# ---- block 1 ----
**Block 1: the metal 4 layer**

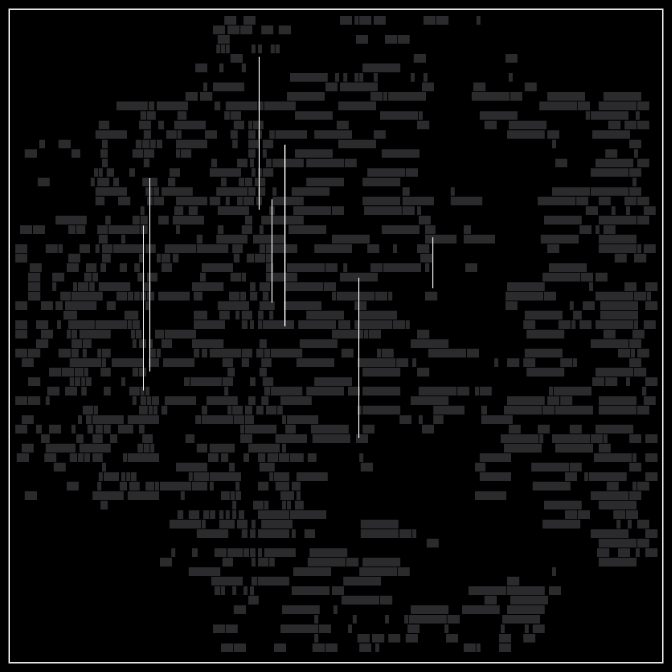

**config.mk**
```make
export PLATFORM = sky130hd
export DESIGN_NAME = if_fetch_unit
export DESIGN_NICKNAME = d
export VERILOG_FILES = /design/src/rtl/if_fetch_unit.sv
export SDC_FILE = /design/constraint.sdc
export NUM_CORES = 1
export LEC_CHECK = 0
export ABC_AREA = 0
export CORE_MARGIN = 1
export CORE_UTILIZATION = 25
export CTS_BUF_LIST = sky130_fd_sc_hd__clkbuf_16
export CTS_CLUSTER_DIAMETER = 30
export DETAILED_ROUTE_END_ITERATION = 10
export GPL_ROUTABILITY_DRIVEN = 0
export PLACE_DENSITY = 0.51
export SYNTH_ARGS = -nofsm -noshare
export SYNTH_HDL_FRONTEND = slang
export SYNTH_SLANG_ARGS = --single-unit
```
**constraint.sdc**
```tcl
create_clock -name clk -period 5.16 [get_ports clk]
set_clock_uncertainty 0.15 [all_clocks]
set_input_delay 0.774 -clock clk [delete_from_list [all_inputs] [get_ports clk]]
set_output_delay 0.774 -clock clk [all_outputs]
set_load 0.02 [all_outputs]
```
**src/rtl/if_fetch_unit.sv**
```systemverilog
// Instruction-fetch stage: owns the fetch PC, issues in-order requests to instruction memory,
// buffers responses in a small FIFO for IF/ID and flushes in-flight work on branch/jump redirects.
module if_fetch_unit #(
  parameter int                 DWIDTH     = 32,
  parameter logic [DWIDTH-1:0]  RESET_PC   = '0,
  parameter int                 FIFO_DEPTH = 2
) (
  input  logic              clk,
  input  logic              rst_n,
  output logic              imem_req,
  output logic [DWIDTH-1:0] imem_addr,
  input  logic              imem_gnt,
  input  logic              imem_rvalid,
  input  logic [DWIDTH-1:0] imem_rdata,
  output logic              inst_valid,
  output logic [DWIDTH-1:0] inst,
  output logic [DWIDTH-1:0] inst_pc,
  input  logic              id_ready,
  input  logic              redirect_valid,
  input  logic [DWIDTH-1:0] redirect_pc
);

  localparam int AW = (FIFO_DEPTH > 1) ? $clog2(FIFO_DEPTH) : 1;
  localparam int CW = $clog2(FIFO_DEPTH) + 1;

  logic [DWIDTH-1:0] fetch_pc;
  logic [DWIDTH-1:0] resp_pc;
  logic [CW-1:0]     fifo_count;
  logic [CW-1:0]     outstanding;
  logic [CW-1:0]     kill_cnt;
  logic [AW-1:0]     wr_ptr;
  logic [AW-1:0]     rd_ptr;
  logic [DWIDTH-1:0] inst_mem [FIFO_DEPTH];
  logic [DWIDTH-1:0] pc_mem   [FIFO_DEPTH];

  logic [CW:0]       in_flight;
  logic              handshake;
  logic              rsp;
  logic              push;
  logic              pop;
  logic [CW-1:0]     outstanding_next;
  logic [DWIDTH-1:0] target_pc;

  // Buffered entries plus outstanding requests never exceed the FIFO, so a response always has room.
  assign in_flight = {1'b0, fifo_count} + {1'b0, outstanding};
  assign imem_req  = rst_n & ~redirect_valid & (in_flight < (CW+1)'(FIFO_DEPTH));
  assign imem_addr = fetch_pc;
  assign handshake = imem_req & imem_gnt;

  // A response with nothing outstanding is a protocol error and is ignored outright.
  assign rsp  = imem_rvalid & (outstanding != '0);
  assign push = rsp & ~redirect_valid & (kill_cnt == '0);
  assign pop  = inst_valid & id_ready & ~redirect_valid;

  assign outstanding_next = outstanding + CW'(handshake) - CW'(rsp);
  assign target_pc        = redirect_pc & ~DWIDTH'(3);

  assign inst_valid = (fifo_count != '0);
  assign inst       = inst_valid ? inst_mem[rd_ptr] : '0;
  assign inst_pc    = inst_valid ? pc_mem[rd_ptr]   : '0;

  // On redirect every response still owed by memory belongs to the abandoned path and is killed.
  always_ff @(posedge clk or negedge rst_n) begin
    if (!rst_n) begin
      fetch_pc    <= RESET_PC;
      resp_pc     <= RESET_PC;
      fifo_count  <= '0;
      outstanding <= '0;
      kill_cnt    <= '0;
      wr_ptr      <= '0;
      rd_ptr      <= '0;
    end else begin
      outstanding <= outstanding_next;
      if (redirect_valid) begin
        fetch_pc   <= target_pc;
        resp_pc    <= target_pc;
        kill_cnt   <= outstanding_next;
        fifo_count <= '0;
        wr_ptr     <= '0;
        rd_ptr     <= '0;
      end else begin
        if (handshake) begin
          fetch_pc <= fetch_pc + DWIDTH'(4);
        end
        if (rsp && (kill_cnt != '0)) begin
          kill_cnt <= kill_cnt - CW'(1);
        end
        if (push) begin
          resp_pc <= resp_pc + DWIDTH'(4);
          wr_ptr  <= wr_ptr + AW'(1);
        end
        if (pop) begin
          rd_ptr <= rd_ptr + AW'(1);
        end
        fifo_count <= fifo_count + CW'(push) - CW'(pop);
      end
    end
  end

  // Storage needs no reset: entries are only visible while fifo_count says they are valid.
  always_ff @(posedge clk) begin
    if (push) begin
      inst_mem[wr_ptr] <= imem_rdata;
      pc_mem[wr_ptr]   <= resp_pc;
    end
  end

endmodule
```
# ---- block 2 ----
`src/rtl/sb_tx_serializer_if.sv`:
```
`default_nettype none
// ============================================================================
// Module   : sb_tx_serializer_if
// Purpose  : Message handshake between the sideband encoder and the serializer.
// Revision : 1.0
// ============================================================================
interface sb_tx_serializer_if;
    logic        msg_valid_i;
    logic        msg_ready_o;
    logic [63:0] msg_i;
    logic [63:0] data_i;
    logic [1:0]  data_len_i;

    modport master (
        output msg_valid_i, msg_i, data_i, data_len_i,
        input  msg_ready_o
    );

    modport slave (
        input  msg_valid_i, msg_i, data_i, data_len_i,
        output msg_ready_o
    );
endinterface
`default_nettype wire

```
`src/rtl/sb_tx_serializer.sv`:
```
`default_nettype none
// ============================================================================
// Module   : sb_tx_serializer
// Purpose  : Queues sideband header/payload messages and shifts them out
//            LSB-first on dataPin_o with a forwarded clkPin_o (2 cycles per UI).
// Revision : 1.0
// ============================================================================
module sb_tx_serializer #(
    parameter int QUEUE_DEPTH = 2,
    parameter int GAP_UI      = 32
) (
    input  wire logic           clk_800MHz,
    input  wire logic           reset,
    input  wire logic           enable_i,
    sb_tx_serializer_if.slave   bus,
    output logic                dataPin_o,
    output logic                clkPin_o,
    output logic                busy_o,
    output logic                done_o
);
    localparam int c_PTR_W = (QUEUE_DEPTH > 1) ? $clog2(QUEUE_DEPTH) : 1;
    localparam int c_CNT_W = $clog2(QUEUE_DEPTH + 1);
    localparam int c_GAP_W = $clog2(2 * GAP_UI + 1);
    localparam logic [c_CNT_W-1:0] c_CNT_FULL = c_CNT_W'(QUEUE_DEPTH);
    localparam logic [c_GAP_W-1:0] c_GAP_LAST = c_GAP_W'(2 * GAP_UI - 1);

    typedef enum logic [1:0] {
        ST_IDLE = 2'd0,
        ST_HDR  = 2'd1,
        ST_GAP  = 2'd2,
        ST_DATA = 2'd3
    } state_t;

    logic [63:0]        r_q_msg  [QUEUE_DEPTH];
    logic [63:0]        r_q_data [QUEUE_DEPTH];
    logic [1:0]         r_q_len  [QUEUE_DEPTH];
    logic [c_PTR_W-1:0] r_wr_ptr;
    logic [c_PTR_W-1:0] r_rd_ptr;
    logic [c_CNT_W-1:0] r_count;
    logic               r_ready;

    state_t             r_state;
    logic [63:0]        r_shift;
    logic [63:0]        r_payload;
    logic               r_has_data;
    logic               r_in_data;
    logic [6:0]         r_k;
    logic [c_GAP_W-1:0] r_gap;

    logic               w_enq;
    logic               w_deq;
    logic               w_msg_end;
    logic [c_CNT_W-1:0] w_count_nxt;
    logic [1:0]         w_head_len;
    logic [63:0]        w_head_data;

    assign bus.msg_ready_o = r_ready;
    assign w_head_len      = r_q_len[r_rd_ptr];
    assign w_head_data     = r_q_data[r_rd_ptr];

    always_comb begin
        w_enq       = bus.msg_valid_i && r_ready;
        w_msg_end   = (r_state == ST_GAP) && (r_gap == c_GAP_LAST) &&
                      (r_in_data || !r_has_data);
        // A new message may start from IDLE or straight out of the final gap cycle.
        w_deq       = enable_i && (r_count != '0) &&
                      ((r_state == ST_IDLE) || w_msg_end);
        w_count_nxt = r_count + c_CNT_W'(w_enq) - c_CNT_W'(w_deq);
    end

    always_ff @(posedge clk_800MHz) begin
        if (w_enq) begin
            r_q_msg[r_wr_ptr]  <= bus.msg_i;
            r_q_data[r_wr_ptr] <= bus.data_i;
            r_q_len[r_wr_ptr]  <= bus.data_len_i;
        end
    end

    always_ff @(posedge clk_800MHz or negedge reset) begin
        if (!reset) begin
            r_wr_ptr   <= '0;
            r_rd_ptr   <= '0;
            r_count    <= '0;
            r_ready    <= 1'b1;
            r_state    <= ST_IDLE;
            r_shift    <= '0;
            r_payload  <= '0;
            r_has_data <= 1'b0;
            r_in_data  <= 1'b0;
            r_k        <= '0;
            r_gap      <= '0;
            dataPin_o  <= 1'b0;
            clkPin_o   <= 1'b0;
            busy_o     <= 1'b0;
            done_o     <= 1'b0;
        end else begin
            if (w_enq) r_wr_ptr <= r_wr_ptr + c_PTR_W'(1);
            if (w_deq) r_rd_ptr <= r_rd_ptr + c_PTR_W'(1);
            r_count   <= w_count_nxt;
            r_ready   <= (w_count_nxt != c_CNT_FULL);
            dataPin_o <= 1'b0;
            clkPin_o  <= 1'b0;
            done_o    <= 1'b0;

            case (r_state)
                ST_HDR, ST_DATA: begin
                    // Clock high on the first half of each UI so the falling edge is mid-bit.
                    dataPin_o <= r_shift[r_k[6:1]];
                    clkPin_o  <= ~r_k[0];
                    r_k       <= r_k + 7'd1;
                    if (r_k == 7'd127) begin
                        r_state <= ST_GAP;
                        r_gap   <= '0;
                    end
                end
                ST_GAP: begin
                    r_gap <= r_gap + c_GAP_W'(1);
                    if (r_gap == c_GAP_LAST) begin
                        if (r_has_data && !r_in_data) begin
                            r_state   <= ST_DATA;
                            r_shift   <= r_payload;
                            r_in_data <= 1'b1;
                            r_k       <= '0;
                        end else begin
                            done_o  <= 1'b1;
                            r_state <= ST_IDLE;
                            busy_o  <= 1'b0;
                        end
                    end
                end
                default: ;
            endcase

            if (w_deq) begin
                r_state    <= ST_HDR;
                busy_o     <= 1'b1;
                r_shift    <= r_q_msg[r_rd_ptr];
                r_has_data <= (w_head_len == 2'b01) || (w_head_len == 2'b10);
                r_payload  <= (w_head_len == 2'b01) ? {32'd0, w_head_data[31:0]}
                                                    : w_head_data;
                r_in_data  <= 1'b0;
                r_k        <= '0;
            end
        end
    end
endmodule
`default_nettype wire

```
`src/flat_wrapper.sv`:
```
// flat-port wrapper written by rule: the top's interface ports become plain ports
module sb_tx_serializer_flat 
#(
    parameter int QUEUE_DEPTH = 2,
    parameter int GAP_UI      = 32
)
  (clk_800MHz, reset, enable_i, dataPin_o, clkPin_o, busy_o, done_o, bus_msg_valid_i, bus_msg_i, bus_data_i, bus_data_len_i, bus_msg_ready_o);
  sb_tx_serializer_if bus_i ();
  input  wire logic clk_800MHz;
  input  wire logic reset;
  input  wire logic enable_i;
  output logic dataPin_o;
  output logic clkPin_o;
  output logic busy_o;
  output logic done_o;
  input wire logic [$bits(bus_i.msg_valid_i)-1:0] bus_msg_valid_i;
  input wire logic [$bits(bus_i.msg_i)-1:0] bus_msg_i;
  input wire logic [$bits(bus_i.data_i)-1:0] bus_data_i;
  input wire logic [$bits(bus_i.data_len_i)-1:0] bus_data_len_i;
  output wire logic [$bits(bus_i.msg_ready_o)-1:0] bus_msg_ready_o;
  assign bus_i.msg_valid_i = bus_msg_valid_i;
  assign bus_i.msg_i = bus_msg_i;
  assign bus_i.data_i = bus_data_i;
  assign bus_i.data_len_i = bus_data_len_i;
  assign bus_msg_ready_o = bus_i.msg_ready_o;
  sb_tx_serializer #(.QUEUE_DEPTH(QUEUE_DEPTH), .GAP_UI(GAP_UI)) u_core (.clk_800MHz(clk_800MHz), .reset(reset), .enable_i(enable_i), .bus(bus_i), .dataPin_o(dataPin_o), .clkPin_o(clkPin_o), .busy_o(busy_o), .done_o(done_o));
endmodule
```
`config.mk`:
```
export PLATFORM = sky130hd
export DESIGN_NAME = sb_tx_serializer_flat
export DESIGN_NICKNAME = d
export VERILOG_FILES = /design/src/rtl/sb_tx_serializer_if.sv /design/src/rtl/sb_tx_serializer.sv /design/src/flat_wrapper.sv
export SDC_FILE = /design/constraint.sdc
export NUM_CORES = 1
export LEC_CHECK = 0
export ABC_AREA = 1
export CAP_MARGIN = 20
export CORE_MARGIN = 3
export CORE_UTILIZATION = 62
export CTS_CLUSTER_DIAMETER = 150
export DETAILED_ROUTE_END_ITERATION = 12
export PLACE_DENSITY = 0.84
export SLEW_MARGIN = 20
export SYNTH_ARGS = -nofsm -noshare
export SYNTH_HDL_FRONTEND = slang
export SYNTH_SLANG_ARGS = --single-unit
export TNS_END_PERCENT = 10
```
`constraint.sdc`:
```
create_clock -name clk_800MHz -period 15.1 [get_ports clk_800MHz]
set_clock_uncertainty 0.15 [all_clocks]
set_input_delay 2.265 -clock clk_800MHz [delete_from_list [all_inputs] [get_ports clk_800MHz]]
set_output_delay 2.265 -clock clk_800MHz [all_outputs]
set_load 0.02 [all_outputs]
```

## Gallery

Routing congestion map.
image #1
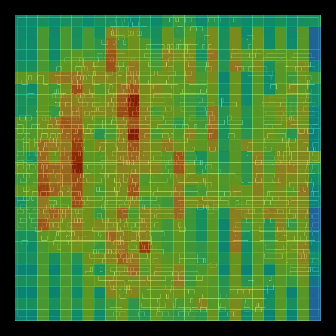
image #2
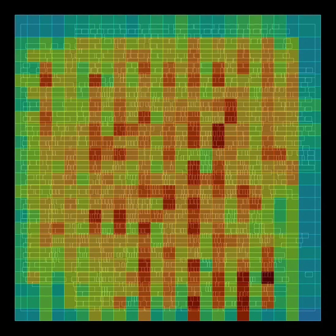
block 1 -> image #1
block 2 -> image #2

**Block 1: met2 routing**

Bar = 50 µm.
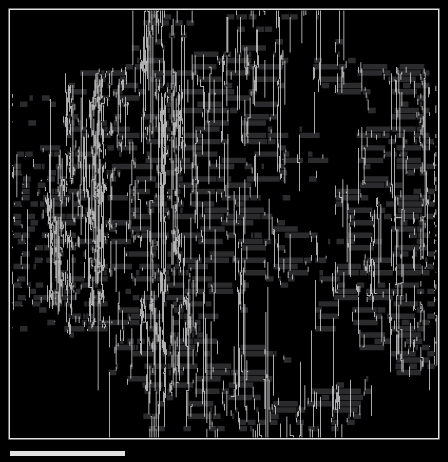
The wires run mostly vertical. The layer carries 9520 µm of wire. The longest straight run is 86.4 µm. 753 nets have wire on it. The layer holds 44% of the routed length.
via count: 5830
GRT met2 Usage: 0.193
final WL: 21.8 mm

**Block 1: met1 routing**

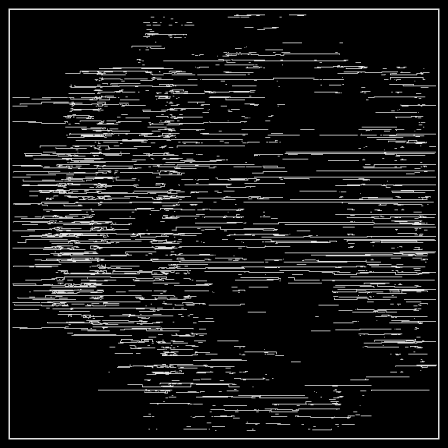
The layer carries 11000 µm of wire. 833 nets have wire on it. The longest straight run is 82.8 µm. The layer holds 50% of the routed length.
routing usage on met1: 0.181

## Picture notes: 'the metal 4 layer' of block 1
The layer carries 286 µm of wire. The layer holds 1.3% of the routed length. 5 nets have wire on it.

==> GITHUB_STEP_SUMMARY, block 1 <==
## PnR job results

| Metric | Value |
|---|---|
| Status | complete, no violations |
| Post-layout min period | 3.70 ns |
| Comb pwr share | 0.266 |
| Worst Setup End Kind | output pin |
| Reg area | 5430 µm² |
| Post-CTS Setup Repair Bufs | 0 |
| Sequential Power Share | 0.453 |
| Psw | 1.38 mW |
| Reg with most FFs | inst_mem |
| CTS Root Cell | clkbuf_16 |
| CP max stage delay | 0.92 ns |
| Top cells, area | edfxtp_1, dfrtp_1, mux2i_1 |
| Cell Type Count | 48 |
| Post-route ant nets | 0 |
| Async set or reset register ratio after synthesis | 0.354 |
| Highest clock rate | 270 MHz |
| H-tree depth | 4 |
[block 1: kinds of logic after synthesis]
logic type               share of synthesized area
flip-flops                                   0.637
adder cells (fa/ha/maj)                     0.0126
AND-OR/OR-AND                               0.0635
other                                     0.000440
XOR/XNOR                                    0.0432
AND/OR/NAND/NOR                              0.141
multiplexers                                0.0792
buffers and inverters                       0.0236
[block 1: synth_stat cells (7+ instances only)]
| cell type | instances |
|---|---|
| and3_1 | 16 |
| clkbuf_1 | 25 |
| dfrtp_1 | 68 |
| edfxtp_1 | 124 |
| ha_1 | 7 |
| inv_1 | 12 |
| mux2i_1 | 64 |
| nand2_1 | 65 |
| nand3_1 | 32 |
| nand4_1 | 15 |
| nor2_1 | 84 |
| o211ai_1 | 8 |
| o21ai_0 | 46 |
| o311ai_0 | 7 |
| o311ai_1 | 7 |
| xnor2_1 | 16 |
| xor2_1 | 26 |
[block 1: power by group through the flow]
stage	registers [mW]	clock network [mW]	logic (mW)
2_1_floorplan	1.97	0	0.653
3_3_place_gp	2.00	0	1.17
3_5_place_dp	2.00	0	1.18
4_1_cts	1.97	1.27	1.18
5_1_grt	2.00	1.32	1.26
6_report	1.97	1.22	1.15
**Block 2: the metal 4 layer**

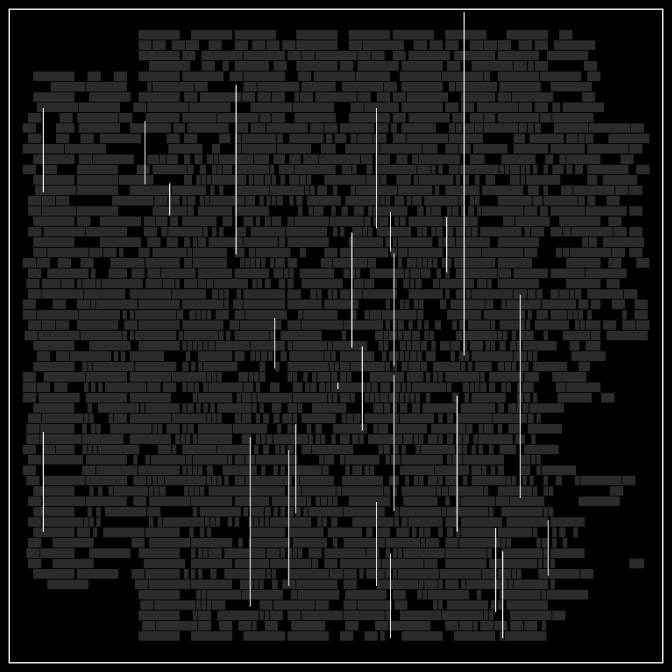
The layer holds 2.0% of the routed length. The layer carries 685 µm of wire. The wires run mostly vertical. 18 nets have wire on it.
via count: 10748
final WL: 34.9 mm

==> GITHUB_STEP_SUMMARY, block 2 <==
## PnR job results

| Metric | Value |
|---|---|
| Status | complete, no violations |
| GRT Residual Overflow | 0 |
| Hold Slack | 0.321 ns |
| Non-clock buffers | 150 |
| WL per Instance | 18.8 µm |
| Flop Count | 415 |
| MaxCap Viol Count | 0 |
| Syn-to-layout area delta | 17.8% |
| Vertical die size | 171 µm |
| CTS Sinks | 415 |
| Comb pwr | 215 µW |
| Mux share of post-synthesis cell area | 0.0575 |
| Relative slew slack | 0.254 |
| Synthesis area per yosys | 16900 µm² |
| CP Depth | 6 |
| Most frequent cell after synthesis | nand2_1 |
| Commonest cells post-synth | nand2_1, edfxtp_1, dfrtp_1 |
| Cell Type Count | 40 |
| Post-route ant nets | 0 |
| Power per cell area | 138 nW/µm² |
| Sequential Power Share | 0.519 |
| CP max stage delay | 0.84 ns |
| Max-area cell class | flip-flops and latches |
| Logic area | 4720 µm² |
| Initial antenna violation count | 0 |
| Capture point of the worst reg-to-reg path | u_core.r_payload[32] |
==> block 2: sequential cells by signal, summed over array words and instances, names as in the netlist <==
register                flops
u_core.r_k                  7
u_core.clkPin_o             1
u_core.done_o               1
u_core.r_q_len              4
u_core.busy_o               1
u_core.dataPin_o            1
u_core.r_gap                7
u_core.r_payload           64
u_core.r_q_data           128
u_core.r_count              2
u_core.bus.msg_ready_o      1
u_core.r_shift             64
u_core.r_has_data           1
u_core.r_state              2
u_core.r_in_data            1
u_core.r_wr_ptr             1
u_core.r_q_msg            128
u_core.r_rd_ptr             1
==> block 2: how the worst min path moves through the flow <==
stage / slack (ns) / from / end / depth (start not counted)
6_report: 0.32 / u_core.r_payload[43] / u_core.r_payload[43] / 2
5_1_grt: 0.34 / u_core.r_payload[45] / u_core.r_payload[45] / 2
4_1_cts: 0.32 / u_core.r_payload[2] / u_core.r_payload[2] / 2
3_5_place_dp: 0.31 / u_core.r_payload[2] / u_core.r_payload[2] / 2
3_3_place_gp: 0.30 / u_core.r_payload[1] / u_core.r_payload[1] / 2
2_1_floorplan: 0.29 / u_core.r_payload[0] / u_core.r_payload[0] / 2

# ---- block 3 ----
**Block 3: routing congestion map**

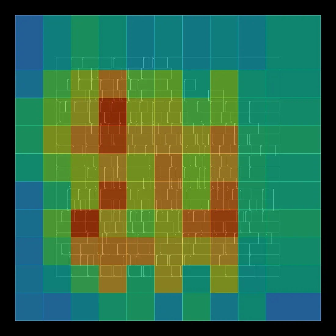

`config.mk`:
```
export PLATFORM = sky130hd
export DESIGN_NAME = multicycle_ctrl_fsm
export DESIGN_NICKNAME = d
export VERILOG_FILES = /design/src/rtl/multicycle_ctrl_fsm.sv
export SDC_FILE = /design/constraint.sdc
export NUM_CORES = 1
export LEC_CHECK = 0
export ABC_AREA = 0
export CORE_MARGIN = 10
export CORE_UTILIZATION = 47
export DETAILED_ROUTE_END_ITERATION = 10
export PLACE_DENSITY = 0.79
export SYNTH_ARGS = -nofsm -noshare
export SYNTH_HDL_FRONTEND = slang
export SYNTH_SLANG_ARGS = --single-unit
```
`constraint.sdc`:
```
create_clock -name clk_i -period 2.9 [get_ports clk_i]
set_clock_uncertainty 0.1 [all_clocks]
set_input_delay 0.87 -clock clk_i [delete_from_list [all_inputs] [get_ports clk_i]]
set_output_delay 0.87 -clock clk_i [all_outputs]
set_load 0.05 [all_outputs]
```
`src/rtl/multicycle_ctrl_fsm.sv`:
```
// ---------------------------------------------------------------------------
// multicycle_ctrl_fsm
//   Main control unit of a multicycle MIPS datapath. Sequences each
//   instruction through FETCH/DECODE/EXEC/MEM/WB states against a shared
//   memory that signals completion with mem_ready_i, and drives the datapath
//   mux selects and write enables.
//
//   Supported opcodes: R(0) BGEZ(1) J(2) BEQ(4) BNE(5) BLT(6) ADDI(8)
//   SLTI(10) ORI(13) LUI(15) LW(35) SW(43). Any other opcode pulses
//   illegal_o in DECODE and is retired as a NOP.
//
//   Optional feature macro: JUMP_LINK_EN
//     defined   : op 3 (JAL) jumps and writes PC to $31; R-type with
//                 funct 8 (JR) jumps to rs.
//     undefined : op 3 is illegal; JR executes as an ordinary R-type.
//
// Parameters
//   OP_W        opcode width
//   ALU_OP_W    ALU-control code width (R=0 ADD=1 SUB=2 SLT=3 LUI=4 OR=5 BGEZ=6)
//   MEM_TIMEOUT memory wait cycles before mem_timeout_o sets (1..255)
//
// Ports
//   clk_i, rst_i          clock, synchronous active-high reset
//   instr_op_i, funct_i   opcode / funct from the instruction register
//   mem_ready_i           memory access completes this cycle
//   pc_write_o, branch_o  unconditional / conditional PC load
//   branch_type_o         0 BEQ, 1 BGEZ, 2 BLT, 3 BNE
//   pc_src_o              0 ALU, 1 ALUOut, 2 jump addr, 3 rs
//   iord_o                memory address select: 0 PC, 1 ALUOut
//   mem_read_o/_write_o   memory requests
//   ir_write_o            instruction register load
//   reg_write_o           register file write
//   reg_dst_o             0 rt, 1 rd, 2 $31
//   mem_to_reg_o          0 ALUOut, 1 MDR, 2 PC
//   alu_src_a_o           0 PC, 1 rs
//   alu_src_b_o           0 rt, 1 const 4, 2 sign-ext imm, 3 imm<<2
//   alu_op_o              ALU-control code
//   illegal_o             1-cycle pulse on unsupported opcode in DECODE
//   mem_timeout_o         sticky flag: a memory wait reached MEM_TIMEOUT
//   state_o               current state (debug)
// ---------------------------------------------------------------------------
module multicycle_ctrl_fsm #(
  parameter int OP_W        = 6,
  parameter int ALU_OP_W    = 3,
  parameter int MEM_TIMEOUT = 15
) (
  input  logic                clk_i,
  input  logic                rst_i,
  input  logic [OP_W-1:0]     instr_op_i,
  input  logic [5:0]          funct_i,
  input  logic                mem_ready_i,
  output logic                pc_write_o,
  output logic                branch_o,
  output logic [1:0]          branch_type_o,
  output logic [1:0]          pc_src_o,
  output logic                iord_o,
  output logic                mem_read_o,
  output logic                mem_write_o,
  output logic                ir_write_o,
  output logic                reg_write_o,
  output logic [1:0]          reg_dst_o,
  output logic [1:0]          mem_to_reg_o,
  output logic                alu_src_a_o,
  output logic [1:0]          alu_src_b_o,
  output logic [ALU_OP_W-1:0] alu_op_o,
  output logic                illegal_o,
  output logic                mem_timeout_o,
  output logic [3:0]          state_o
);

  // State encoding
  localparam logic [3:0] S_FETCH  = 4'd0;
  localparam logic [3:0] S_DECODE = 4'd1;
  localparam logic [3:0] S_MEMADR = 4'd2;
  localparam logic [3:0] S_MEMRD  = 4'd3;
  localparam logic [3:0] S_MEMWB  = 4'd4;
  localparam logic [3:0] S_MEMWR  = 4'd5;
  localparam logic [3:0] S_EXEC   = 4'd6;
  localparam logic [3:0] S_ALUWB  = 4'd7;
  localparam logic [3:0] S_BRANCH = 4'd8;
  localparam logic [3:0] S_JUMP   = 4'd9;

  // Opcodes
  localparam logic [OP_W-1:0] OP_R    = OP_W'(0);
  localparam logic [OP_W-1:0] OP_BGEZ = OP_W'(1);
  localparam logic [OP_W-1:0] OP_J    = OP_W'(2);
  localparam logic [OP_W-1:0] OP_JAL  = OP_W'(3);
  localparam logic [OP_W-1:0] OP_BEQ  = OP_W'(4);
  localparam logic [OP_W-1:0] OP_BNE  = OP_W'(5);
  localparam logic [OP_W-1:0] OP_BLT  = OP_W'(6);
  localparam logic [OP_W-1:0] OP_ADDI = OP_W'(8);
  localparam logic [OP_W-1:0] OP_SLTI = OP_W'(10);
  localparam logic [OP_W-1:0] OP_ORI  = OP_W'(13);
  localparam logic [OP_W-1:0] OP_LUI  = OP_W'(15);
  localparam logic [OP_W-1:0] OP_LW   = OP_W'(35);
  localparam logic [OP_W-1:0] OP_SW   = OP_W'(43);

  localparam logic [5:0] FN_JR = 6'd8;

  // ALU-control codes
  localparam logic [ALU_OP_W-1:0] ALU_R    = ALU_OP_W'(0);
  localparam logic [ALU_OP_W-1:0] ALU_ADD  = ALU_OP_W'(1);
  localparam logic [ALU_OP_W-1:0] ALU_SUB  = ALU_OP_W'(2);
  localparam logic [ALU_OP_W-1:0] ALU_SLT  = ALU_OP_W'(3);
  localparam logic [ALU_OP_W-1:0] ALU_LUI  = ALU_OP_W'(4);
  localparam logic [ALU_OP_W-1:0] ALU_OR   = ALU_OP_W'(5);
  localparam logic [ALU_OP_W-1:0] ALU_BGEZ = ALU_OP_W'(6);

  localparam logic [7:0] WAIT_MAX  = 8'hFF;
  localparam logic [7:0] WAIT_TRIP = 8'(MEM_TIMEOUT);

  logic [3:0]      state_q, state_d;
  logic [OP_W-1:0] op_q, op_d;
  logic [7:0]      wait_cnt_q, wait_cnt_d;
  logic            mem_timeout_q, mem_timeout_d;

  logic [3:0]      dec_next;
  logic            dec_illegal;

`ifdef JUMP_LINK_EN
  logic            jr_q, jr_d;
  logic            dec_jr;
`else
  logic            unused_funct;
  assign unused_funct = ^funct_i;
`endif

  // ALU code for the EXEC state of ALU-class instructions
  function automatic logic [ALU_OP_W-1:0] exec_alu_op(input logic [OP_W-1:0] op);
    case (op)
      OP_R:    return ALU_R;
      OP_SLTI: return ALU_SLT;
      OP_ORI:  return ALU_OR;
      OP_LUI:  return ALU_LUI;
      default: return ALU_ADD;
    endcase
  endfunction

  // Opcode classification, evaluated on the live instruction register
  // while in DECODE (op_q only becomes valid one cycle later).
  always_comb begin
    dec_next    = S_FETCH;
    dec_illegal = 1'b0;
`ifdef JUMP_LINK_EN
    dec_jr      = 1'b0;
`endif
    case (instr_op_i)
      OP_R: begin
        dec_next = S_EXEC;
`ifdef JUMP_LINK_EN
        if (funct_i == FN_JR) begin
          dec_next = S_JUMP;
          dec_jr   = 1'b1;
        end
`endif
      end
      OP_ADDI, OP_SLTI, OP_ORI, OP_LUI:  dec_next = S_EXEC;
      OP_LW, OP_SW:                      dec_next = S_MEMADR;
      OP_BEQ, OP_BNE, OP_BLT, OP_BGEZ:   dec_next = S_BRANCH;
      OP_J:                              dec_next = S_JUMP;
`ifdef JUMP_LINK_EN
      OP_JAL:                            dec_next = S_JUMP;
`endif
      default:                           dec_illegal = 1'b1;
    endcase
  end

  // Next-state, opcode latch, memory wait counter
  always_comb begin
    state_d = state_q;
    op_d    = op_q;
`ifdef JUMP_LINK_EN
    jr_d    = jr_q;
`endif
    case (state_q)
      S_FETCH:  if (mem_ready_i) state_d = S_DECODE;
      S_DECODE: begin
        op_d    = instr_op_i;
        state_d = dec_next;
`ifdef JUMP_LINK_EN
        jr_d    = dec_jr;
`endif
      end
      S_MEMADR: state_d = (op_q == OP_SW) ? S_MEMWR : S_MEMRD;
      S_MEMRD:  if (mem_ready_i) state_d = S_MEMWB;
      S_MEMWB:  state_d = S_FETCH;
      S_MEMWR:  if (mem_ready_i) state_d = S_FETCH;
      S_EXEC:   state_d = S_ALUWB;
      S_ALUWB:  state_d = S_FETCH;
      S_BRANCH: state_d = S_FETCH;
      S_JUMP:   state_d = S_FETCH;
      default:  state_d = S_FETCH;
    endcase

    // Only the three memory-wait states can stall; any state change
    // starts the count afresh for the next wait.
    if (state_d != state_q) begin
      wait_cnt_d = 8'd0;
    end else if (((state_q == S_FETCH) || (state_q == S_MEMRD) || (state_q == S_MEMWR)) &&
                 !mem_ready_i && (wait_cnt_q != WAIT_MAX)) begin
      wait_cnt_d = wait_cnt_q + 8'd1;
    end else begin
      wait_cnt_d = wait_cnt_q;
    end

    // Flag is raised by the edge on which the count reaches the limit;
    // the FSM itself keeps waiting.
    mem_timeout_d = mem_timeout_q | (wait_cnt_d == WAIT_TRIP);
  end

  always_ff @(posedge clk_i) begin
    if (rst_i) begin
      state_q       <= S_FETCH;
      op_q          <= '0;
      wait_cnt_q    <= 8'd0;
      mem_timeout_q <= 1'b0;
`ifdef JUMP_LINK_EN
      jr_q          <= 1'b0;
`endif
    end else begin
      state_q       <= state_d;
      op_q          <= op_d;
      wait_cnt_q    <= wait_cnt_d;
      mem_timeout_q <= mem_timeout_d;
`ifdef JUMP_LINK_EN
      jr_q          <= jr_d;
`endif
    end
  end

  // Moore output decode of {state, op_q}; FETCH completion strobes follow
  // mem_ready_i so PC and IR load in the cycle the fetch actually lands.
  always_comb begin
    pc_write_o    = 1'b0;
    branch_o      = 1'b0;
    branch_type_o = 2'd0;
    pc_src_o      = 2'd0;
    iord_o        = 1'b0;
    mem_read_o    = 1'b0;
    mem_write_o   = 1'b0;
    ir_write_o    = 1'b0;
    reg_write_o   = 1'b0;
    reg_dst_o     = 2'd0;
    mem_to_reg_o  = 2'd0;
    alu_src_a_o   = 1'b0;
    alu_src_b_o   = 2'd0;
    alu_op_o      = ALU_R;
    illegal_o     = 1'b0;

    case (state_q)
      S_FETCH: begin
        mem_read_o  = 1'b1;
        alu_src_b_o = 2'd1;
        alu_op_o    = ALU_ADD;
        pc_write_o  = mem_ready_i;
        ir_write_o  = mem_ready_i;
      end
      S_DECODE: begin
        // Speculative branch target PC + (imm<<2) into ALUOut
        alu_src_b_o = 2'd3;
        alu_op_o    = ALU_ADD;
        illegal_o   = dec_illegal;
      end
      S_MEMADR: begin
        alu_src_a_o = 1'b1;
        alu_src_b_o = 2'd2;
        alu_op_o    = ALU_ADD;
      end
      S_MEMRD: begin
        mem_read_o = 1'b1;
        iord_o     = 1'b1;
      end
      S_MEMWB: begin
        reg_write_o  = 1'b1;
        mem_to_reg_o = 2'd1;
      end
      S_MEMWR: begin
        mem_write_o = 1'b1;
        iord_o      = 1'b1;
      end
      S_EXEC: begin
        alu_src_a_o = 1'b1;
        alu_src_b_o = (op_q == OP_R) ? 2'd0 : 2'd2;
        alu_op_o    = exec_alu_op(op_q);
      end
      S_ALUWB: begin
        reg_write_o = 1'b1;
        reg_dst_o   = (op_q == OP_R) ? 2'd1 : 2'd0;
      end
      S_BRANCH: begin
        alu_src_a_o = 1'b1;
        branch_o    = 1'b1;
        pc_src_o    = 2'd1;
        case (op_q)
          OP_BGEZ: begin branch_type_o = 2'd1; alu_op_o = ALU_BGEZ; end
          OP_BLT:  begin branch_type_o = 2'd2; alu_op_o = ALU_SLT;  end
          OP_BNE:  begin branch_type_o = 2'd3; alu_op_o = ALU_SUB;  end
          default: begin branch_type_o = 2'd0; alu_op_o = ALU_SUB;  end
        endcase
      end
      S_JUMP: begin
        pc_write_o = 1'b1;
        pc_src_o   = 2'd2;
`ifdef JUMP_LINK_EN
        if (op_q == OP_JAL) begin
          reg_write_o  = 1'b1;
          reg_dst_o    = 2'd2;
          mem_to_reg_o = 2'd2;
        end
        if (jr_q) pc_src_o = 2'd3;
`endif
      end
      default: ;
    endcase

    // A reset cycle abandons the instruction without side effects
    if (rst_i) begin
      pc_write_o  = 1'b0;
      ir_write_o  = 1'b0;
      reg_write_o = 1'b0;
      mem_write_o = 1'b0;
      branch_o    = 1'b0;
      illegal_o   = 1'b0;
    end
  end

  assign mem_timeout_o = mem_timeout_q;
  assign state_o       = state_q;

endmodule

```
# ---- block 4 ----
===== config.mk =====
export PLATFORM = sky130hd
export DESIGN_NAME = led_pattern_gen
export DESIGN_NICKNAME = d
export VERILOG_FILES = /design/src/rtl/led_pattern_pkg.sv /design/src/rtl/led_pattern_gen_tick_prescaler.sv /design/src/rtl/led_pattern_gen.sv
export SDC_FILE = /design/constraint.sdc
export NUM_CORES = 1
export LEC_CHECK = 0
export CAP_MARGIN = 20
export CELL_PAD_IN_SITES_DETAIL_PLACEMENT = 0
export CELL_PAD_IN_SITES_GLOBAL_PLACEMENT = 2
export CORE_ASPECT_RATIO = 1.25
export CORE_MARGIN = 2
export CORE_UTILIZATION = 31
export CTS_CLUSTER_DIAMETER = 60
export DETAILED_ROUTE_END_ITERATION = 8
export PLACE_DENSITY = 0.83
export SLEW_MARGIN = 20
export SYNTH_ARGS = -nofsm -noshare
export SYNTH_HDL_FRONTEND = slang
export SYNTH_SLANG_ARGS = --single-unit

===== constraint.sdc =====
create_clock -name clk -period 4.4 [get_ports clk]
set_input_delay 0.88 -clock clk [delete_from_list [all_inputs] [get_ports clk]]
set_output_delay 0.88 -clock clk [all_outputs]
set_load 0.05 [all_outputs]

===== src/rtl/led_pattern_pkg.sv =====
// Shared definitions for the LED pattern generator: mode codes, LED width,
// per-mode sequence lengths and the pattern lookup used by the top level.
package led_pattern_pkg;

  localparam int LED_W = 16;

  localparam logic [2:0] MODE_IDLE     = 3'd0;
  localparam logic [2:0] MODE_FILL     = 3'd1;
  localparam logic [2:0] MODE_DRAIN    = 3'd2;
  localparam logic [2:0] MODE_WALK     = 3'd3;
  localparam logic [2:0] MODE_BLINK    = 3'd4;
  localparam logic [2:0] MODE_CONVERGE = 3'd5;

  localparam int SEQ_LEN_LONG  = 16;
  localparam int SEQ_LEN_SHORT = 8;

  // Last step index of a mode's sequence (L-1).
  function automatic logic [3:0] seq_last(input logic [2:0] m);
    if (m == MODE_BLINK || m == MODE_CONVERGE) begin
      return 4'(SEQ_LEN_SHORT - 1);
    end
    return 4'(SEQ_LEN_LONG - 1);
  endfunction

  // Unused codes 6 and 7 fall back to idle.
  function automatic logic [2:0] map_mode(input logic [2:0] m);
    return (m > MODE_CONVERGE) ? MODE_IDLE : m;
  endfunction

  // LED image for step k of mode m, built bit by bit.
  function automatic logic [LED_W-1:0] pattern(input logic [2:0] m, input logic [3:0] k);
    logic [LED_W-1:0] p;
    int ki;
    p  = '0;
    ki = int'(k);
    for (int i = 0; i < LED_W; i++) begin
      case (m)
        MODE_FILL:     p[i] = (i <= ki);
        MODE_DRAIN:    p[i] = (i <= (LED_W - 1 - ki));
        MODE_WALK:     p[i] = (i == ki);
        MODE_BLINK:    p[i] = ~k[0];
        MODE_CONVERGE: p[i] = (i <= ki) || (i >= (LED_W - 1 - ki));
        default:       p[i] = 1'b0;
      endcase
    end
    return p;
  endfunction

endpackage


===== src/rtl/led_pattern_gen_tick_prescaler.sv =====
// Step prescaler: counts 0..TICK_DIV-1 and flags the cycle on which the
// pattern should advance. A synchronous clear restarts the count.
module tick_prescaler #(
  parameter int TICK_DIV = 4
) (
  input  logic clk,
  input  logic rst,
  input  logic clear,
  input  logic en,
  output logic tick
);

  localparam int CW = (TICK_DIV > 1) ? $clog2(TICK_DIV) : 1;

  logic [CW-1:0] c_reg;

  // Terminal count reached while counting; clear suppresses the tick.
  assign tick = en && !clear && (c_reg == CW'(TICK_DIV - 1));

  // Prescaler count: clear wins, then wrap on tick, else increment when enabled.
  always_ff @(posedge clk or posedge rst) begin
    if (rst) begin
      c_reg <= '0;
    end else if (clear) begin
      c_reg <= '0;
    end else if (en) begin
      c_reg <= tick ? '0 : c_reg + CW'(1);
    end
  end

endmodule


===== src/rtl/led_pattern_gen.sv =====
// LED pattern generator: plays the selected mode's pattern sequence, one
// step every TICK_DIV cycles, and pulses flick at each sequence wrap.
// Optional feature: define LED_PATTERN_PAUSE_EN to add a pause input.
module led_pattern_gen #(
  parameter int TICK_DIV = 4,
  parameter int LED_W    = 16
) (
  input  logic             clk,
  input  logic             rst,
  input  logic [2:0]       mode,
`ifdef LED_PATTERN_PAUSE_EN
  input  logic             pause,
`endif
  output logic [LED_W-1:0] led,
  output logic             flick,
  output logic [2:0]       prev_mode
);
  import led_pattern_pkg::*;

  logic [2:0]       prev_mode_reg, prev_mode_next;
  logic [3:0]       k_reg, k_next;
  logic [LED_W-1:0] led_reg, led_next;
  logic             flick_reg, flick_next;
  logic             mode_change;
  logic             idle;
  logic             run;
  logic             step_tick;

  assign mode_change = (mode != prev_mode_reg);
  assign idle        = (prev_mode_reg == MODE_IDLE);

`ifdef LED_PATTERN_PAUSE_EN
  assign run = !pause;
`else
  assign run = 1'b1;
`endif

  tick_prescaler #(
    .TICK_DIV(TICK_DIV)
  ) u_prescaler (
    .clk  (clk),
    .rst  (rst),
    .clear(mode_change || idle),
    .en   (run),
    .tick (step_tick)
  );

  // Next state: mode change has priority, idle parks at step 0, else advance on tick.
  always_comb begin
    prev_mode_next = prev_mode_reg;
    k_next         = k_reg;
    flick_next     = 1'b0;
    if (mode_change) begin
      prev_mode_next = map_mode(mode);
      k_next         = '0;
    end else if (idle) begin
      k_next = '0;
    end else if (step_tick) begin
      if (k_reg == seq_last(prev_mode_reg)) begin
        k_next     = '0;
        flick_next = 1'b1;
      end else begin
        k_next = k_reg + 4'd1;
      end
    end
    // Pattern from next-state so led lines up with prev_mode and k.
    led_next = LED_W'(pattern(prev_mode_next, k_next));
  end

  // State and output registers, cleared immediately by reset.
  always_ff @(posedge clk or posedge rst) begin
    if (rst) begin
      prev_mode_reg <= MODE_IDLE;
      k_reg         <= '0;
      led_reg       <= '0;
      flick_reg     <= 1'b0;
    end else begin
      prev_mode_reg <= prev_mode_next;
      k_reg         <= k_next;
      led_reg       <= led_next;
      flick_reg     <= flick_next;
    end
  end

  assign led       = led_reg;
  assign flick     = flick_reg;
  assign prev_mode = prev_mode_reg;

endmodule


# ---- block 5 ----
[src/rtl/store_unit.sv]
// store_unit: MEM-stage store path; aligns address, builds byte enables and lane data,
// and runs a req/ready write handshake with timeout, stalling the pipeline meanwhile.
module store_unit #(
    parameter int TIMEOUT = 16
) (
    input  logic        clk,
    input  logic        reset,
    input  logic        st_valid,
    input  logic [1:0]  store_type,
    input  logic [31:0] addr,
    input  logic [31:0] wdata,
    input  logic        mem_ready,
    output logic        mem_req,
    output logic [31:0] mem_addr,
    output logic [31:0] mem_wdata,
    output logic [3:0]  mem_byteen,
    output logic        st_stall,
    output logic        st_misalign,
    output logic        st_buserr
);
    localparam int CW = $clog2(TIMEOUT);
    typedef enum logic {IDLE, REQ} state_t;
    state_t        state, state_n;
    logic [CW-1:0] count, count_n;
    logic          sw, sh, aligned, store, go, last;
    logic          req_n, misalign_n, buserr_n;
    logic [31:0]   addr_n, wdata_n;
    logic [3:0]    byteen_n;
    assign sw      = store_type == 2'b01;
    assign sh      = store_type == 2'b10;
    assign aligned = sw ? addr[1:0] == 2'b00 : sh ? !addr[0] : 1'b1;
    assign store   = state == IDLE && st_valid && store_type != 2'b00;
    assign go      = store && aligned;
    assign last    = count == CW'(TIMEOUT - 1);
    always_ff @(posedge clk or negedge reset)
        if (!reset) begin
            state       <= IDLE;
            count       <= '0;
            mem_req     <= 1'b0;
            mem_addr    <= '0;
            mem_wdata   <= '0;
            mem_byteen  <= '0;
            st_misalign <= 1'b0;
            st_buserr   <= 1'b0;
        end else begin
            state       <= state_n;
            count       <= count_n;
            mem_req     <= req_n;
            mem_addr    <= addr_n;
            mem_wdata   <= wdata_n;
            mem_byteen  <= byteen_n;
            st_misalign <= misalign_n;
            st_buserr   <= buserr_n;
        end
    always_comb
        state_n = state == IDLE ? (go ? REQ : IDLE) : (mem_ready || last ? IDLE : REQ);
    // Request fields are captured only on acceptance and held for the whole REQ phase.
    always_comb begin
        st_stall   = go || (state == REQ && !mem_ready && !last);
        req_n      = st_stall;
        count_n    = go ? '0 : (state == REQ && st_stall) ? count + CW'(1) : count;
        addr_n     = go ? {addr[31:2], 2'b00} : mem_addr;
        wdata_n    = !go ? mem_wdata : sw ? wdata : sh ? {2{wdata[15:0]}} : {4{wdata[7:0]}};
        byteen_n   = !go ? mem_byteen : sw ? 4'b1111 : sh ? (addr[1] ? 4'b1100 : 4'b0011)
                   : 4'b0001 << addr[1:0];
        misalign_n = store && !aligned;
        buserr_n   = state == REQ && !mem_ready && last;
    end
endmodule
[config.mk]
export PLATFORM = sky130hd
export DESIGN_NAME = store_unit
export DESIGN_NICKNAME = d
export VERILOG_FILES = /design/src/rtl/store_unit.sv
export SDC_FILE = /design/constraint.sdc
export NUM_CORES = 1
export LEC_CHECK = 0
export CORE_ASPECT_RATIO = 0.8
export CORE_UTILIZATION = 40
export CTS_CLUSTER_DIAMETER = 50
export CTS_CLUSTER_SIZE = 12
export DETAILED_ROUTE_END_ITERATION = 10
export MAX_ROUTING_LAYER = met4
export PLACE_DENSITY = 0.86
export SYNTH_ARGS = -nofsm -noshare
export SYNTH_HDL_FRONTEND = slang
export SYNTH_SLANG_ARGS = --single-unit
[constraint.sdc]
create_clock -name clk -period 2.6 [get_ports clk]
set_clock_uncertainty 0.1 [all_clocks]
set_input_delay 0.52 -clock clk [delete_from_list [all_inputs] [get_ports clk]]
set_output_delay 0.52 -clock clk [all_outputs]
set_load 0.03 [all_outputs]
**Block 5: layout detail**

Bar = 5 µm. Window x 15 to 35, y 51 to 71 µm. Cells in grey, sequential cells in the stronger grey; small squares are vias.
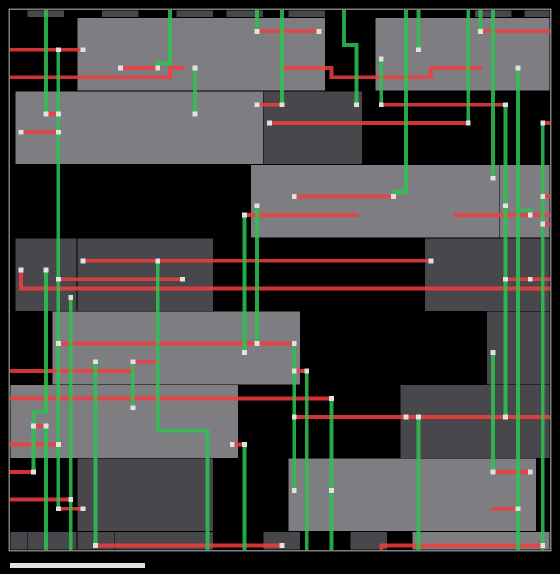
met1: drawn in red. met2: drawn in green.
Most frequent: dfrtp_1 (7), clkbuf_8 (3), clkdlybuf4s50_1 (2). Netlist names of flops here include mem_addr (4), count (2). Sequential cells in the window: 7. 14 logic cells have their middle in the window.

**Block 5: routing congestion map**

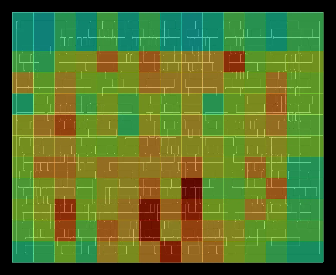
GRT met2 Usage: 0.353
WL per Instance: 14.4 µm
gr busiest metal: met2
M3 GR Usage: 0.0698
GRT Total Usage: 0.222

==> GITHUB_STEP_SUMMARY, block 5 <==
## PnR job results

| Metric | Value |
|---|---|
| Status | complete, no violations |
| H-tree depth | 3 |
| Max-area cell class | flip-flops and latches |
| Initial antenna violation count | 0 |
| Reg area | 1850 µm² |
| Cell Type Count | 30 |
| Endpoints failing setup | 0 |
| Dpl cells | 582 |
| Worst slew pin tran | 0.563 ns |
| Tot Pwr | 4.28 mW |
| Clkbuf count | 12 |
| Seq area share | 0.375 |
| Comb area share | 0.239 |
| Row cnt | 28 |
| Post-cts sizing count | 0 |
| TNS Setup | 0 ns |
| Synth Seq Share | 0.584 |
| Non-clk invs | 0 |
| Vias in the first global route | 2769 |
| Clock-cell share of area | 0.0482 |
| Sequential Power Share | 0.371 |
| Gp weighted congestion | 0.846 |
| Clock group share of total power | 0.238 |
| Largest type area fraction | 0.584 |
| Vertical die size | 81.6 µm |
| Comb pwr | 1.67 mW |
| Sw frac | 0.355 |
| First-pass GRT wire length | 13.4 mm |
| Async set or reset register ratio after synthesis | 1.00 |
| Post-synthesis cell area | 3170 µm² |
| Final WL | 8.61 mm |
| DP HPWL | 6.30 mm |
| Number of buffers created by CTS | 9 |
| Clk buf depth | 2 |
| Slowest-stage cell, CP | clkdlybuf4s50_1 |
| Placed Area | 4690 µm² |
| CTS Root Cell | clkbuf_8 |
| Clock group | 1.02 mW |
| Commonest cells post-synth | nand2_1, dfrtp_1, nor2_1 |
[block 5: cells by family after synthesis]
family / share of synthesized area
flops: 0.584
simple gates: 0.243
compound gates: 0.0907
mux: 0.0252
xor+xnor: 0.00552
fa+ha+maj: 0.00394
buf+inv: 0.0465
other cells: 0.00118
[block 5: state kept, by name, summed over array words and instances, names as in the netlist]
register and count:
state 1, count 4, mem_byteen 4, mem_wdata 32
st_misalign 1, st_buserr 1, mem_req 1, mem_addr 30
[block 5: final timing paths]
path                               start            end  slack [ns]  depth (start not counted)
max                        store_type[0]       st_stall        0.07                          5
min                                reset   mem_wdata[2]        0.06                          1
max reg2reg                        state  mem_wdata[25]        1.01                          4
min reg2reg                 mem_addr[19]   mem_addr[19]        0.38                          2
max in group asynchronous          reset  mem_wdata[25]        1.76                          2
min in group clk            mem_addr[19]   mem_addr[19]        0.38                          2
[block 5: layer usage]
layer,global-route usage,part of all wire,vias up
li1,-,-,1403
met1,0.274,0.44,1326
met2,0.353,0.48,99
met3,0.0698,0.068,12
met4,0.0623,0.014,0
met5,-,0,-
**Block 3: met2 routing**

Bar = 20 µm.
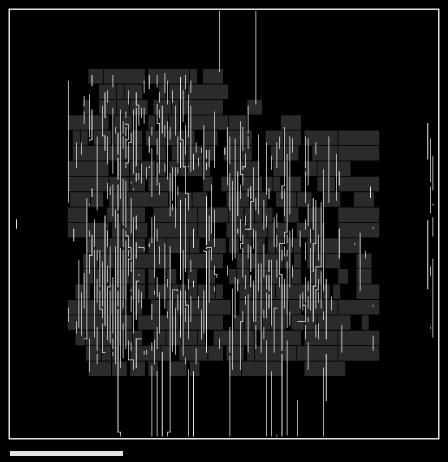
The longest straight run is 32.8 µm. The layer carries 1990 µm of wire. The wires run mostly vertical.
final WL: 4.09 mm
GRT met2 Usage: 0.245
via count: 1606

## Picture notes: 'routing congestion map' of block 3
Final Core Density: 0.738
GRT Total Usage: 0.144

==> GITHUB_STEP_SUMMARY, block 3 <==
## PnR job results

| Metric | Value |
|---|---|
| Status | complete, no violations |
| Fin cells | 280 |
| Non-clk buf share | 0.289 |
| PortBufs | 33 |
| Fillers | 222 |
| Placed Area | 2130 µm² |
| Non-clock buffers | 56 |
| Tool warnings | 33 |
| Post-CTS Setup Repair Bufs | 1 |
| Post-synthesis cell area | 1460 µm² |
| Commonest cells post-synth | nor2_1, nand2_1, dfxtp_1 |
| Critical path type | in2out |
| Cell family with most CP delay | AND-OR/OR-AND gates |
| Slew Limit Fails | 0 |
| Clk pin slew, worst setup/hold paths | 0.09 ns |
| CP max stage delay | 0.27 ns |
| TNS Setup | 0 ns |
| Largest net degree at the start of global routing | 22 |
| Dpl cells | 274 |
| Post-cts sizing count | 19 |
| WHS Path Cells | 2 |
| Uppermost layer routed | met4 |
| Relative slew slack | 0.666 |
block 3: cells by family after synthesis:
logic type / count (synthesis) / share of synthesized area
and+or+nand+nor: 107 / 0.398
AOI/OAI and AO/OA: 40 / 0.186
buffers and inverters: 22 / 0.0765
DFF: 19 / 0.261
xor gates and xnor gates: 10 / 0.0602
adders and majority gates: 1 / 0.00860
other: 1 / 0.00258
muxes: 1 / 0.00688
block 3: flip-flops by register name, summed over array words and instances, names as in the netlist:
| register | flops |
|---|---|
| mem_timeout_o | 1 |
| wait_cnt_q | 8 |
| op_q | 6 |
| state_o | 4 |
block 3: where the power goes:
group / switching [mW] / total (mW) / leakage [nW] / internal, mW
sequential: 0.0160 / 0.286 / 0.156 / 0.270
combinational: 0.130 / 0.228 / 0.651 / 0.0986
clock: 0.0744 / 0.128 / 0.0150 / 0.0537
block 3: worst paths after layout:
| kind | from | end | slack (ns) |
|---|---|---|---|
| setup / recovery | instr_op_i[2] | illegal_o | 0.05 |
| hold reg to reg | op_q[4] | op_q[4] | 0.41 |
| setup reg to reg | state_o[0] | wait_cnt_q[2] | 0.56 |
| hold / removal | op_q[4] | op_q[4] | 0.41 |
**Block 4: layout detail**

Bar = 5 µm. Window x 7 to 27, y 55 to 75 µm. Cells in grey, sequential cells in the stronger grey; small squares are vias.
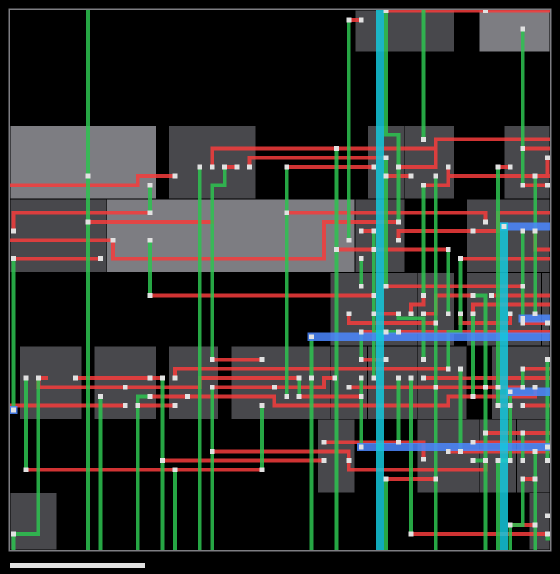
met2: drawn in green. met4: drawn in cyan. met3: drawn in blue. met1: drawn in red.
27 logic cells have their middle in the window. Netlist names of flops here include led (2). Most frequent: nor2_1 (5), nor3_1 (3). Sequential cells in the window: 2.

==> GITHUB_STEP_SUMMARY, block 4 <==
## PnR job results

| Metric | Value |
|---|---|
| Leakage power figure | 0.834 nW |
| # nets final | 212 |
| CTS Hold Bufs | 0 |
| Clk pin slew, worst setup/hold paths | 0.09 ns |
| Met2 WL | 2.12 mm |
| GRT Total Usage | 0.162 |
| RSZ-0062 raised after global routing | no |
| Largest type area fraction | 0.389 |
| Most instantiated logic cells after routing | dfrtp_1, clkdlybuf4s50_1, nand2_1, nor2_1, nand3_1 |
| Syn-to-layout area delta | 18.5% |
| CP Buf/Inv Count | 2 |
| Fin area | 1980 µm² |
| CP Depth | 8 |
| IO Count | 25 |
| Post-cts sizing count | 0 |
| Post-layout min period | 3.21 ns |
| Tool warnings | 26 |
| Critical path type | in2reg |
| Slew Limit Fails | 0 |
| Placed Area | 1930 µm² |
| Cell type with the largest total area | dfrtp_1 |
| Die X | 69.7 µm |
| Status | complete, no violations |
| Initial antenna violation count | 0 |
| Yosys warning tally | 0 |
| Cell Type Count | 53 |
| MaxCap Viol Count | 0 |
| WL per Instance | 16.5 µm |
| Worst setup path start | mode[2] |
| CTS tree | yes |
| Type of the tightest min-delay check | reg2reg |
| Final Core Density | 0.385 |
| GRT Residual Overflow | 0 |
| Dpl ws | 0.925 ns |
| DR iter-0 viols | 83 |
| Highest clock rate | 311 MHz |
| Vias in the first global route | 1519 |
==> block 4: layout make-up <==
| type | count | area (µm²) |
|---|---|---|
| Fill cell | 550 | 3170 |
| Multi-Input combinational cell | 142 | 917 |
| Sequential cell | 26 | 651 |
| Timing Repair Buffer | 26 | 255 |
| Tap cell | 62 | 77.6 |
| Clock buffer | 4 | 55.1 |
| Inverter | 6 | 27.5 |
==> block 4: power by group <==
part	switching (mW)	internal (mW)	leakage (nW)	total, mW
clock network	0.0752	0.0802	0.0288	0.155
registers	0.00543	0.251	0.341	0.256
logic	0.0808	0.0404	0.464	0.121
==> block 4: kinds of logic (layout without fill, tap and decap cells) <==
| kind of cell | after synthesis | in the layout | share of synthesized area |
|---|---|---|---|
| DFF | 26 | 26 | 0.389 |
| buffers and inverters | 17 | 36 | 0.0635 |
| and+or+nand+nor | 80 | 80 | 0.256 |
| muxes | 3 | 3 | 0.0194 |
| adders and majority gates | 2 | 2 | 0.0149 |
| AOI/OAI and AO/OA | 49 | 49 | 0.206 |
| xor gates and xnor gates | 8 | 8 | 0.0508 |

# ---- block 6 ----
**Block 6: met2 routing**

Bar = 20 µm.
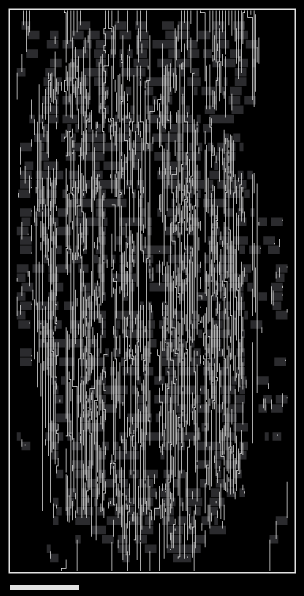

File: config.mk
export PLATFORM = sky130hd
export DESIGN_NAME = cpu_control
export DESIGN_NICKNAME = d
export VERILOG_FILES = /design/src/rtl/cpu_control.sv
export SDC_FILE = /design/constraint.sdc
export NUM_CORES = 1
export LEC_CHECK = 0
export CELL_PAD_IN_SITES_DETAIL_PLACEMENT = 1
export CELL_PAD_IN_SITES_GLOBAL_PLACEMENT = 2
export CORE_ASPECT_RATIO = 2
export CORE_MARGIN = 1
export CORE_UTILIZATION = 32
export DETAILED_ROUTE_END_ITERATION = 10
export GPL_TIMING_DRIVEN = 0
export MAX_ROUTING_LAYER = met4
export PLACE_DENSITY = 0.89
export SETUP_SLACK_MARGIN = 0.15
export SYNTH_ARGS = -nofsm -noshare
export SYNTH_HDL_FRONTEND = slang
export SYNTH_SLANG_ARGS = --single-unit
File: constraint.sdc
create_clock -name CLK -period 8.87 [get_ports CLK]
set_input_delay 2.2175 -clock CLK [delete_from_list [all_inputs] [get_ports CLK]]
set_output_delay 2.2175 -clock CLK [all_outputs]
set_load 0.01 [all_outputs]
File: src/rtl/cpu_control.sv
// Fetch/decode and PC sequencing for the 8-bit processor: drives ALU controls and
// register-file addresses, and advances the PC unless instruction memory is busy.
module cpu_control #(
  parameter int unsigned     PC_W     = 32,
  parameter logic [PC_W-1:0] RESET_PC = '0
) (
  input  logic            CLK,
  input  logic            RESET,
  input  logic [31:0]     INSTRUCTION,
  input  logic            I_BUSYWAIT,
  input  logic            ZERO,
  output logic [PC_W-1:0] PC,
  output logic            I_READ,
  output logic [2:0]      ALUOP,
  output logic            IMM_SEL,
  output logic            NEG_SEL,
  output logic            WRITEENABLE,
  output logic [2:0]      WRITEREG,
  output logic [2:0]      READREG1,
  output logic [2:0]      READREG2,
  output logic [7:0]      IMMEDIATE
);

  typedef enum logic [1:0] {BOOT, RUN, STALL} state_t;

  localparam logic [7:0] OP_LOADI = 8'h00;
  localparam logic [7:0] OP_MOV   = 8'h01;
  localparam logic [7:0] OP_ADD   = 8'h02;
  localparam logic [7:0] OP_SUB   = 8'h03;
  localparam logic [7:0] OP_AND   = 8'h04;
  localparam logic [7:0] OP_OR    = 8'h05;
  localparam logic [7:0] OP_J     = 8'h06;
  localparam logic [7:0] OP_BEQ   = 8'h07;

  state_t          state;
  logic [7:0]      opcode;
  logic            fetch_ok;
  logic [PC_W-1:0] pc4, target, offset, next_pc;
  logic            unused_fields;

  assign opcode        = INSTRUCTION[31:24];
  assign WRITEREG      = INSTRUCTION[18:16];
  assign READREG1      = INSTRUCTION[10:8];
  assign READREG2      = INSTRUCTION[2:0];
  assign IMMEDIATE     = INSTRUCTION[7:0];
  assign unused_fields = ^{INSTRUCTION[15:11]};

  // An instruction commits only on an edge where memory is ready and we are past boot.
  assign fetch_ok = (state != BOOT) && !I_BUSYWAIT;

  always_comb begin
    ALUOP       = 3'b000;
    IMM_SEL     = 1'b0;
    NEG_SEL     = 1'b0;
    WRITEENABLE = 1'b0;
    if (fetch_ok) begin
      case (opcode)
        OP_LOADI: begin IMM_SEL = 1'b1; WRITEENABLE = 1'b1; end
        OP_MOV:   WRITEENABLE = 1'b1;
        OP_ADD:   begin ALUOP = 3'b001; WRITEENABLE = 1'b1; end
        OP_SUB:   begin ALUOP = 3'b001; NEG_SEL = 1'b1; WRITEENABLE = 1'b1; end
        OP_AND:   begin ALUOP = 3'b010; WRITEENABLE = 1'b1; end
        OP_OR:    begin ALUOP = 3'b011; WRITEENABLE = 1'b1; end
        OP_BEQ:   begin ALUOP = 3'b001; NEG_SEL = 1'b1; end
        default:  ;
      endcase
    end
  end

  // Branch offset is a signed word count relative to the following instruction.
  assign offset = {{(PC_W-10){INSTRUCTION[23]}}, INSTRUCTION[23:16], 2'b00};
  assign pc4    = PC + PC_W'(4);
  assign target = pc4 + offset;

  always_comb begin
    next_pc = pc4;
    if (opcode == OP_J || (opcode == OP_BEQ && ZERO))
      next_pc = target;
  end

  always_ff @(posedge CLK) begin
    if (RESET) begin
      state  <= BOOT;
      PC     <= RESET_PC;
      I_READ <= 1'b0;
    end else begin
      case (state)
        BOOT: begin
          state  <= RUN;
          I_READ <= 1'b1;
        end
        RUN, STALL: begin
          I_READ <= 1'b1;
          if (I_BUSYWAIT) begin
            state <= STALL;
          end else begin
            state <= RUN;
            PC    <= next_pc;
          end
        end
        default: begin
          state  <= BOOT;
          I_READ <= 1'b0;
        end
      endcase
    end
  end

endmodule
# ---- block 7 ----
[config.mk]
export PLATFORM = sky130hd
export DESIGN_NAME = instr_encoder_loader
export DESIGN_NICKNAME = d
export VERILOG_FILES = /design/src/rtl/instr_encoder_loader.sv
export SDC_FILE = /design/constraint.sdc
export NUM_CORES = 1
export LEC_CHECK = 0
export CAP_MARGIN = 40
export CORE_ASPECT_RATIO = 0.5
export CORE_UTILIZATION = 24
export CTS_CLUSTER_SIZE = 20
export DETAILED_ROUTE_END_ITERATION = 12
export PLACE_DENSITY = 0.6
export SLEW_MARGIN = 20
export SYNTH_ARGS = -nofsm -noshare
export SYNTH_HDL_FRONTEND = slang
export SYNTH_SLANG_ARGS = --single-unit
[constraint.sdc]
create_clock -name clk -period 2.91 [get_ports clk]
set_clock_uncertainty 0.05 [all_clocks]
set_input_delay 0.582 -clock clk [delete_from_list [all_inputs] [get_ports clk]]
set_output_delay 0.582 -clock clk [all_outputs]
set_load 0.02 [all_outputs]
[src/rtl/instr_encoder_loader.sv]
// instr_encoder_loader
//   Packs field-level instructions (op, rd, rs1, rs2, imm) into 16-bit ISA
//   words and writes them sequentially into instruction memory starting at a
//   programmable base address.
//
// Ports
//   clk, reset        clock, synchronous active-high reset
//   start, base_addr  begin a load session (taken only in IDLE/ERROR)
//   in_*              field bundle stream, valid/ready handshake
//   imem_wr_*         instruction memory write port (held until imem_wr_rdy)
//   busy, done, err   session status; done is a one-cycle pulse
//   err_code          0 none, 1 illegal opcode, 2 address overflow
//   instr_count       words written in the current/last session
module instr_encoder_loader #(
    parameter int PC_ADDR_WIDTH  = 8,
    parameter int INST_MSG_WIDTH = 16
) (
    input  logic                      clk,
    input  logic                      reset,
    input  logic                      start,
    input  logic [PC_ADDR_WIDTH-1:0]  base_addr,
    input  logic                      in_val,
    output logic                      in_rdy,
    input  logic [3:0]                in_op,
    input  logic [3:0]                in_rd,
    input  logic [3:0]                in_rs1,
    input  logic [3:0]                in_rs2,
    input  logic [7:0]                in_imm,
    input  logic                      in_last,
    output logic                      imem_wr_en,
    output logic [PC_ADDR_WIDTH-1:0]  imem_wr_addr,
    output logic [INST_MSG_WIDTH-1:0] imem_wr_data,
    input  logic                      imem_wr_rdy,
    output logic                      busy,
    output logic                      done,
    output logic                      err,
    output logic [1:0]                err_code,
    output logic [PC_ADDR_WIDTH:0]    instr_count
);

    typedef enum logic [2:0] {
        S_IDLE,
        S_ACCEPT,
        S_WRITE,
        S_DONE,
        S_ERROR
    } state_t;

    localparam logic [3:0]               OP_MAX   = 4'd12;
    localparam logic [PC_ADDR_WIDTH-1:0] ADDR_ONE = {{(PC_ADDR_WIDTH-1){1'b0}}, 1'b1};
    localparam logic [PC_ADDR_WIDTH:0]   CNT_ONE  = {{PC_ADDR_WIDTH{1'b0}}, 1'b1};

    state_t                      state_q, state_d;
    logic [PC_ADDR_WIDTH-1:0]    addr_q, addr_d;
    logic [INST_MSG_WIDTH-1:0]   data_q, data_d;
    logic                        last_q, last_d;
    logic [PC_ADDR_WIDTH:0]      count_q, count_d;
    logic [1:0]                  err_code_q, err_code_d;

    // Fields a given opcode does not use are forced to zero.
    function automatic logic [INST_MSG_WIDTH-1:0] encode(
        input logic [3:0] op,
        input logic [3:0] rd,
        input logic [3:0] rs1,
        input logic [3:0] rs2,
        input logic [7:0] imm
    );
        logic [INST_MSG_WIDTH-1:0] w;
        w = '0;
        case (op)
            4'd0, 4'd1, 4'd2, 4'd3,
            4'd4, 4'd5, 4'd6, 4'd7: w = {op, rd, rs1, rs2};
            4'd8:                   w = {op, rd, imm};
            4'd9:                   w = {op, rd, rs1, 4'h0};
            4'd10:                  w = {op, 4'h0, rs1, rs2};
            default:                w = {op, 12'h000};
        endcase
        return w;
    endfunction

    always_comb begin
        state_d    = state_q;
        addr_d     = addr_q;
        data_d     = data_q;
        last_d     = last_q;
        count_d    = count_q;
        err_code_d = err_code_q;

        case (state_q)
            S_IDLE, S_ERROR: begin
                if (start) begin
                    addr_d     = base_addr;
                    count_d    = '0;
                    err_code_d = 2'd0;
                    state_d    = S_ACCEPT;
                end
            end
            S_ACCEPT: begin
                if (in_val) begin
                    if (in_op > OP_MAX) begin
                        err_code_d = 2'd1;
                        state_d    = S_ERROR;
                    end else begin
                        data_d  = encode(in_op, in_rd, in_rs1, in_rs2, in_imm);
                        last_d  = in_last;
                        state_d = S_WRITE;
                    end
                end
            end
            S_WRITE: begin
                if (imem_wr_rdy) begin
                    count_d = count_q + CNT_ONE;
                    if (last_q) begin
                        state_d = S_DONE;
                    end else if (&addr_q) begin
                        // No wrap: the next word would land outside imem.
                        err_code_d = 2'd2;
                        state_d    = S_ERROR;
                    end else begin
                        addr_d  = addr_q + ADDR_ONE;
                        state_d = S_ACCEPT;
                    end
                end
            end
            S_DONE:  state_d = S_IDLE;
            default: state_d = S_IDLE;
        endcase
    end

    always_ff @(posedge clk) begin
        if (reset) begin
            state_q    <= S_IDLE;
            addr_q     <= '0;
            data_q     <= '0;
            last_q     <= 1'b0;
            count_q    <= '0;
            err_code_q <= 2'd0;
        end else begin
            state_q    <= state_d;
            addr_q     <= addr_d;
            data_q     <= data_d;
            last_q     <= last_d;
            count_q    <= count_d;
            err_code_q <= err_code_d;
        end
    end

    assign in_rdy       = (state_q == S_ACCEPT);
    assign imem_wr_en   = (state_q == S_WRITE);
    assign busy         = (state_q == S_ACCEPT) || (state_q == S_WRITE);
    assign done         = (state_q == S_DONE);
    assign err          = (state_q == S_ERROR);
    assign err_code     = err_code_q;
    assign imem_wr_addr = addr_q;
    assign imem_wr_data = data_q;
    assign instr_count  = count_q;

endmodule

# ---- block 8 ----
**src/rtl/riscv_muldiv_unit.sv**
```systemverilog
// riscv_muldiv_unit
//   Sequential RV32M/RV64M multiply/divide unit. One operation at a time,
//   taken on a valid/ready handshake and returned with its rd tag on a
//   second valid/ready handshake. Multiply is registered in one cycle
//   (FAST_MUL=1) or iterative shift-add; divide is iterative restoring
//   division on magnitudes with sign fix-up at the end. Divide-by-zero and
//   signed overflow finish in one cycle with the architectural results.
//
//   state | meaning
//   IDLE  | ready for a new request
//   MUL   | iterative shift-add, one multiplier bit per cycle
//   DIV   | restoring division, one quotient bit per cycle
//   DONE  | result valid, held until the consumer takes it
//
// Ports
//   SYS_clk, SYS_reset       clock, synchronous active-high reset
//   MD_valid_in/ready_out    request handshake
//   MD_funct3, MD_rs1_data,
//   MD_rs2_data, MD_tag_in   operation, operands, rd tag
//   MD_flush                 abort whatever is in flight
//   MD_valid_out/ready_in    result handshake
//   MD_result, MD_tag_out    result and its tag
//   MD_busy                  unit not idle
module riscv_muldiv_unit #(
  parameter int XLEN     = 32,
  parameter int FAST_MUL = 1,
  parameter int TAG_W    = 5
) (
  input  logic             SYS_clk,
  input  logic             SYS_reset,
  input  logic             MD_valid_in,
  output logic             MD_ready_out,
  input  logic [2:0]       MD_funct3,
  input  logic [XLEN-1:0]  MD_rs1_data,
  input  logic [XLEN-1:0]  MD_rs2_data,
  input  logic [TAG_W-1:0] MD_tag_in,
  input  logic             MD_flush,
  output logic             MD_valid_out,
  input  logic             MD_ready_in,
  output logic [XLEN-1:0]  MD_result,
  output logic [TAG_W-1:0] MD_tag_out,
  output logic             MD_busy
);

  localparam int CW = $clog2(XLEN);

  typedef enum logic [1:0] {IDLE, MUL, DIV, DONE} state_e;

  state_e            state_q;
  logic [CW-1:0]     cnt_q;
  logic [2:0]        op_q;
  logic [TAG_W-1:0]  tag_q;
  logic              neg_q;      // negate product / quotient at the end
  logic              rem_neg_q;  // remainder takes the dividend's sign
  logic [XLEN-1:0]   a_q;        // multiplier (shifts right) or dividend -> quotient
  logic [XLEN-1:0]   b_q;        // multiplicand or divisor magnitude
  logic [2*XLEN-1:0] acc_q;      // product accumulator; low XLEN bits are the partial remainder
  logic [XLEN-1:0]   result_q;
  logic              valid_q;

  // Operand decode at accept
  logic            is_div, a_signed, b_signed, a_sgn, b_sgn;
  logic [XLEN-1:0] mag_a, mag_b;
  logic            div_zero, div_ovf;

  assign is_div   = MD_funct3[2];
  assign a_signed = (MD_funct3 == 3'b001) | (MD_funct3 == 3'b010) | (is_div & ~MD_funct3[0]);
  assign b_signed = (MD_funct3 == 3'b001) | (is_div & ~MD_funct3[0]);
  assign a_sgn    = a_signed & MD_rs1_data[XLEN-1];
  assign b_sgn    = b_signed & MD_rs2_data[XLEN-1];
  assign mag_a    = a_sgn ? -MD_rs1_data : MD_rs1_data;
  assign mag_b    = b_sgn ? -MD_rs2_data : MD_rs2_data;
  assign div_zero = (MD_rs2_data == '0);
  assign div_ovf  = ~MD_funct3[0] & (MD_rs1_data == {1'b1, {(XLEN-1){1'b0}}}) & (MD_rs2_data == '1);

  // Single-cycle product: both operands extended to 2*XLEN, product taken mod 2^(2*XLEN)
  logic [2*XLEN-1:0] fast_a, fast_b, fast_prod;
  assign fast_a    = {{XLEN{a_sgn}}, MD_rs1_data};
  assign fast_b    = {{XLEN{b_sgn}}, MD_rs2_data};
  assign fast_prod = fast_a * fast_b;

  // One shift-add step: add into the upper half, then shift the whole accumulator right
  logic [XLEN:0]     mul_sum;
  logic [2*XLEN-1:0] mul_acc_d, mul_prod;
  logic [XLEN-1:0]   mul_res;
  assign mul_sum   = {1'b0, acc_q[2*XLEN-1:XLEN]} + {1'b0, (a_q[0] ? b_q : {XLEN{1'b0}})};
  assign mul_acc_d = {mul_sum, acc_q[XLEN-1:1]};
  assign mul_prod  = neg_q ? -mul_acc_d : mul_acc_d;
  assign mul_res   = (op_q == 3'b000) ? mul_prod[XLEN-1:0] : mul_prod[2*XLEN-1:XLEN];

  // One restoring step; partial remainder stays below the divisor so XLEN bits suffice
  logic [XLEN:0]   div_rs;
  logic            div_ge;
  logic [XLEN-1:0] div_rem_d, div_quo_d, div_q, div_r, div_res;
  assign div_rs    = {acc_q[XLEN-1:0], a_q[XLEN-1]};
  assign div_ge    = (div_rs >= {1'b0, b_q});
  assign div_rem_d = div_ge ? (div_rs[XLEN-1:0] - b_q) : div_rs[XLEN-1:0];
  assign div_quo_d = {a_q[XLEN-2:0], div_ge};
  assign div_q     = neg_q ? -div_quo_d : div_quo_d;
  assign div_r     = rem_neg_q ? -div_rem_d : div_rem_d;
  assign div_res   = op_q[1] ? div_r : div_q;

  always_ff @(posedge SYS_clk) begin
    if (SYS_reset) begin
      state_q   <= IDLE;
      cnt_q     <= '0;
      op_q      <= '0;
      tag_q     <= '0;
      neg_q     <= 1'b0;
      rem_neg_q <= 1'b0;
      a_q       <= '0;
      b_q       <= '0;
      acc_q     <= '0;
      result_q  <= '0;
      valid_q   <= 1'b0;
    end else if (MD_flush) begin
      state_q <= IDLE;
      valid_q <= 1'b0;
    end else begin
      case (state_q)
        IDLE: begin
          if (MD_valid_in) begin
            op_q      <= MD_funct3;
            tag_q     <= MD_tag_in;
            cnt_q     <= CW'(XLEN-1);
            a_q       <= mag_a;
            b_q       <= mag_b;
            acc_q     <= '0;
            neg_q     <= a_sgn ^ b_sgn;
            rem_neg_q <= a_sgn;
            if (!is_div) begin
              if (FAST_MUL != 0) begin
                result_q <= (MD_funct3 == 3'b000) ? fast_prod[XLEN-1:0] : fast_prod[2*XLEN-1:XLEN];
                valid_q  <= 1'b1;
                state_q  <= DONE;
              end else begin
                state_q <= MUL;
              end
            end else if (div_zero) begin
              result_q <= MD_funct3[1] ? MD_rs1_data : {XLEN{1'b1}};
              valid_q  <= 1'b1;
              state_q  <= DONE;
            end else if (div_ovf) begin
              result_q <= MD_funct3[1] ? {XLEN{1'b0}} : {1'b1, {(XLEN-1){1'b0}}};
              valid_q  <= 1'b1;
              state_q  <= DONE;
            end else begin
              state_q <= DIV;
            end
          end
        end
        MUL: begin
          acc_q <= mul_acc_d;
          a_q   <= a_q >> 1;
          cnt_q <= cnt_q - CW'(1);
          if (cnt_q == '0) begin
            result_q <= mul_res;
            valid_q  <= 1'b1;
            state_q  <= DONE;
          end
        end
        DIV: begin
          acc_q <= {{XLEN{1'b0}}, div_rem_d};
          a_q   <= div_quo_d;
          cnt_q <= cnt_q - CW'(1);
          if (cnt_q == '0) begin
            result_q <= div_res;
            valid_q  <= 1'b1;
            state_q  <= DONE;
          end
        end
        DONE: begin
          if (MD_ready_in) begin
            valid_q <= 1'b0;
            state_q <= IDLE;
          end
        end
        default: state_q <= IDLE;
      endcase
    end
  end

  assign MD_ready_out = (state_q == IDLE);
  assign MD_busy      = (state_q != IDLE);
  assign MD_valid_out = valid_q;
  assign MD_result    = result_q;
  assign MD_tag_out   = tag_q;

endmodule

```
**config.mk**
```make
export PLATFORM = sky130hd
export DESIGN_NAME = riscv_muldiv_unit
export DESIGN_NICKNAME = d
export VERILOG_FILES = /design/src/rtl/riscv_muldiv_unit.sv
export SDC_FILE = /design/constraint.sdc
export NUM_CORES = 2
export LEC_CHECK = 0
export CAP_MARGIN = 10
export CORE_UTILIZATION = 55
export CTS_CLUSTER_SIZE = 8
export DETAILED_ROUTE_END_ITERATION = 10
export HOLD_SLACK_MARGIN = 0.1
export PLACE_DENSITY_LB_ADDON = 0.05
export SYNTH_ARGS = -nofsm -noshare
export SYNTH_HDL_FRONTEND = slang
export SYNTH_SLANG_ARGS = --single-unit
```
**constraint.sdc**
```tcl
create_clock -name SYS_clk -period 10.8 [get_ports SYS_clk]
set_input_delay 2.16 -clock SYS_clk [delete_from_list [all_inputs] [get_ports SYS_clk]]
set_output_delay 2.16 -clock SYS_clk [all_outputs]
set_load 0.02 [all_outputs]
```

==> layout pictures side by side <==
Routing congestion map.
(a)
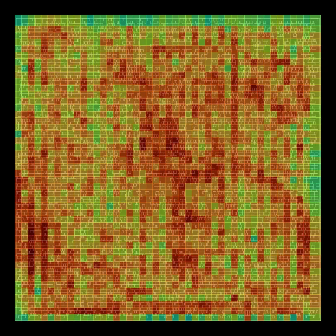
(b)
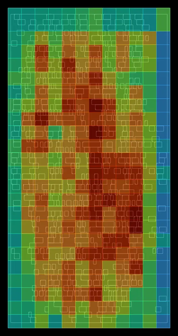
(c)
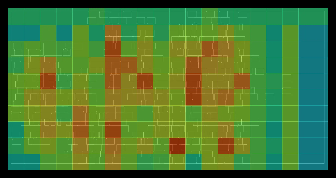
| from | picture |
|---|---|
| block 8 | (a) |
| block 7 | (c) |
| block 6 | (b) |

**Block 7: met1 routing**

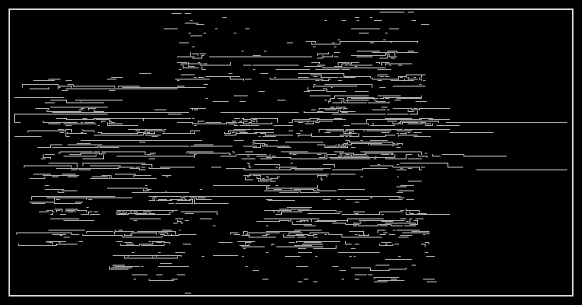
The wires run mostly horizontal. The layer carries 3290 µm of wire. 354 nets have wire on it.
via count: 2341
final WL: 6.55 mm
routing usage on met1: 0.192

==> GITHUB_STEP_SUMMARY, block 7 <==
## PnR job results

| Metric | Value |
|---|---|
| Status | complete, no violations |
| Commonest cells post-synth | nand2_1, dfxtp_1, a21oi_1 |
| Hold Slack | 0.409 ns |
| Critical path arrival | 2.01 ns |
| CTS Sinks | 39 |
| CP cell instances | or3b_2 > inv_1 > clkdlybuf4s50_1 |
| DRC violations left | 0 |
| First-pass GRT wire length | 10.7 mm |
| Ys cells | 275 |
| Avg Vias per Cell | 4.92 |
| Clk pin slew, worst setup/hold paths | 0.06 ns |
| Uppermost layer routed | met4 |
| Post-route ant nets | 0 |
| Largest net degree at the start of global routing | 29 |
[block 7: area by class of cell]
class | count | area (µm²)
fill | 898 | 5430
multi-input combinational | 206 | 1270
timing repair buffer | 93 | 891
sequential | 39 | 781
tap | 117 | 146
clock buffer | 6 | 139
inverter | 13 | 48.8
clock inverter | 2 | 35.0
[block 7: registers in the layout (all words and copies together), names as in the netlist]
| signal | count |
|---|---|
| last_q | 1 |
| imem_wr_addr | 8 |
| state_q | 3 |
| instr_count | 9 |
| err_code | 2 |
| imem_wr_data | 16 |
[block 7: cells by family (layout without fill, tap and decap cells)]
kind of cell    count (synthesis)  in the layout
simple gates                  112            112
compound gates                 86             86
flops                          39             39
buf+inv                        30            114
xor+xnor                        3              3
mux                             3              3
fa+ha+maj                       2              2
[block 7: worst min path at each step]
stage / from / to / slack (ns) / cells after the start
floorplan: last_q / last_q / 0.43 / 2
global placement: imem_wr_data[10] / imem_wr_data[10] / 0.40 / 2
detailed placement: imem_wr_data[13] / imem_wr_data[13] / 0.40 / 2
CTS: imem_wr_data[14] / imem_wr_data[14] / 0.41 / 2
global route: imem_wr_data[12] / imem_wr_data[12] / 0.44 / 2
finish: imem_wr_data[11] / imem_wr_data[11] / 0.41 / 2
**Block 6: signal wires on met3**

Bar = 20 µm.
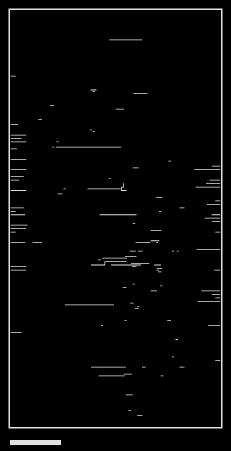
The wires run mostly horizontal. The layer carries 412 µm of wire. The layer holds 2.6% of the routed length.
via count: 4574
final WL: 16.0 mm
M3 GR Usage: 0.0167

Notes on 'met2 routing' of block 6 above:
The layer carries 9050 µm of wire. The longest straight run is 83.6 µm. The wires run mostly vertical. The layer holds 56% of the routed length. 649 nets have wire on it.
GRT met2 Usage: 0.470

==> GITHUB_STEP_SUMMARY, block 6 <==
## PnR job results

| Metric | Value |
|---|---|
| Yosys warning tally | 0 |
| Final Skew | 0.0102 ns |
| Final worst-path cycle share | 0.735 |
| Layout cell share with drive strength beyond 1 | 0.0913 |
| Origin of the critical flop-to-flop path | PC[4] |
| RSZ-0062 raised after global routing | no |
| Dpl ws | 2.30 ns |
| Synth Seq Share | 0.158 |
| Hold Slack | 0.554 ns |
| CP cell instances | clkdlybuf4s50_1 > or4_1 > nor2_1 > nand2_1 > nor4_1 > clkdlybuf4s50_1 |
| WL per Instance | 20.4 µm |
| Status | complete, no violations |
| Synthesis area per yosys | 4180 µm² |
| DIE AREA | 13600 µm² |
| CTS Sinks | 33 |
| Post-synthesis cell area | 4180 µm² |
| IO Count | 92 |
| Hold Crit Start | PC[7] |
| Top cells, area | dfxtp_1, ha_1, xnor2_1 |
| DRC violations left | 0 |
## block 6: final timing paths
kind / slack [ns] / endpoint / depth (start not counted)
hold reg to reg: 0.55 / PC[7] / 2
setup reg to reg: 4.35 / PC[31] / 16
setup / recovery: 2.35 / IMM_SEL / 6
hold / removal: 0.55 / PC[7] / 2
## block 6: layout make-up
cell class | instances | area [µm²]
inverter | 12 | 45.0
buffer | 47 | 353
tap | 150 | 188
timing repair buffer | 71 | 706
clock inverter | 1 | 5.00
multi-input combinational | 464 | 3130
sequential | 33 | 661
clock buffer | 7 | 153
fill | 1603 | 7390
## block 6: sequential cells by signal, summed over array words and instances (netlist names)
signal and cells:
I_READ 1, PC 30, state 2
## block 6: cells by family after synthesis
logic type | share of synthesized area
other | 0.000897
AND/OR/NAND/NOR | 0.238
multiplexers | 0.0147
buffers and inverters | 0.0952
flip-flops | 0.158
XOR/XNOR | 0.0964
AND-OR/OR-AND | 0.275
adder cells (fa/ha/maj) | 0.121
**Block 8: signal wires on met3**

Bar = 100 µm.
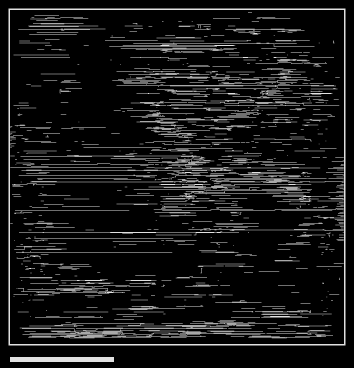
The layer holds 10% of the routed length. The wires run mostly horizontal. The longest straight run is 212 µm. The layer carries 20.7 mm of wire. 697 nets have wire on it.
via count: 49487
M3 GR Usage: 0.0856
final WL: 198 mm

**Block 8: met1 routing**

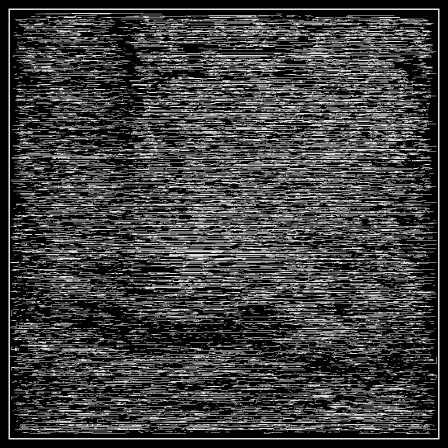
The layer holds 41% of the routed length. The wires run mostly horizontal. The longest straight run is 92.9 µm. 7746 nets have wire on it. The layer carries 81.2 mm of wire.
routing usage on met1: 0.541

==> GITHUB_STEP_SUMMARY, block 8 <==
## PnR job results

| Metric | Value |
|---|---|
| Combinational Gates | 4953 |
| CP required | 11.19 ns |
| Clkbuf count | 18 |
| CTS tree | yes |
| Comb area share | 0.756 |
| Worst setup endpoint | MD_result[6] |
| Post-route ant nets | 0 |
| Vias in the first global route | 49364 |
| Status | complete, no violations |
| Inserted Diodes | 4 |
| Largest type area fraction | 0.401 |
| 1st-pass router iterations | 9 |
| Cell type with the largest total area | fa_1 |
| Logic area | 46200 µm² |
| Worst setup path start | MD_rs2_data[1] |
| Synth flops | 178 |
| CTS Hold Bufs | 0 |
==> block 8: flip-flops by register name, summed over array words and instances (netlist names) <==
name / flops
acc_q: 64
MD_result: 32
a_q: 32
b_q: 32
MD_tag_out: 5
cnt_q: 5
op_q: 3
state_q: 2
MD_valid_out: 1
neg_q: 1
rem_neg_q: 1
==> block 8: routing by layer <==
layer  up-vias  GRT usage  wire, µm
li1      21777          -         -
met2      2552      0.600     87700
met4         8      0.142      8440
met3       387     0.0856     20700
met5         -          0        41
met1     24763      0.541     81200
==> block 8: critical path, delay by kind of cell <==
family                     cells  cell delay (ns)
AOI/OAI and AO/OA              9             2.00
and+or+nand+nor                3             0.31
adders and majority gates      9             4.36
xor gates and xnor gates       1             0.38
buffers and inverters         12             1.58

# ---- block 9 ----
[config.mk]
export PLATFORM = sky130hd
export DESIGN_NAME = cam_param_flat
export DESIGN_NICKNAME = d
export VERILOG_FILES = /design/src/rtl/cam_pkg.sv /design/src/rtl/cam_param_if.sv /design/src/rtl/cam_prio_enc.sv /design/src/rtl/cam_param.sv /design/src/flat_wrapper.sv
export SDC_FILE = /design/constraint.sdc
export NUM_CORES = 1
export LEC_CHECK = 0
export ABC_AREA = 1
export CAP_MARGIN = 10
export CORE_ASPECT_RATIO = 0.75
export CORE_MARGIN = 5
export CORE_UTILIZATION = 25
export DETAILED_ROUTE_END_ITERATION = 8
export PLACE_DENSITY = 0.51
export SLEW_MARGIN = 0
export SYNTH_ARGS = -nofsm -noshare
export SYNTH_HDL_FRONTEND = slang
export SYNTH_SLANG_ARGS = --single-unit
export TNS_END_PERCENT = 50
[constraint.sdc]
create_clock -name clk -period 2.4 [get_ports clk]
set_input_delay 0.36 -clock clk [delete_from_list [all_inputs] [get_ports clk]]
set_output_delay 0.36 -clock clk [all_outputs]
set_load 0.005 [all_outputs]
[src/rtl/cam_pkg.sv]
// Shared types for the parametrised CAM: op-code encoding and its width.
package cam_pkg;

  localparam int OP_W = 2;

  typedef enum logic [OP_W-1:0] {
    OP_SEARCH = 2'b00,
    OP_WRITE  = 2'b01,
    OP_DELETE = 2'b10,
    OP_CLEAR  = 2'b11
  } cam_op_t;

endpackage

[src/rtl/cam_param_if.sv]
// Request/response bundle for cam_param. The master drives op_valid/op/key and
// samples the registered response; there is no back-pressure.
interface cam_param_if #(
  parameter int KEY_W = 7,
  parameter int DEPTH = 16
);
  import cam_pkg::*;

  localparam int IDX_W = $clog2(DEPTH);

  // Handshake: a request is taken on every rising edge with op_valid = 1 (no
  // ready); exactly one rsp_valid pulse follows two cycles later, in order.
  logic             op_valid;
  cam_op_t          op;
  logic [KEY_W-1:0] key;
  logic             rsp_valid;
  logic             hit;
  logic [IDX_W-1:0] hit_idx;
  logic             multi_hit;
  logic [DEPTH-1:0] match_vec;
  logic             full;
  logic             err;

  modport master (
    output op_valid, op, key,
    input  rsp_valid, hit, hit_idx, multi_hit, match_vec, full, err
  );

  modport slave (
    input  op_valid, op, key,
    output rsp_valid, hit, hit_idx, multi_hit, match_vec, full, err
  );

endinterface

[src/rtl/cam_prio_enc.sv]
// Lowest-index priority encoder with any/multi flags; used for hit reporting
// and for locating the lowest free CAM entry.
module cam_prio_enc #(
  parameter  int DEPTH = 16,
  localparam int IDX_W = $clog2(DEPTH)
) (
  input  logic [DEPTH-1:0] i_vec,
  output logic             o_any,
  output logic [IDX_W-1:0] o_idx,
  output logic             o_multi
);

  // Scan from the top so the lowest set bit is the last assignment.
  always_comb begin
    o_idx = '0;
    for (int i = DEPTH - 1; i >= 0; i--) begin
      if (i_vec[i]) o_idx = IDX_W'(i);
    end
  end

  assign o_any   = |i_vec;
  assign o_multi = |(i_vec & (i_vec - DEPTH'(1)));

endmodule

[src/rtl/cam_param.sv]
// Parametrised CAM: two-stage search/write/delete/clear pipeline.
// Define CAM_REPLACE_EN to overwrite a round-robin victim when full.
module cam_param
  import cam_pkg::*;
#(
  parameter  int KEY_W = 7,
  parameter  int DEPTH = 16,
  localparam int IDX_W = $clog2(DEPTH)
) (
  input  logic        clk,
  input  logic        rst,
  cam_param_if.slave  bus
);

  logic [KEY_W-1:0] r_key [DEPTH];
  logic [DEPTH-1:0] r_valid;

  logic [DEPTH-1:0] w_match;
  logic             w_hit1;
  logic             w_free_any;
  logic [IDX_W-1:0] w_free_idx;
  logic             w_unused_free_multi;
  logic             w_wr_new;
  logic             w_store;
  logic             w_wr_err;
  logic [IDX_W-1:0] w_wr_idx;

  always_comb begin
    w_match = '0;
    for (int i = 0; i < DEPTH; i++) begin
      w_match[i] = r_valid[i] && (r_key[i] == bus.key);
    end
  end

  assign w_hit1 = |w_match;

  cam_prio_enc #(.DEPTH(DEPTH)) u_free_enc (
    .i_vec   (~r_valid),
    .o_any   (w_free_any),
    .o_idx   (w_free_idx),
    .o_multi (w_unused_free_multi)
  );

  assign w_wr_new = bus.op_valid && (bus.op == OP_WRITE) && !w_hit1;

`ifdef CAM_REPLACE_EN
  logic [IDX_W-1:0] r_victim;

  assign w_store  = w_wr_new;
  assign w_wr_err = 1'b0;
  assign w_wr_idx = w_free_any ? w_free_idx : r_victim;

  always_ff @(posedge clk or posedge rst) begin
    if (rst) begin
      r_victim <= '0;
    end else if (w_wr_new && !w_free_any) begin
      r_victim <= r_victim + IDX_W'(1);
    end
  end
`else
  assign w_store  = w_wr_new && w_free_any;
  assign w_wr_err = w_wr_new && !w_free_any;
  assign w_wr_idx = w_free_any ? w_free_idx : '0;
`endif

  // Key storage carries no reset; only the valid bits define occupancy.
  always_ff @(posedge clk) begin
    if (w_store) r_key[w_wr_idx] <= bus.key;
  end

  always_ff @(posedge clk or posedge rst) begin
    if (rst) begin
      r_valid <= '0;
    end else if (bus.op_valid) begin
      case (bus.op)
        OP_WRITE:  if (w_store) r_valid[w_wr_idx] <= 1'b1;
        OP_DELETE: r_valid <= r_valid & ~w_match;
        OP_CLEAR:  r_valid <= '0;
        default:   ;
      endcase
    end
  end

  // Stage 1: match vector plus the write outcome decided in the accept cycle.
  logic             r_vld_q;
  logic [DEPTH-1:0] r_match_q;
  logic [IDX_W-1:0] r_wr_idx_q;
  logic             r_wr_err_q;

  always_ff @(posedge clk or posedge rst) begin
    if (rst) begin
      r_vld_q    <= 1'b0;
      r_match_q  <= '0;
      r_wr_idx_q <= '0;
      r_wr_err_q <= 1'b0;
    end else begin
      r_vld_q    <= bus.op_valid;
      r_match_q  <= (bus.op == OP_CLEAR) ? '0 : w_match;
      r_wr_idx_q <= w_store ? w_wr_idx : '0;
      r_wr_err_q <= w_wr_err;
    end
  end

  // Stage 2: priority-encode and register the response.
  logic             w_any;
  logic [IDX_W-1:0] w_idx;
  logic             w_multi;

  cam_prio_enc #(.DEPTH(DEPTH)) u_hit_enc (
    .i_vec   (r_match_q),
    .o_any   (w_any),
    .o_idx   (w_idx),
    .o_multi (w_multi)
  );

  logic             r_rsp_valid;
  logic             r_hit;
  logic [IDX_W-1:0] r_hit_idx;
  logic             r_multi_hit;
  logic [DEPTH-1:0] r_match_vec;
  logic             r_err;

  always_ff @(posedge clk or posedge rst) begin
    if (rst) begin
      r_rsp_valid <= 1'b0;
      r_hit       <= 1'b0;
      r_hit_idx   <= '0;
      r_multi_hit <= 1'b0;
      r_match_vec <= '0;
      r_err       <= 1'b0;
    end else begin
      r_rsp_valid <= r_vld_q;
      if (r_vld_q) begin
        r_hit       <= w_any;
        r_hit_idx   <= w_any ? w_idx : r_wr_idx_q;
        r_multi_hit <= w_multi;
        r_match_vec <= r_match_q;
        r_err       <= r_wr_err_q;
      end
    end
  end

  assign bus.rsp_valid = r_rsp_valid;
  assign bus.hit       = r_hit;
  assign bus.hit_idx   = r_hit_idx;
  assign bus.multi_hit = r_multi_hit;
  assign bus.match_vec = r_match_vec;
  assign bus.err       = r_err;
  assign bus.full      = &r_valid;

endmodule

[src/flat_wrapper.sv]
// flat-port wrapper written by rule: the top's interface ports become plain ports
module cam_param_flat import cam_pkg::*;
#(
  parameter  int KEY_W = 7,
  parameter  int DEPTH = 16,
  localparam int IDX_W = $clog2(DEPTH)
)
  (clk, rst, bus_op_valid, bus_op, bus_key, bus_rsp_valid, bus_hit, bus_hit_idx, bus_multi_hit, bus_match_vec, bus_full, bus_err);
  cam_param_if #(.KEY_W(KEY_W), .DEPTH(DEPTH)) bus_i ();
  input  logic clk;
  input  logic rst;
  input wire logic [$bits(bus_i.op_valid)-1:0] bus_op_valid;
  input wire logic [$bits(bus_i.op)-1:0] bus_op;
  input wire logic [$bits(bus_i.key)-1:0] bus_key;
  output wire logic [$bits(bus_i.rsp_valid)-1:0] bus_rsp_valid;
  output wire logic [$bits(bus_i.hit)-1:0] bus_hit;
  output wire logic [$bits(bus_i.hit_idx)-1:0] bus_hit_idx;
  output wire logic [$bits(bus_i.multi_hit)-1:0] bus_multi_hit;
  output wire logic [$bits(bus_i.match_vec)-1:0] bus_match_vec;
  output wire logic [$bits(bus_i.full)-1:0] bus_full;
  output wire logic [$bits(bus_i.err)-1:0] bus_err;
  assign bus_i.op_valid = bus_op_valid;
  assign bus_i.op = bus_op;
  assign bus_i.key = bus_key;
  assign bus_rsp_valid = bus_i.rsp_valid;
  assign bus_hit = bus_i.hit;
  assign bus_hit_idx = bus_i.hit_idx;
  assign bus_multi_hit = bus_i.multi_hit;
  assign bus_match_vec = bus_i.match_vec;
  assign bus_full = bus_i.full;
  assign bus_err = bus_i.err;
  cam_param #(.KEY_W(KEY_W), .DEPTH(DEPTH)) u_core (.clk(clk), .rst(rst), .bus(bus_i));
endmodule
==> GITHUB_STEP_SUMMARY <==
## PnR job results

| Metric | Value |
|---|---|
| Die X | 219 µm |
| Dpl ws | -0.929 ns |
| GRT Residual Overflow | 0 |
| XORs/XNORs by Area | 0.101 |
| # nets final | 955 |
| Top power group | registers |
| Floorplan Nets | 792 |
| GRT Total Usage | 0.115 |
| Post-route ant nets | 0 |
| Status | complete, no violations |
| Post-synthesis cell area | 8230 µm² |
| Final Core Density | 0.341 |
| Highest clock rate | 442 MHz |
| Worst setup endpoint | u_core.r_key[6][3] |
| Post-CTS Setup Repair Bufs | 4 |
| Tot Pwr | 7.19 mW |
| Sequential Power Share | 0.461 |
| DIE AREA | 36700 µm² |
| Clk buf depth | 2 |
| CP required | 2.52 ns |
| Inserted Diodes | 0 |
| Pint | 5.16 mW |
| Async set or reset register ratio after synthesis | 0.356 |
| CTS Root Cell | clkbuf_16 |
| Psw | 2.03 mW |
| Worst Path Max Fanout | 8 |
| Gp weighted congestion | 0.849 |
| Number of buffers created by CTS | 17 |
| PortBufs | 36 |
| Complex Gates by Area | 0.0455 |
| CTS Hold Bufs | 0 |
| MaxCap Viol Count | 0 |
| Dpl cells | 1340 |
| Synth flops | 174 |
[final cells by class]
cell class / instances / area share
multi-input combinational: 513 / 0.278
tap: 442 / 0.0500
clock inverter: 14 / 0.0147
sequential: 174 / 0.444
inverter: 67 / 0.0227
timing repair buffer: 170 / 0.152
clock buffer: 18 / 0.0388
[per-layer routing]
metal  track usage  vias up
met1         0.164     2893
li1              -     2924
met4        0.0368        0
met2         0.175       99
met3        0.0254       15
met5             0        -
[cell usage after synthesis (2+ instances only)]
cell	n	share of area
nor3_2	5	0.0061
nor2_1	94	0.043
or2_2	4	0.0030
xor2_1	26	0.028
nor2_2	9	0.0068
nand3_1	31	0.019
buf_8	5	0.0091
nor3_1	21	0.013
a31oi_1	2	0.0015
buf_4	2	0.0018
nand4_1	25	0.019
edfxtp_1	112	0.41
nor4_1	3	0.0023
nand2_2	4	0.0030
buf_6	8	0.011
inv_2	8	0.0037
clkbuf_1	9	0.0041
dfrtp_1	62	0.19
nor2_4	2	0.0027
o21ai_0	27	0.016
xnor2_1	69	0.073
inv_1	58	0.026
nand2_1	152	0.069
or2_1	5	0.0038
a21oi_2	10	0.011
a21oi_1	12	0.0073
**Block 9: met1 routing**

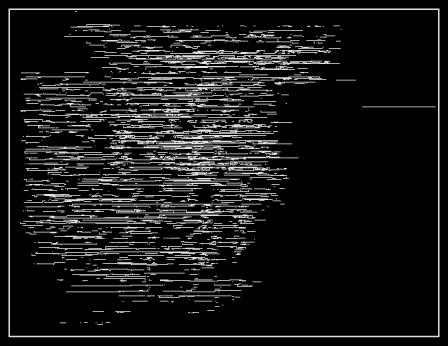
The layer carries 10300 µm of wire. 906 nets have wire on it.
routing usage on met1: 0.164
final WL: 21.1 mm
via count: 5931

**Block 9: met2 routing**

Bar = 50 µm.
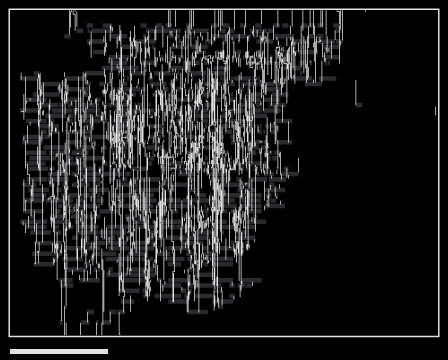
The layer carries 9630 µm of wire. The longest straight run is 63.9 µm. The layer holds 46% of the routed length. 769 nets have wire on it. The wires run mostly vertical.
GRT met2 Usage: 0.175



==> gallery <==
Signal wires on met3.
Plate I
Bar = 50 µm.
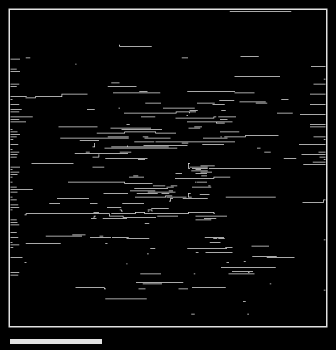
Plate II
Bar = 50 µm.
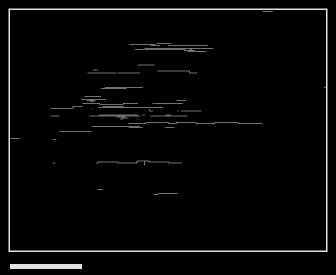
Plate III
Bar = 50 µm.
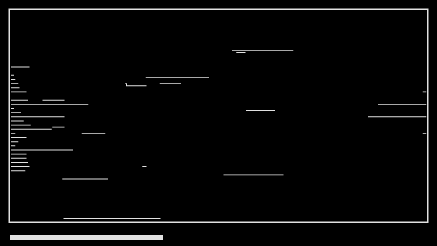
Plate IV
Bar = 20 µm.
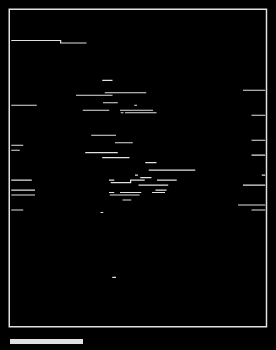
Plate V
Bar = 20 µm.
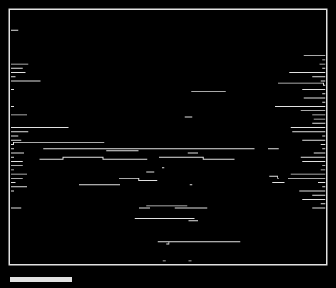
Plate VI
Bar = 20 µm.
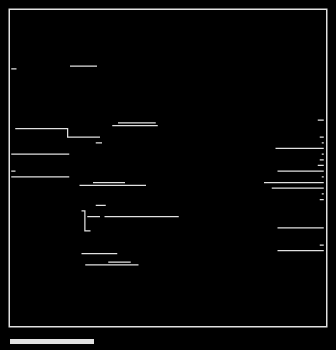
Plate III -> block 7
Plate I -> block 2
Plate IV -> block 4
Plate V -> block 5
Plate II -> block 9
Plate VI -> block 3

Key to Plate IV:
The layer carries 230 µm of wire. The longest straight run is 13.3 µm. The wires run mostly horizontal. 37 nets have wire on it. The layer holds 5.2% of the routed length.


==> gallery <==
Met2 routing.
picture 1
Bar = 20 µm.
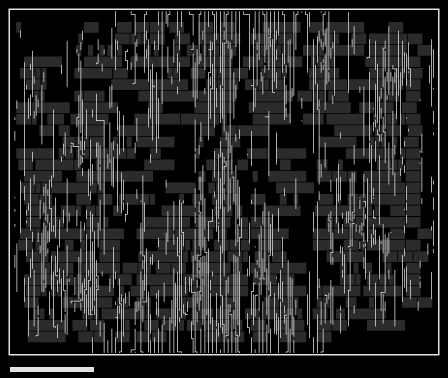
picture 2
Bar = 20 µm.
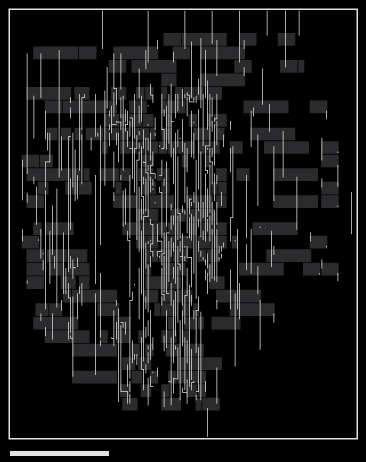
picture 3
Bar = 50 µm.
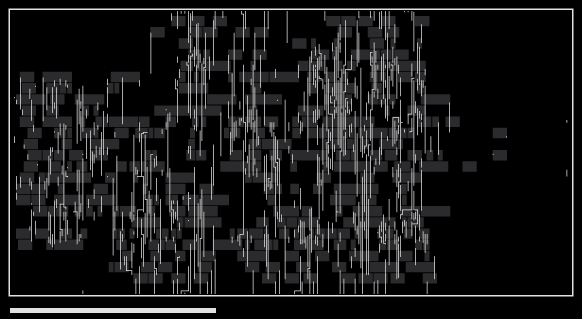
picture 4
Bar = 100 µm.
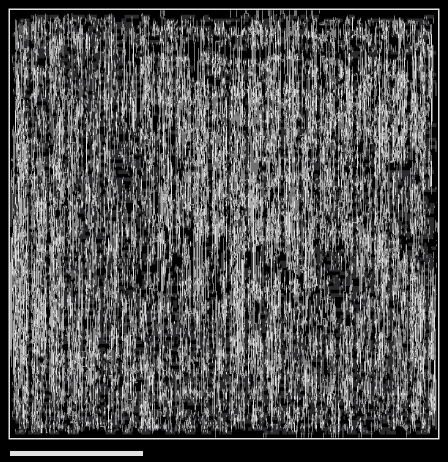
picture 5
Bar = 50 µm.
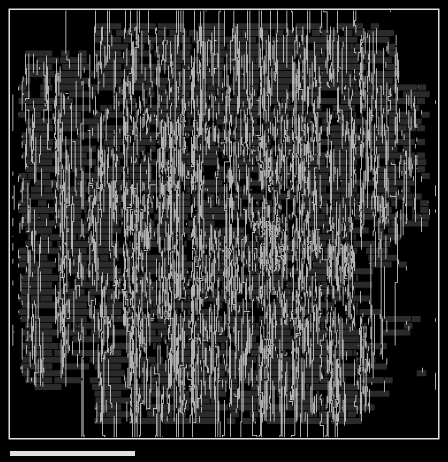
Of these, largest die: picture 4
Of these, smallest die: picture 2
picture 4 -> block 8
picture 5 -> block 2
picture 1 -> block 5
picture 2 -> block 4
picture 3 -> block 7

Key to picture 1:
The layer holds 48% of the routed length. The longest straight run is 31.8 µm. The layer carries 4140 µm of wire. 458 nets have wire on it.

Power is estimated from default activity; no workload was simulated.
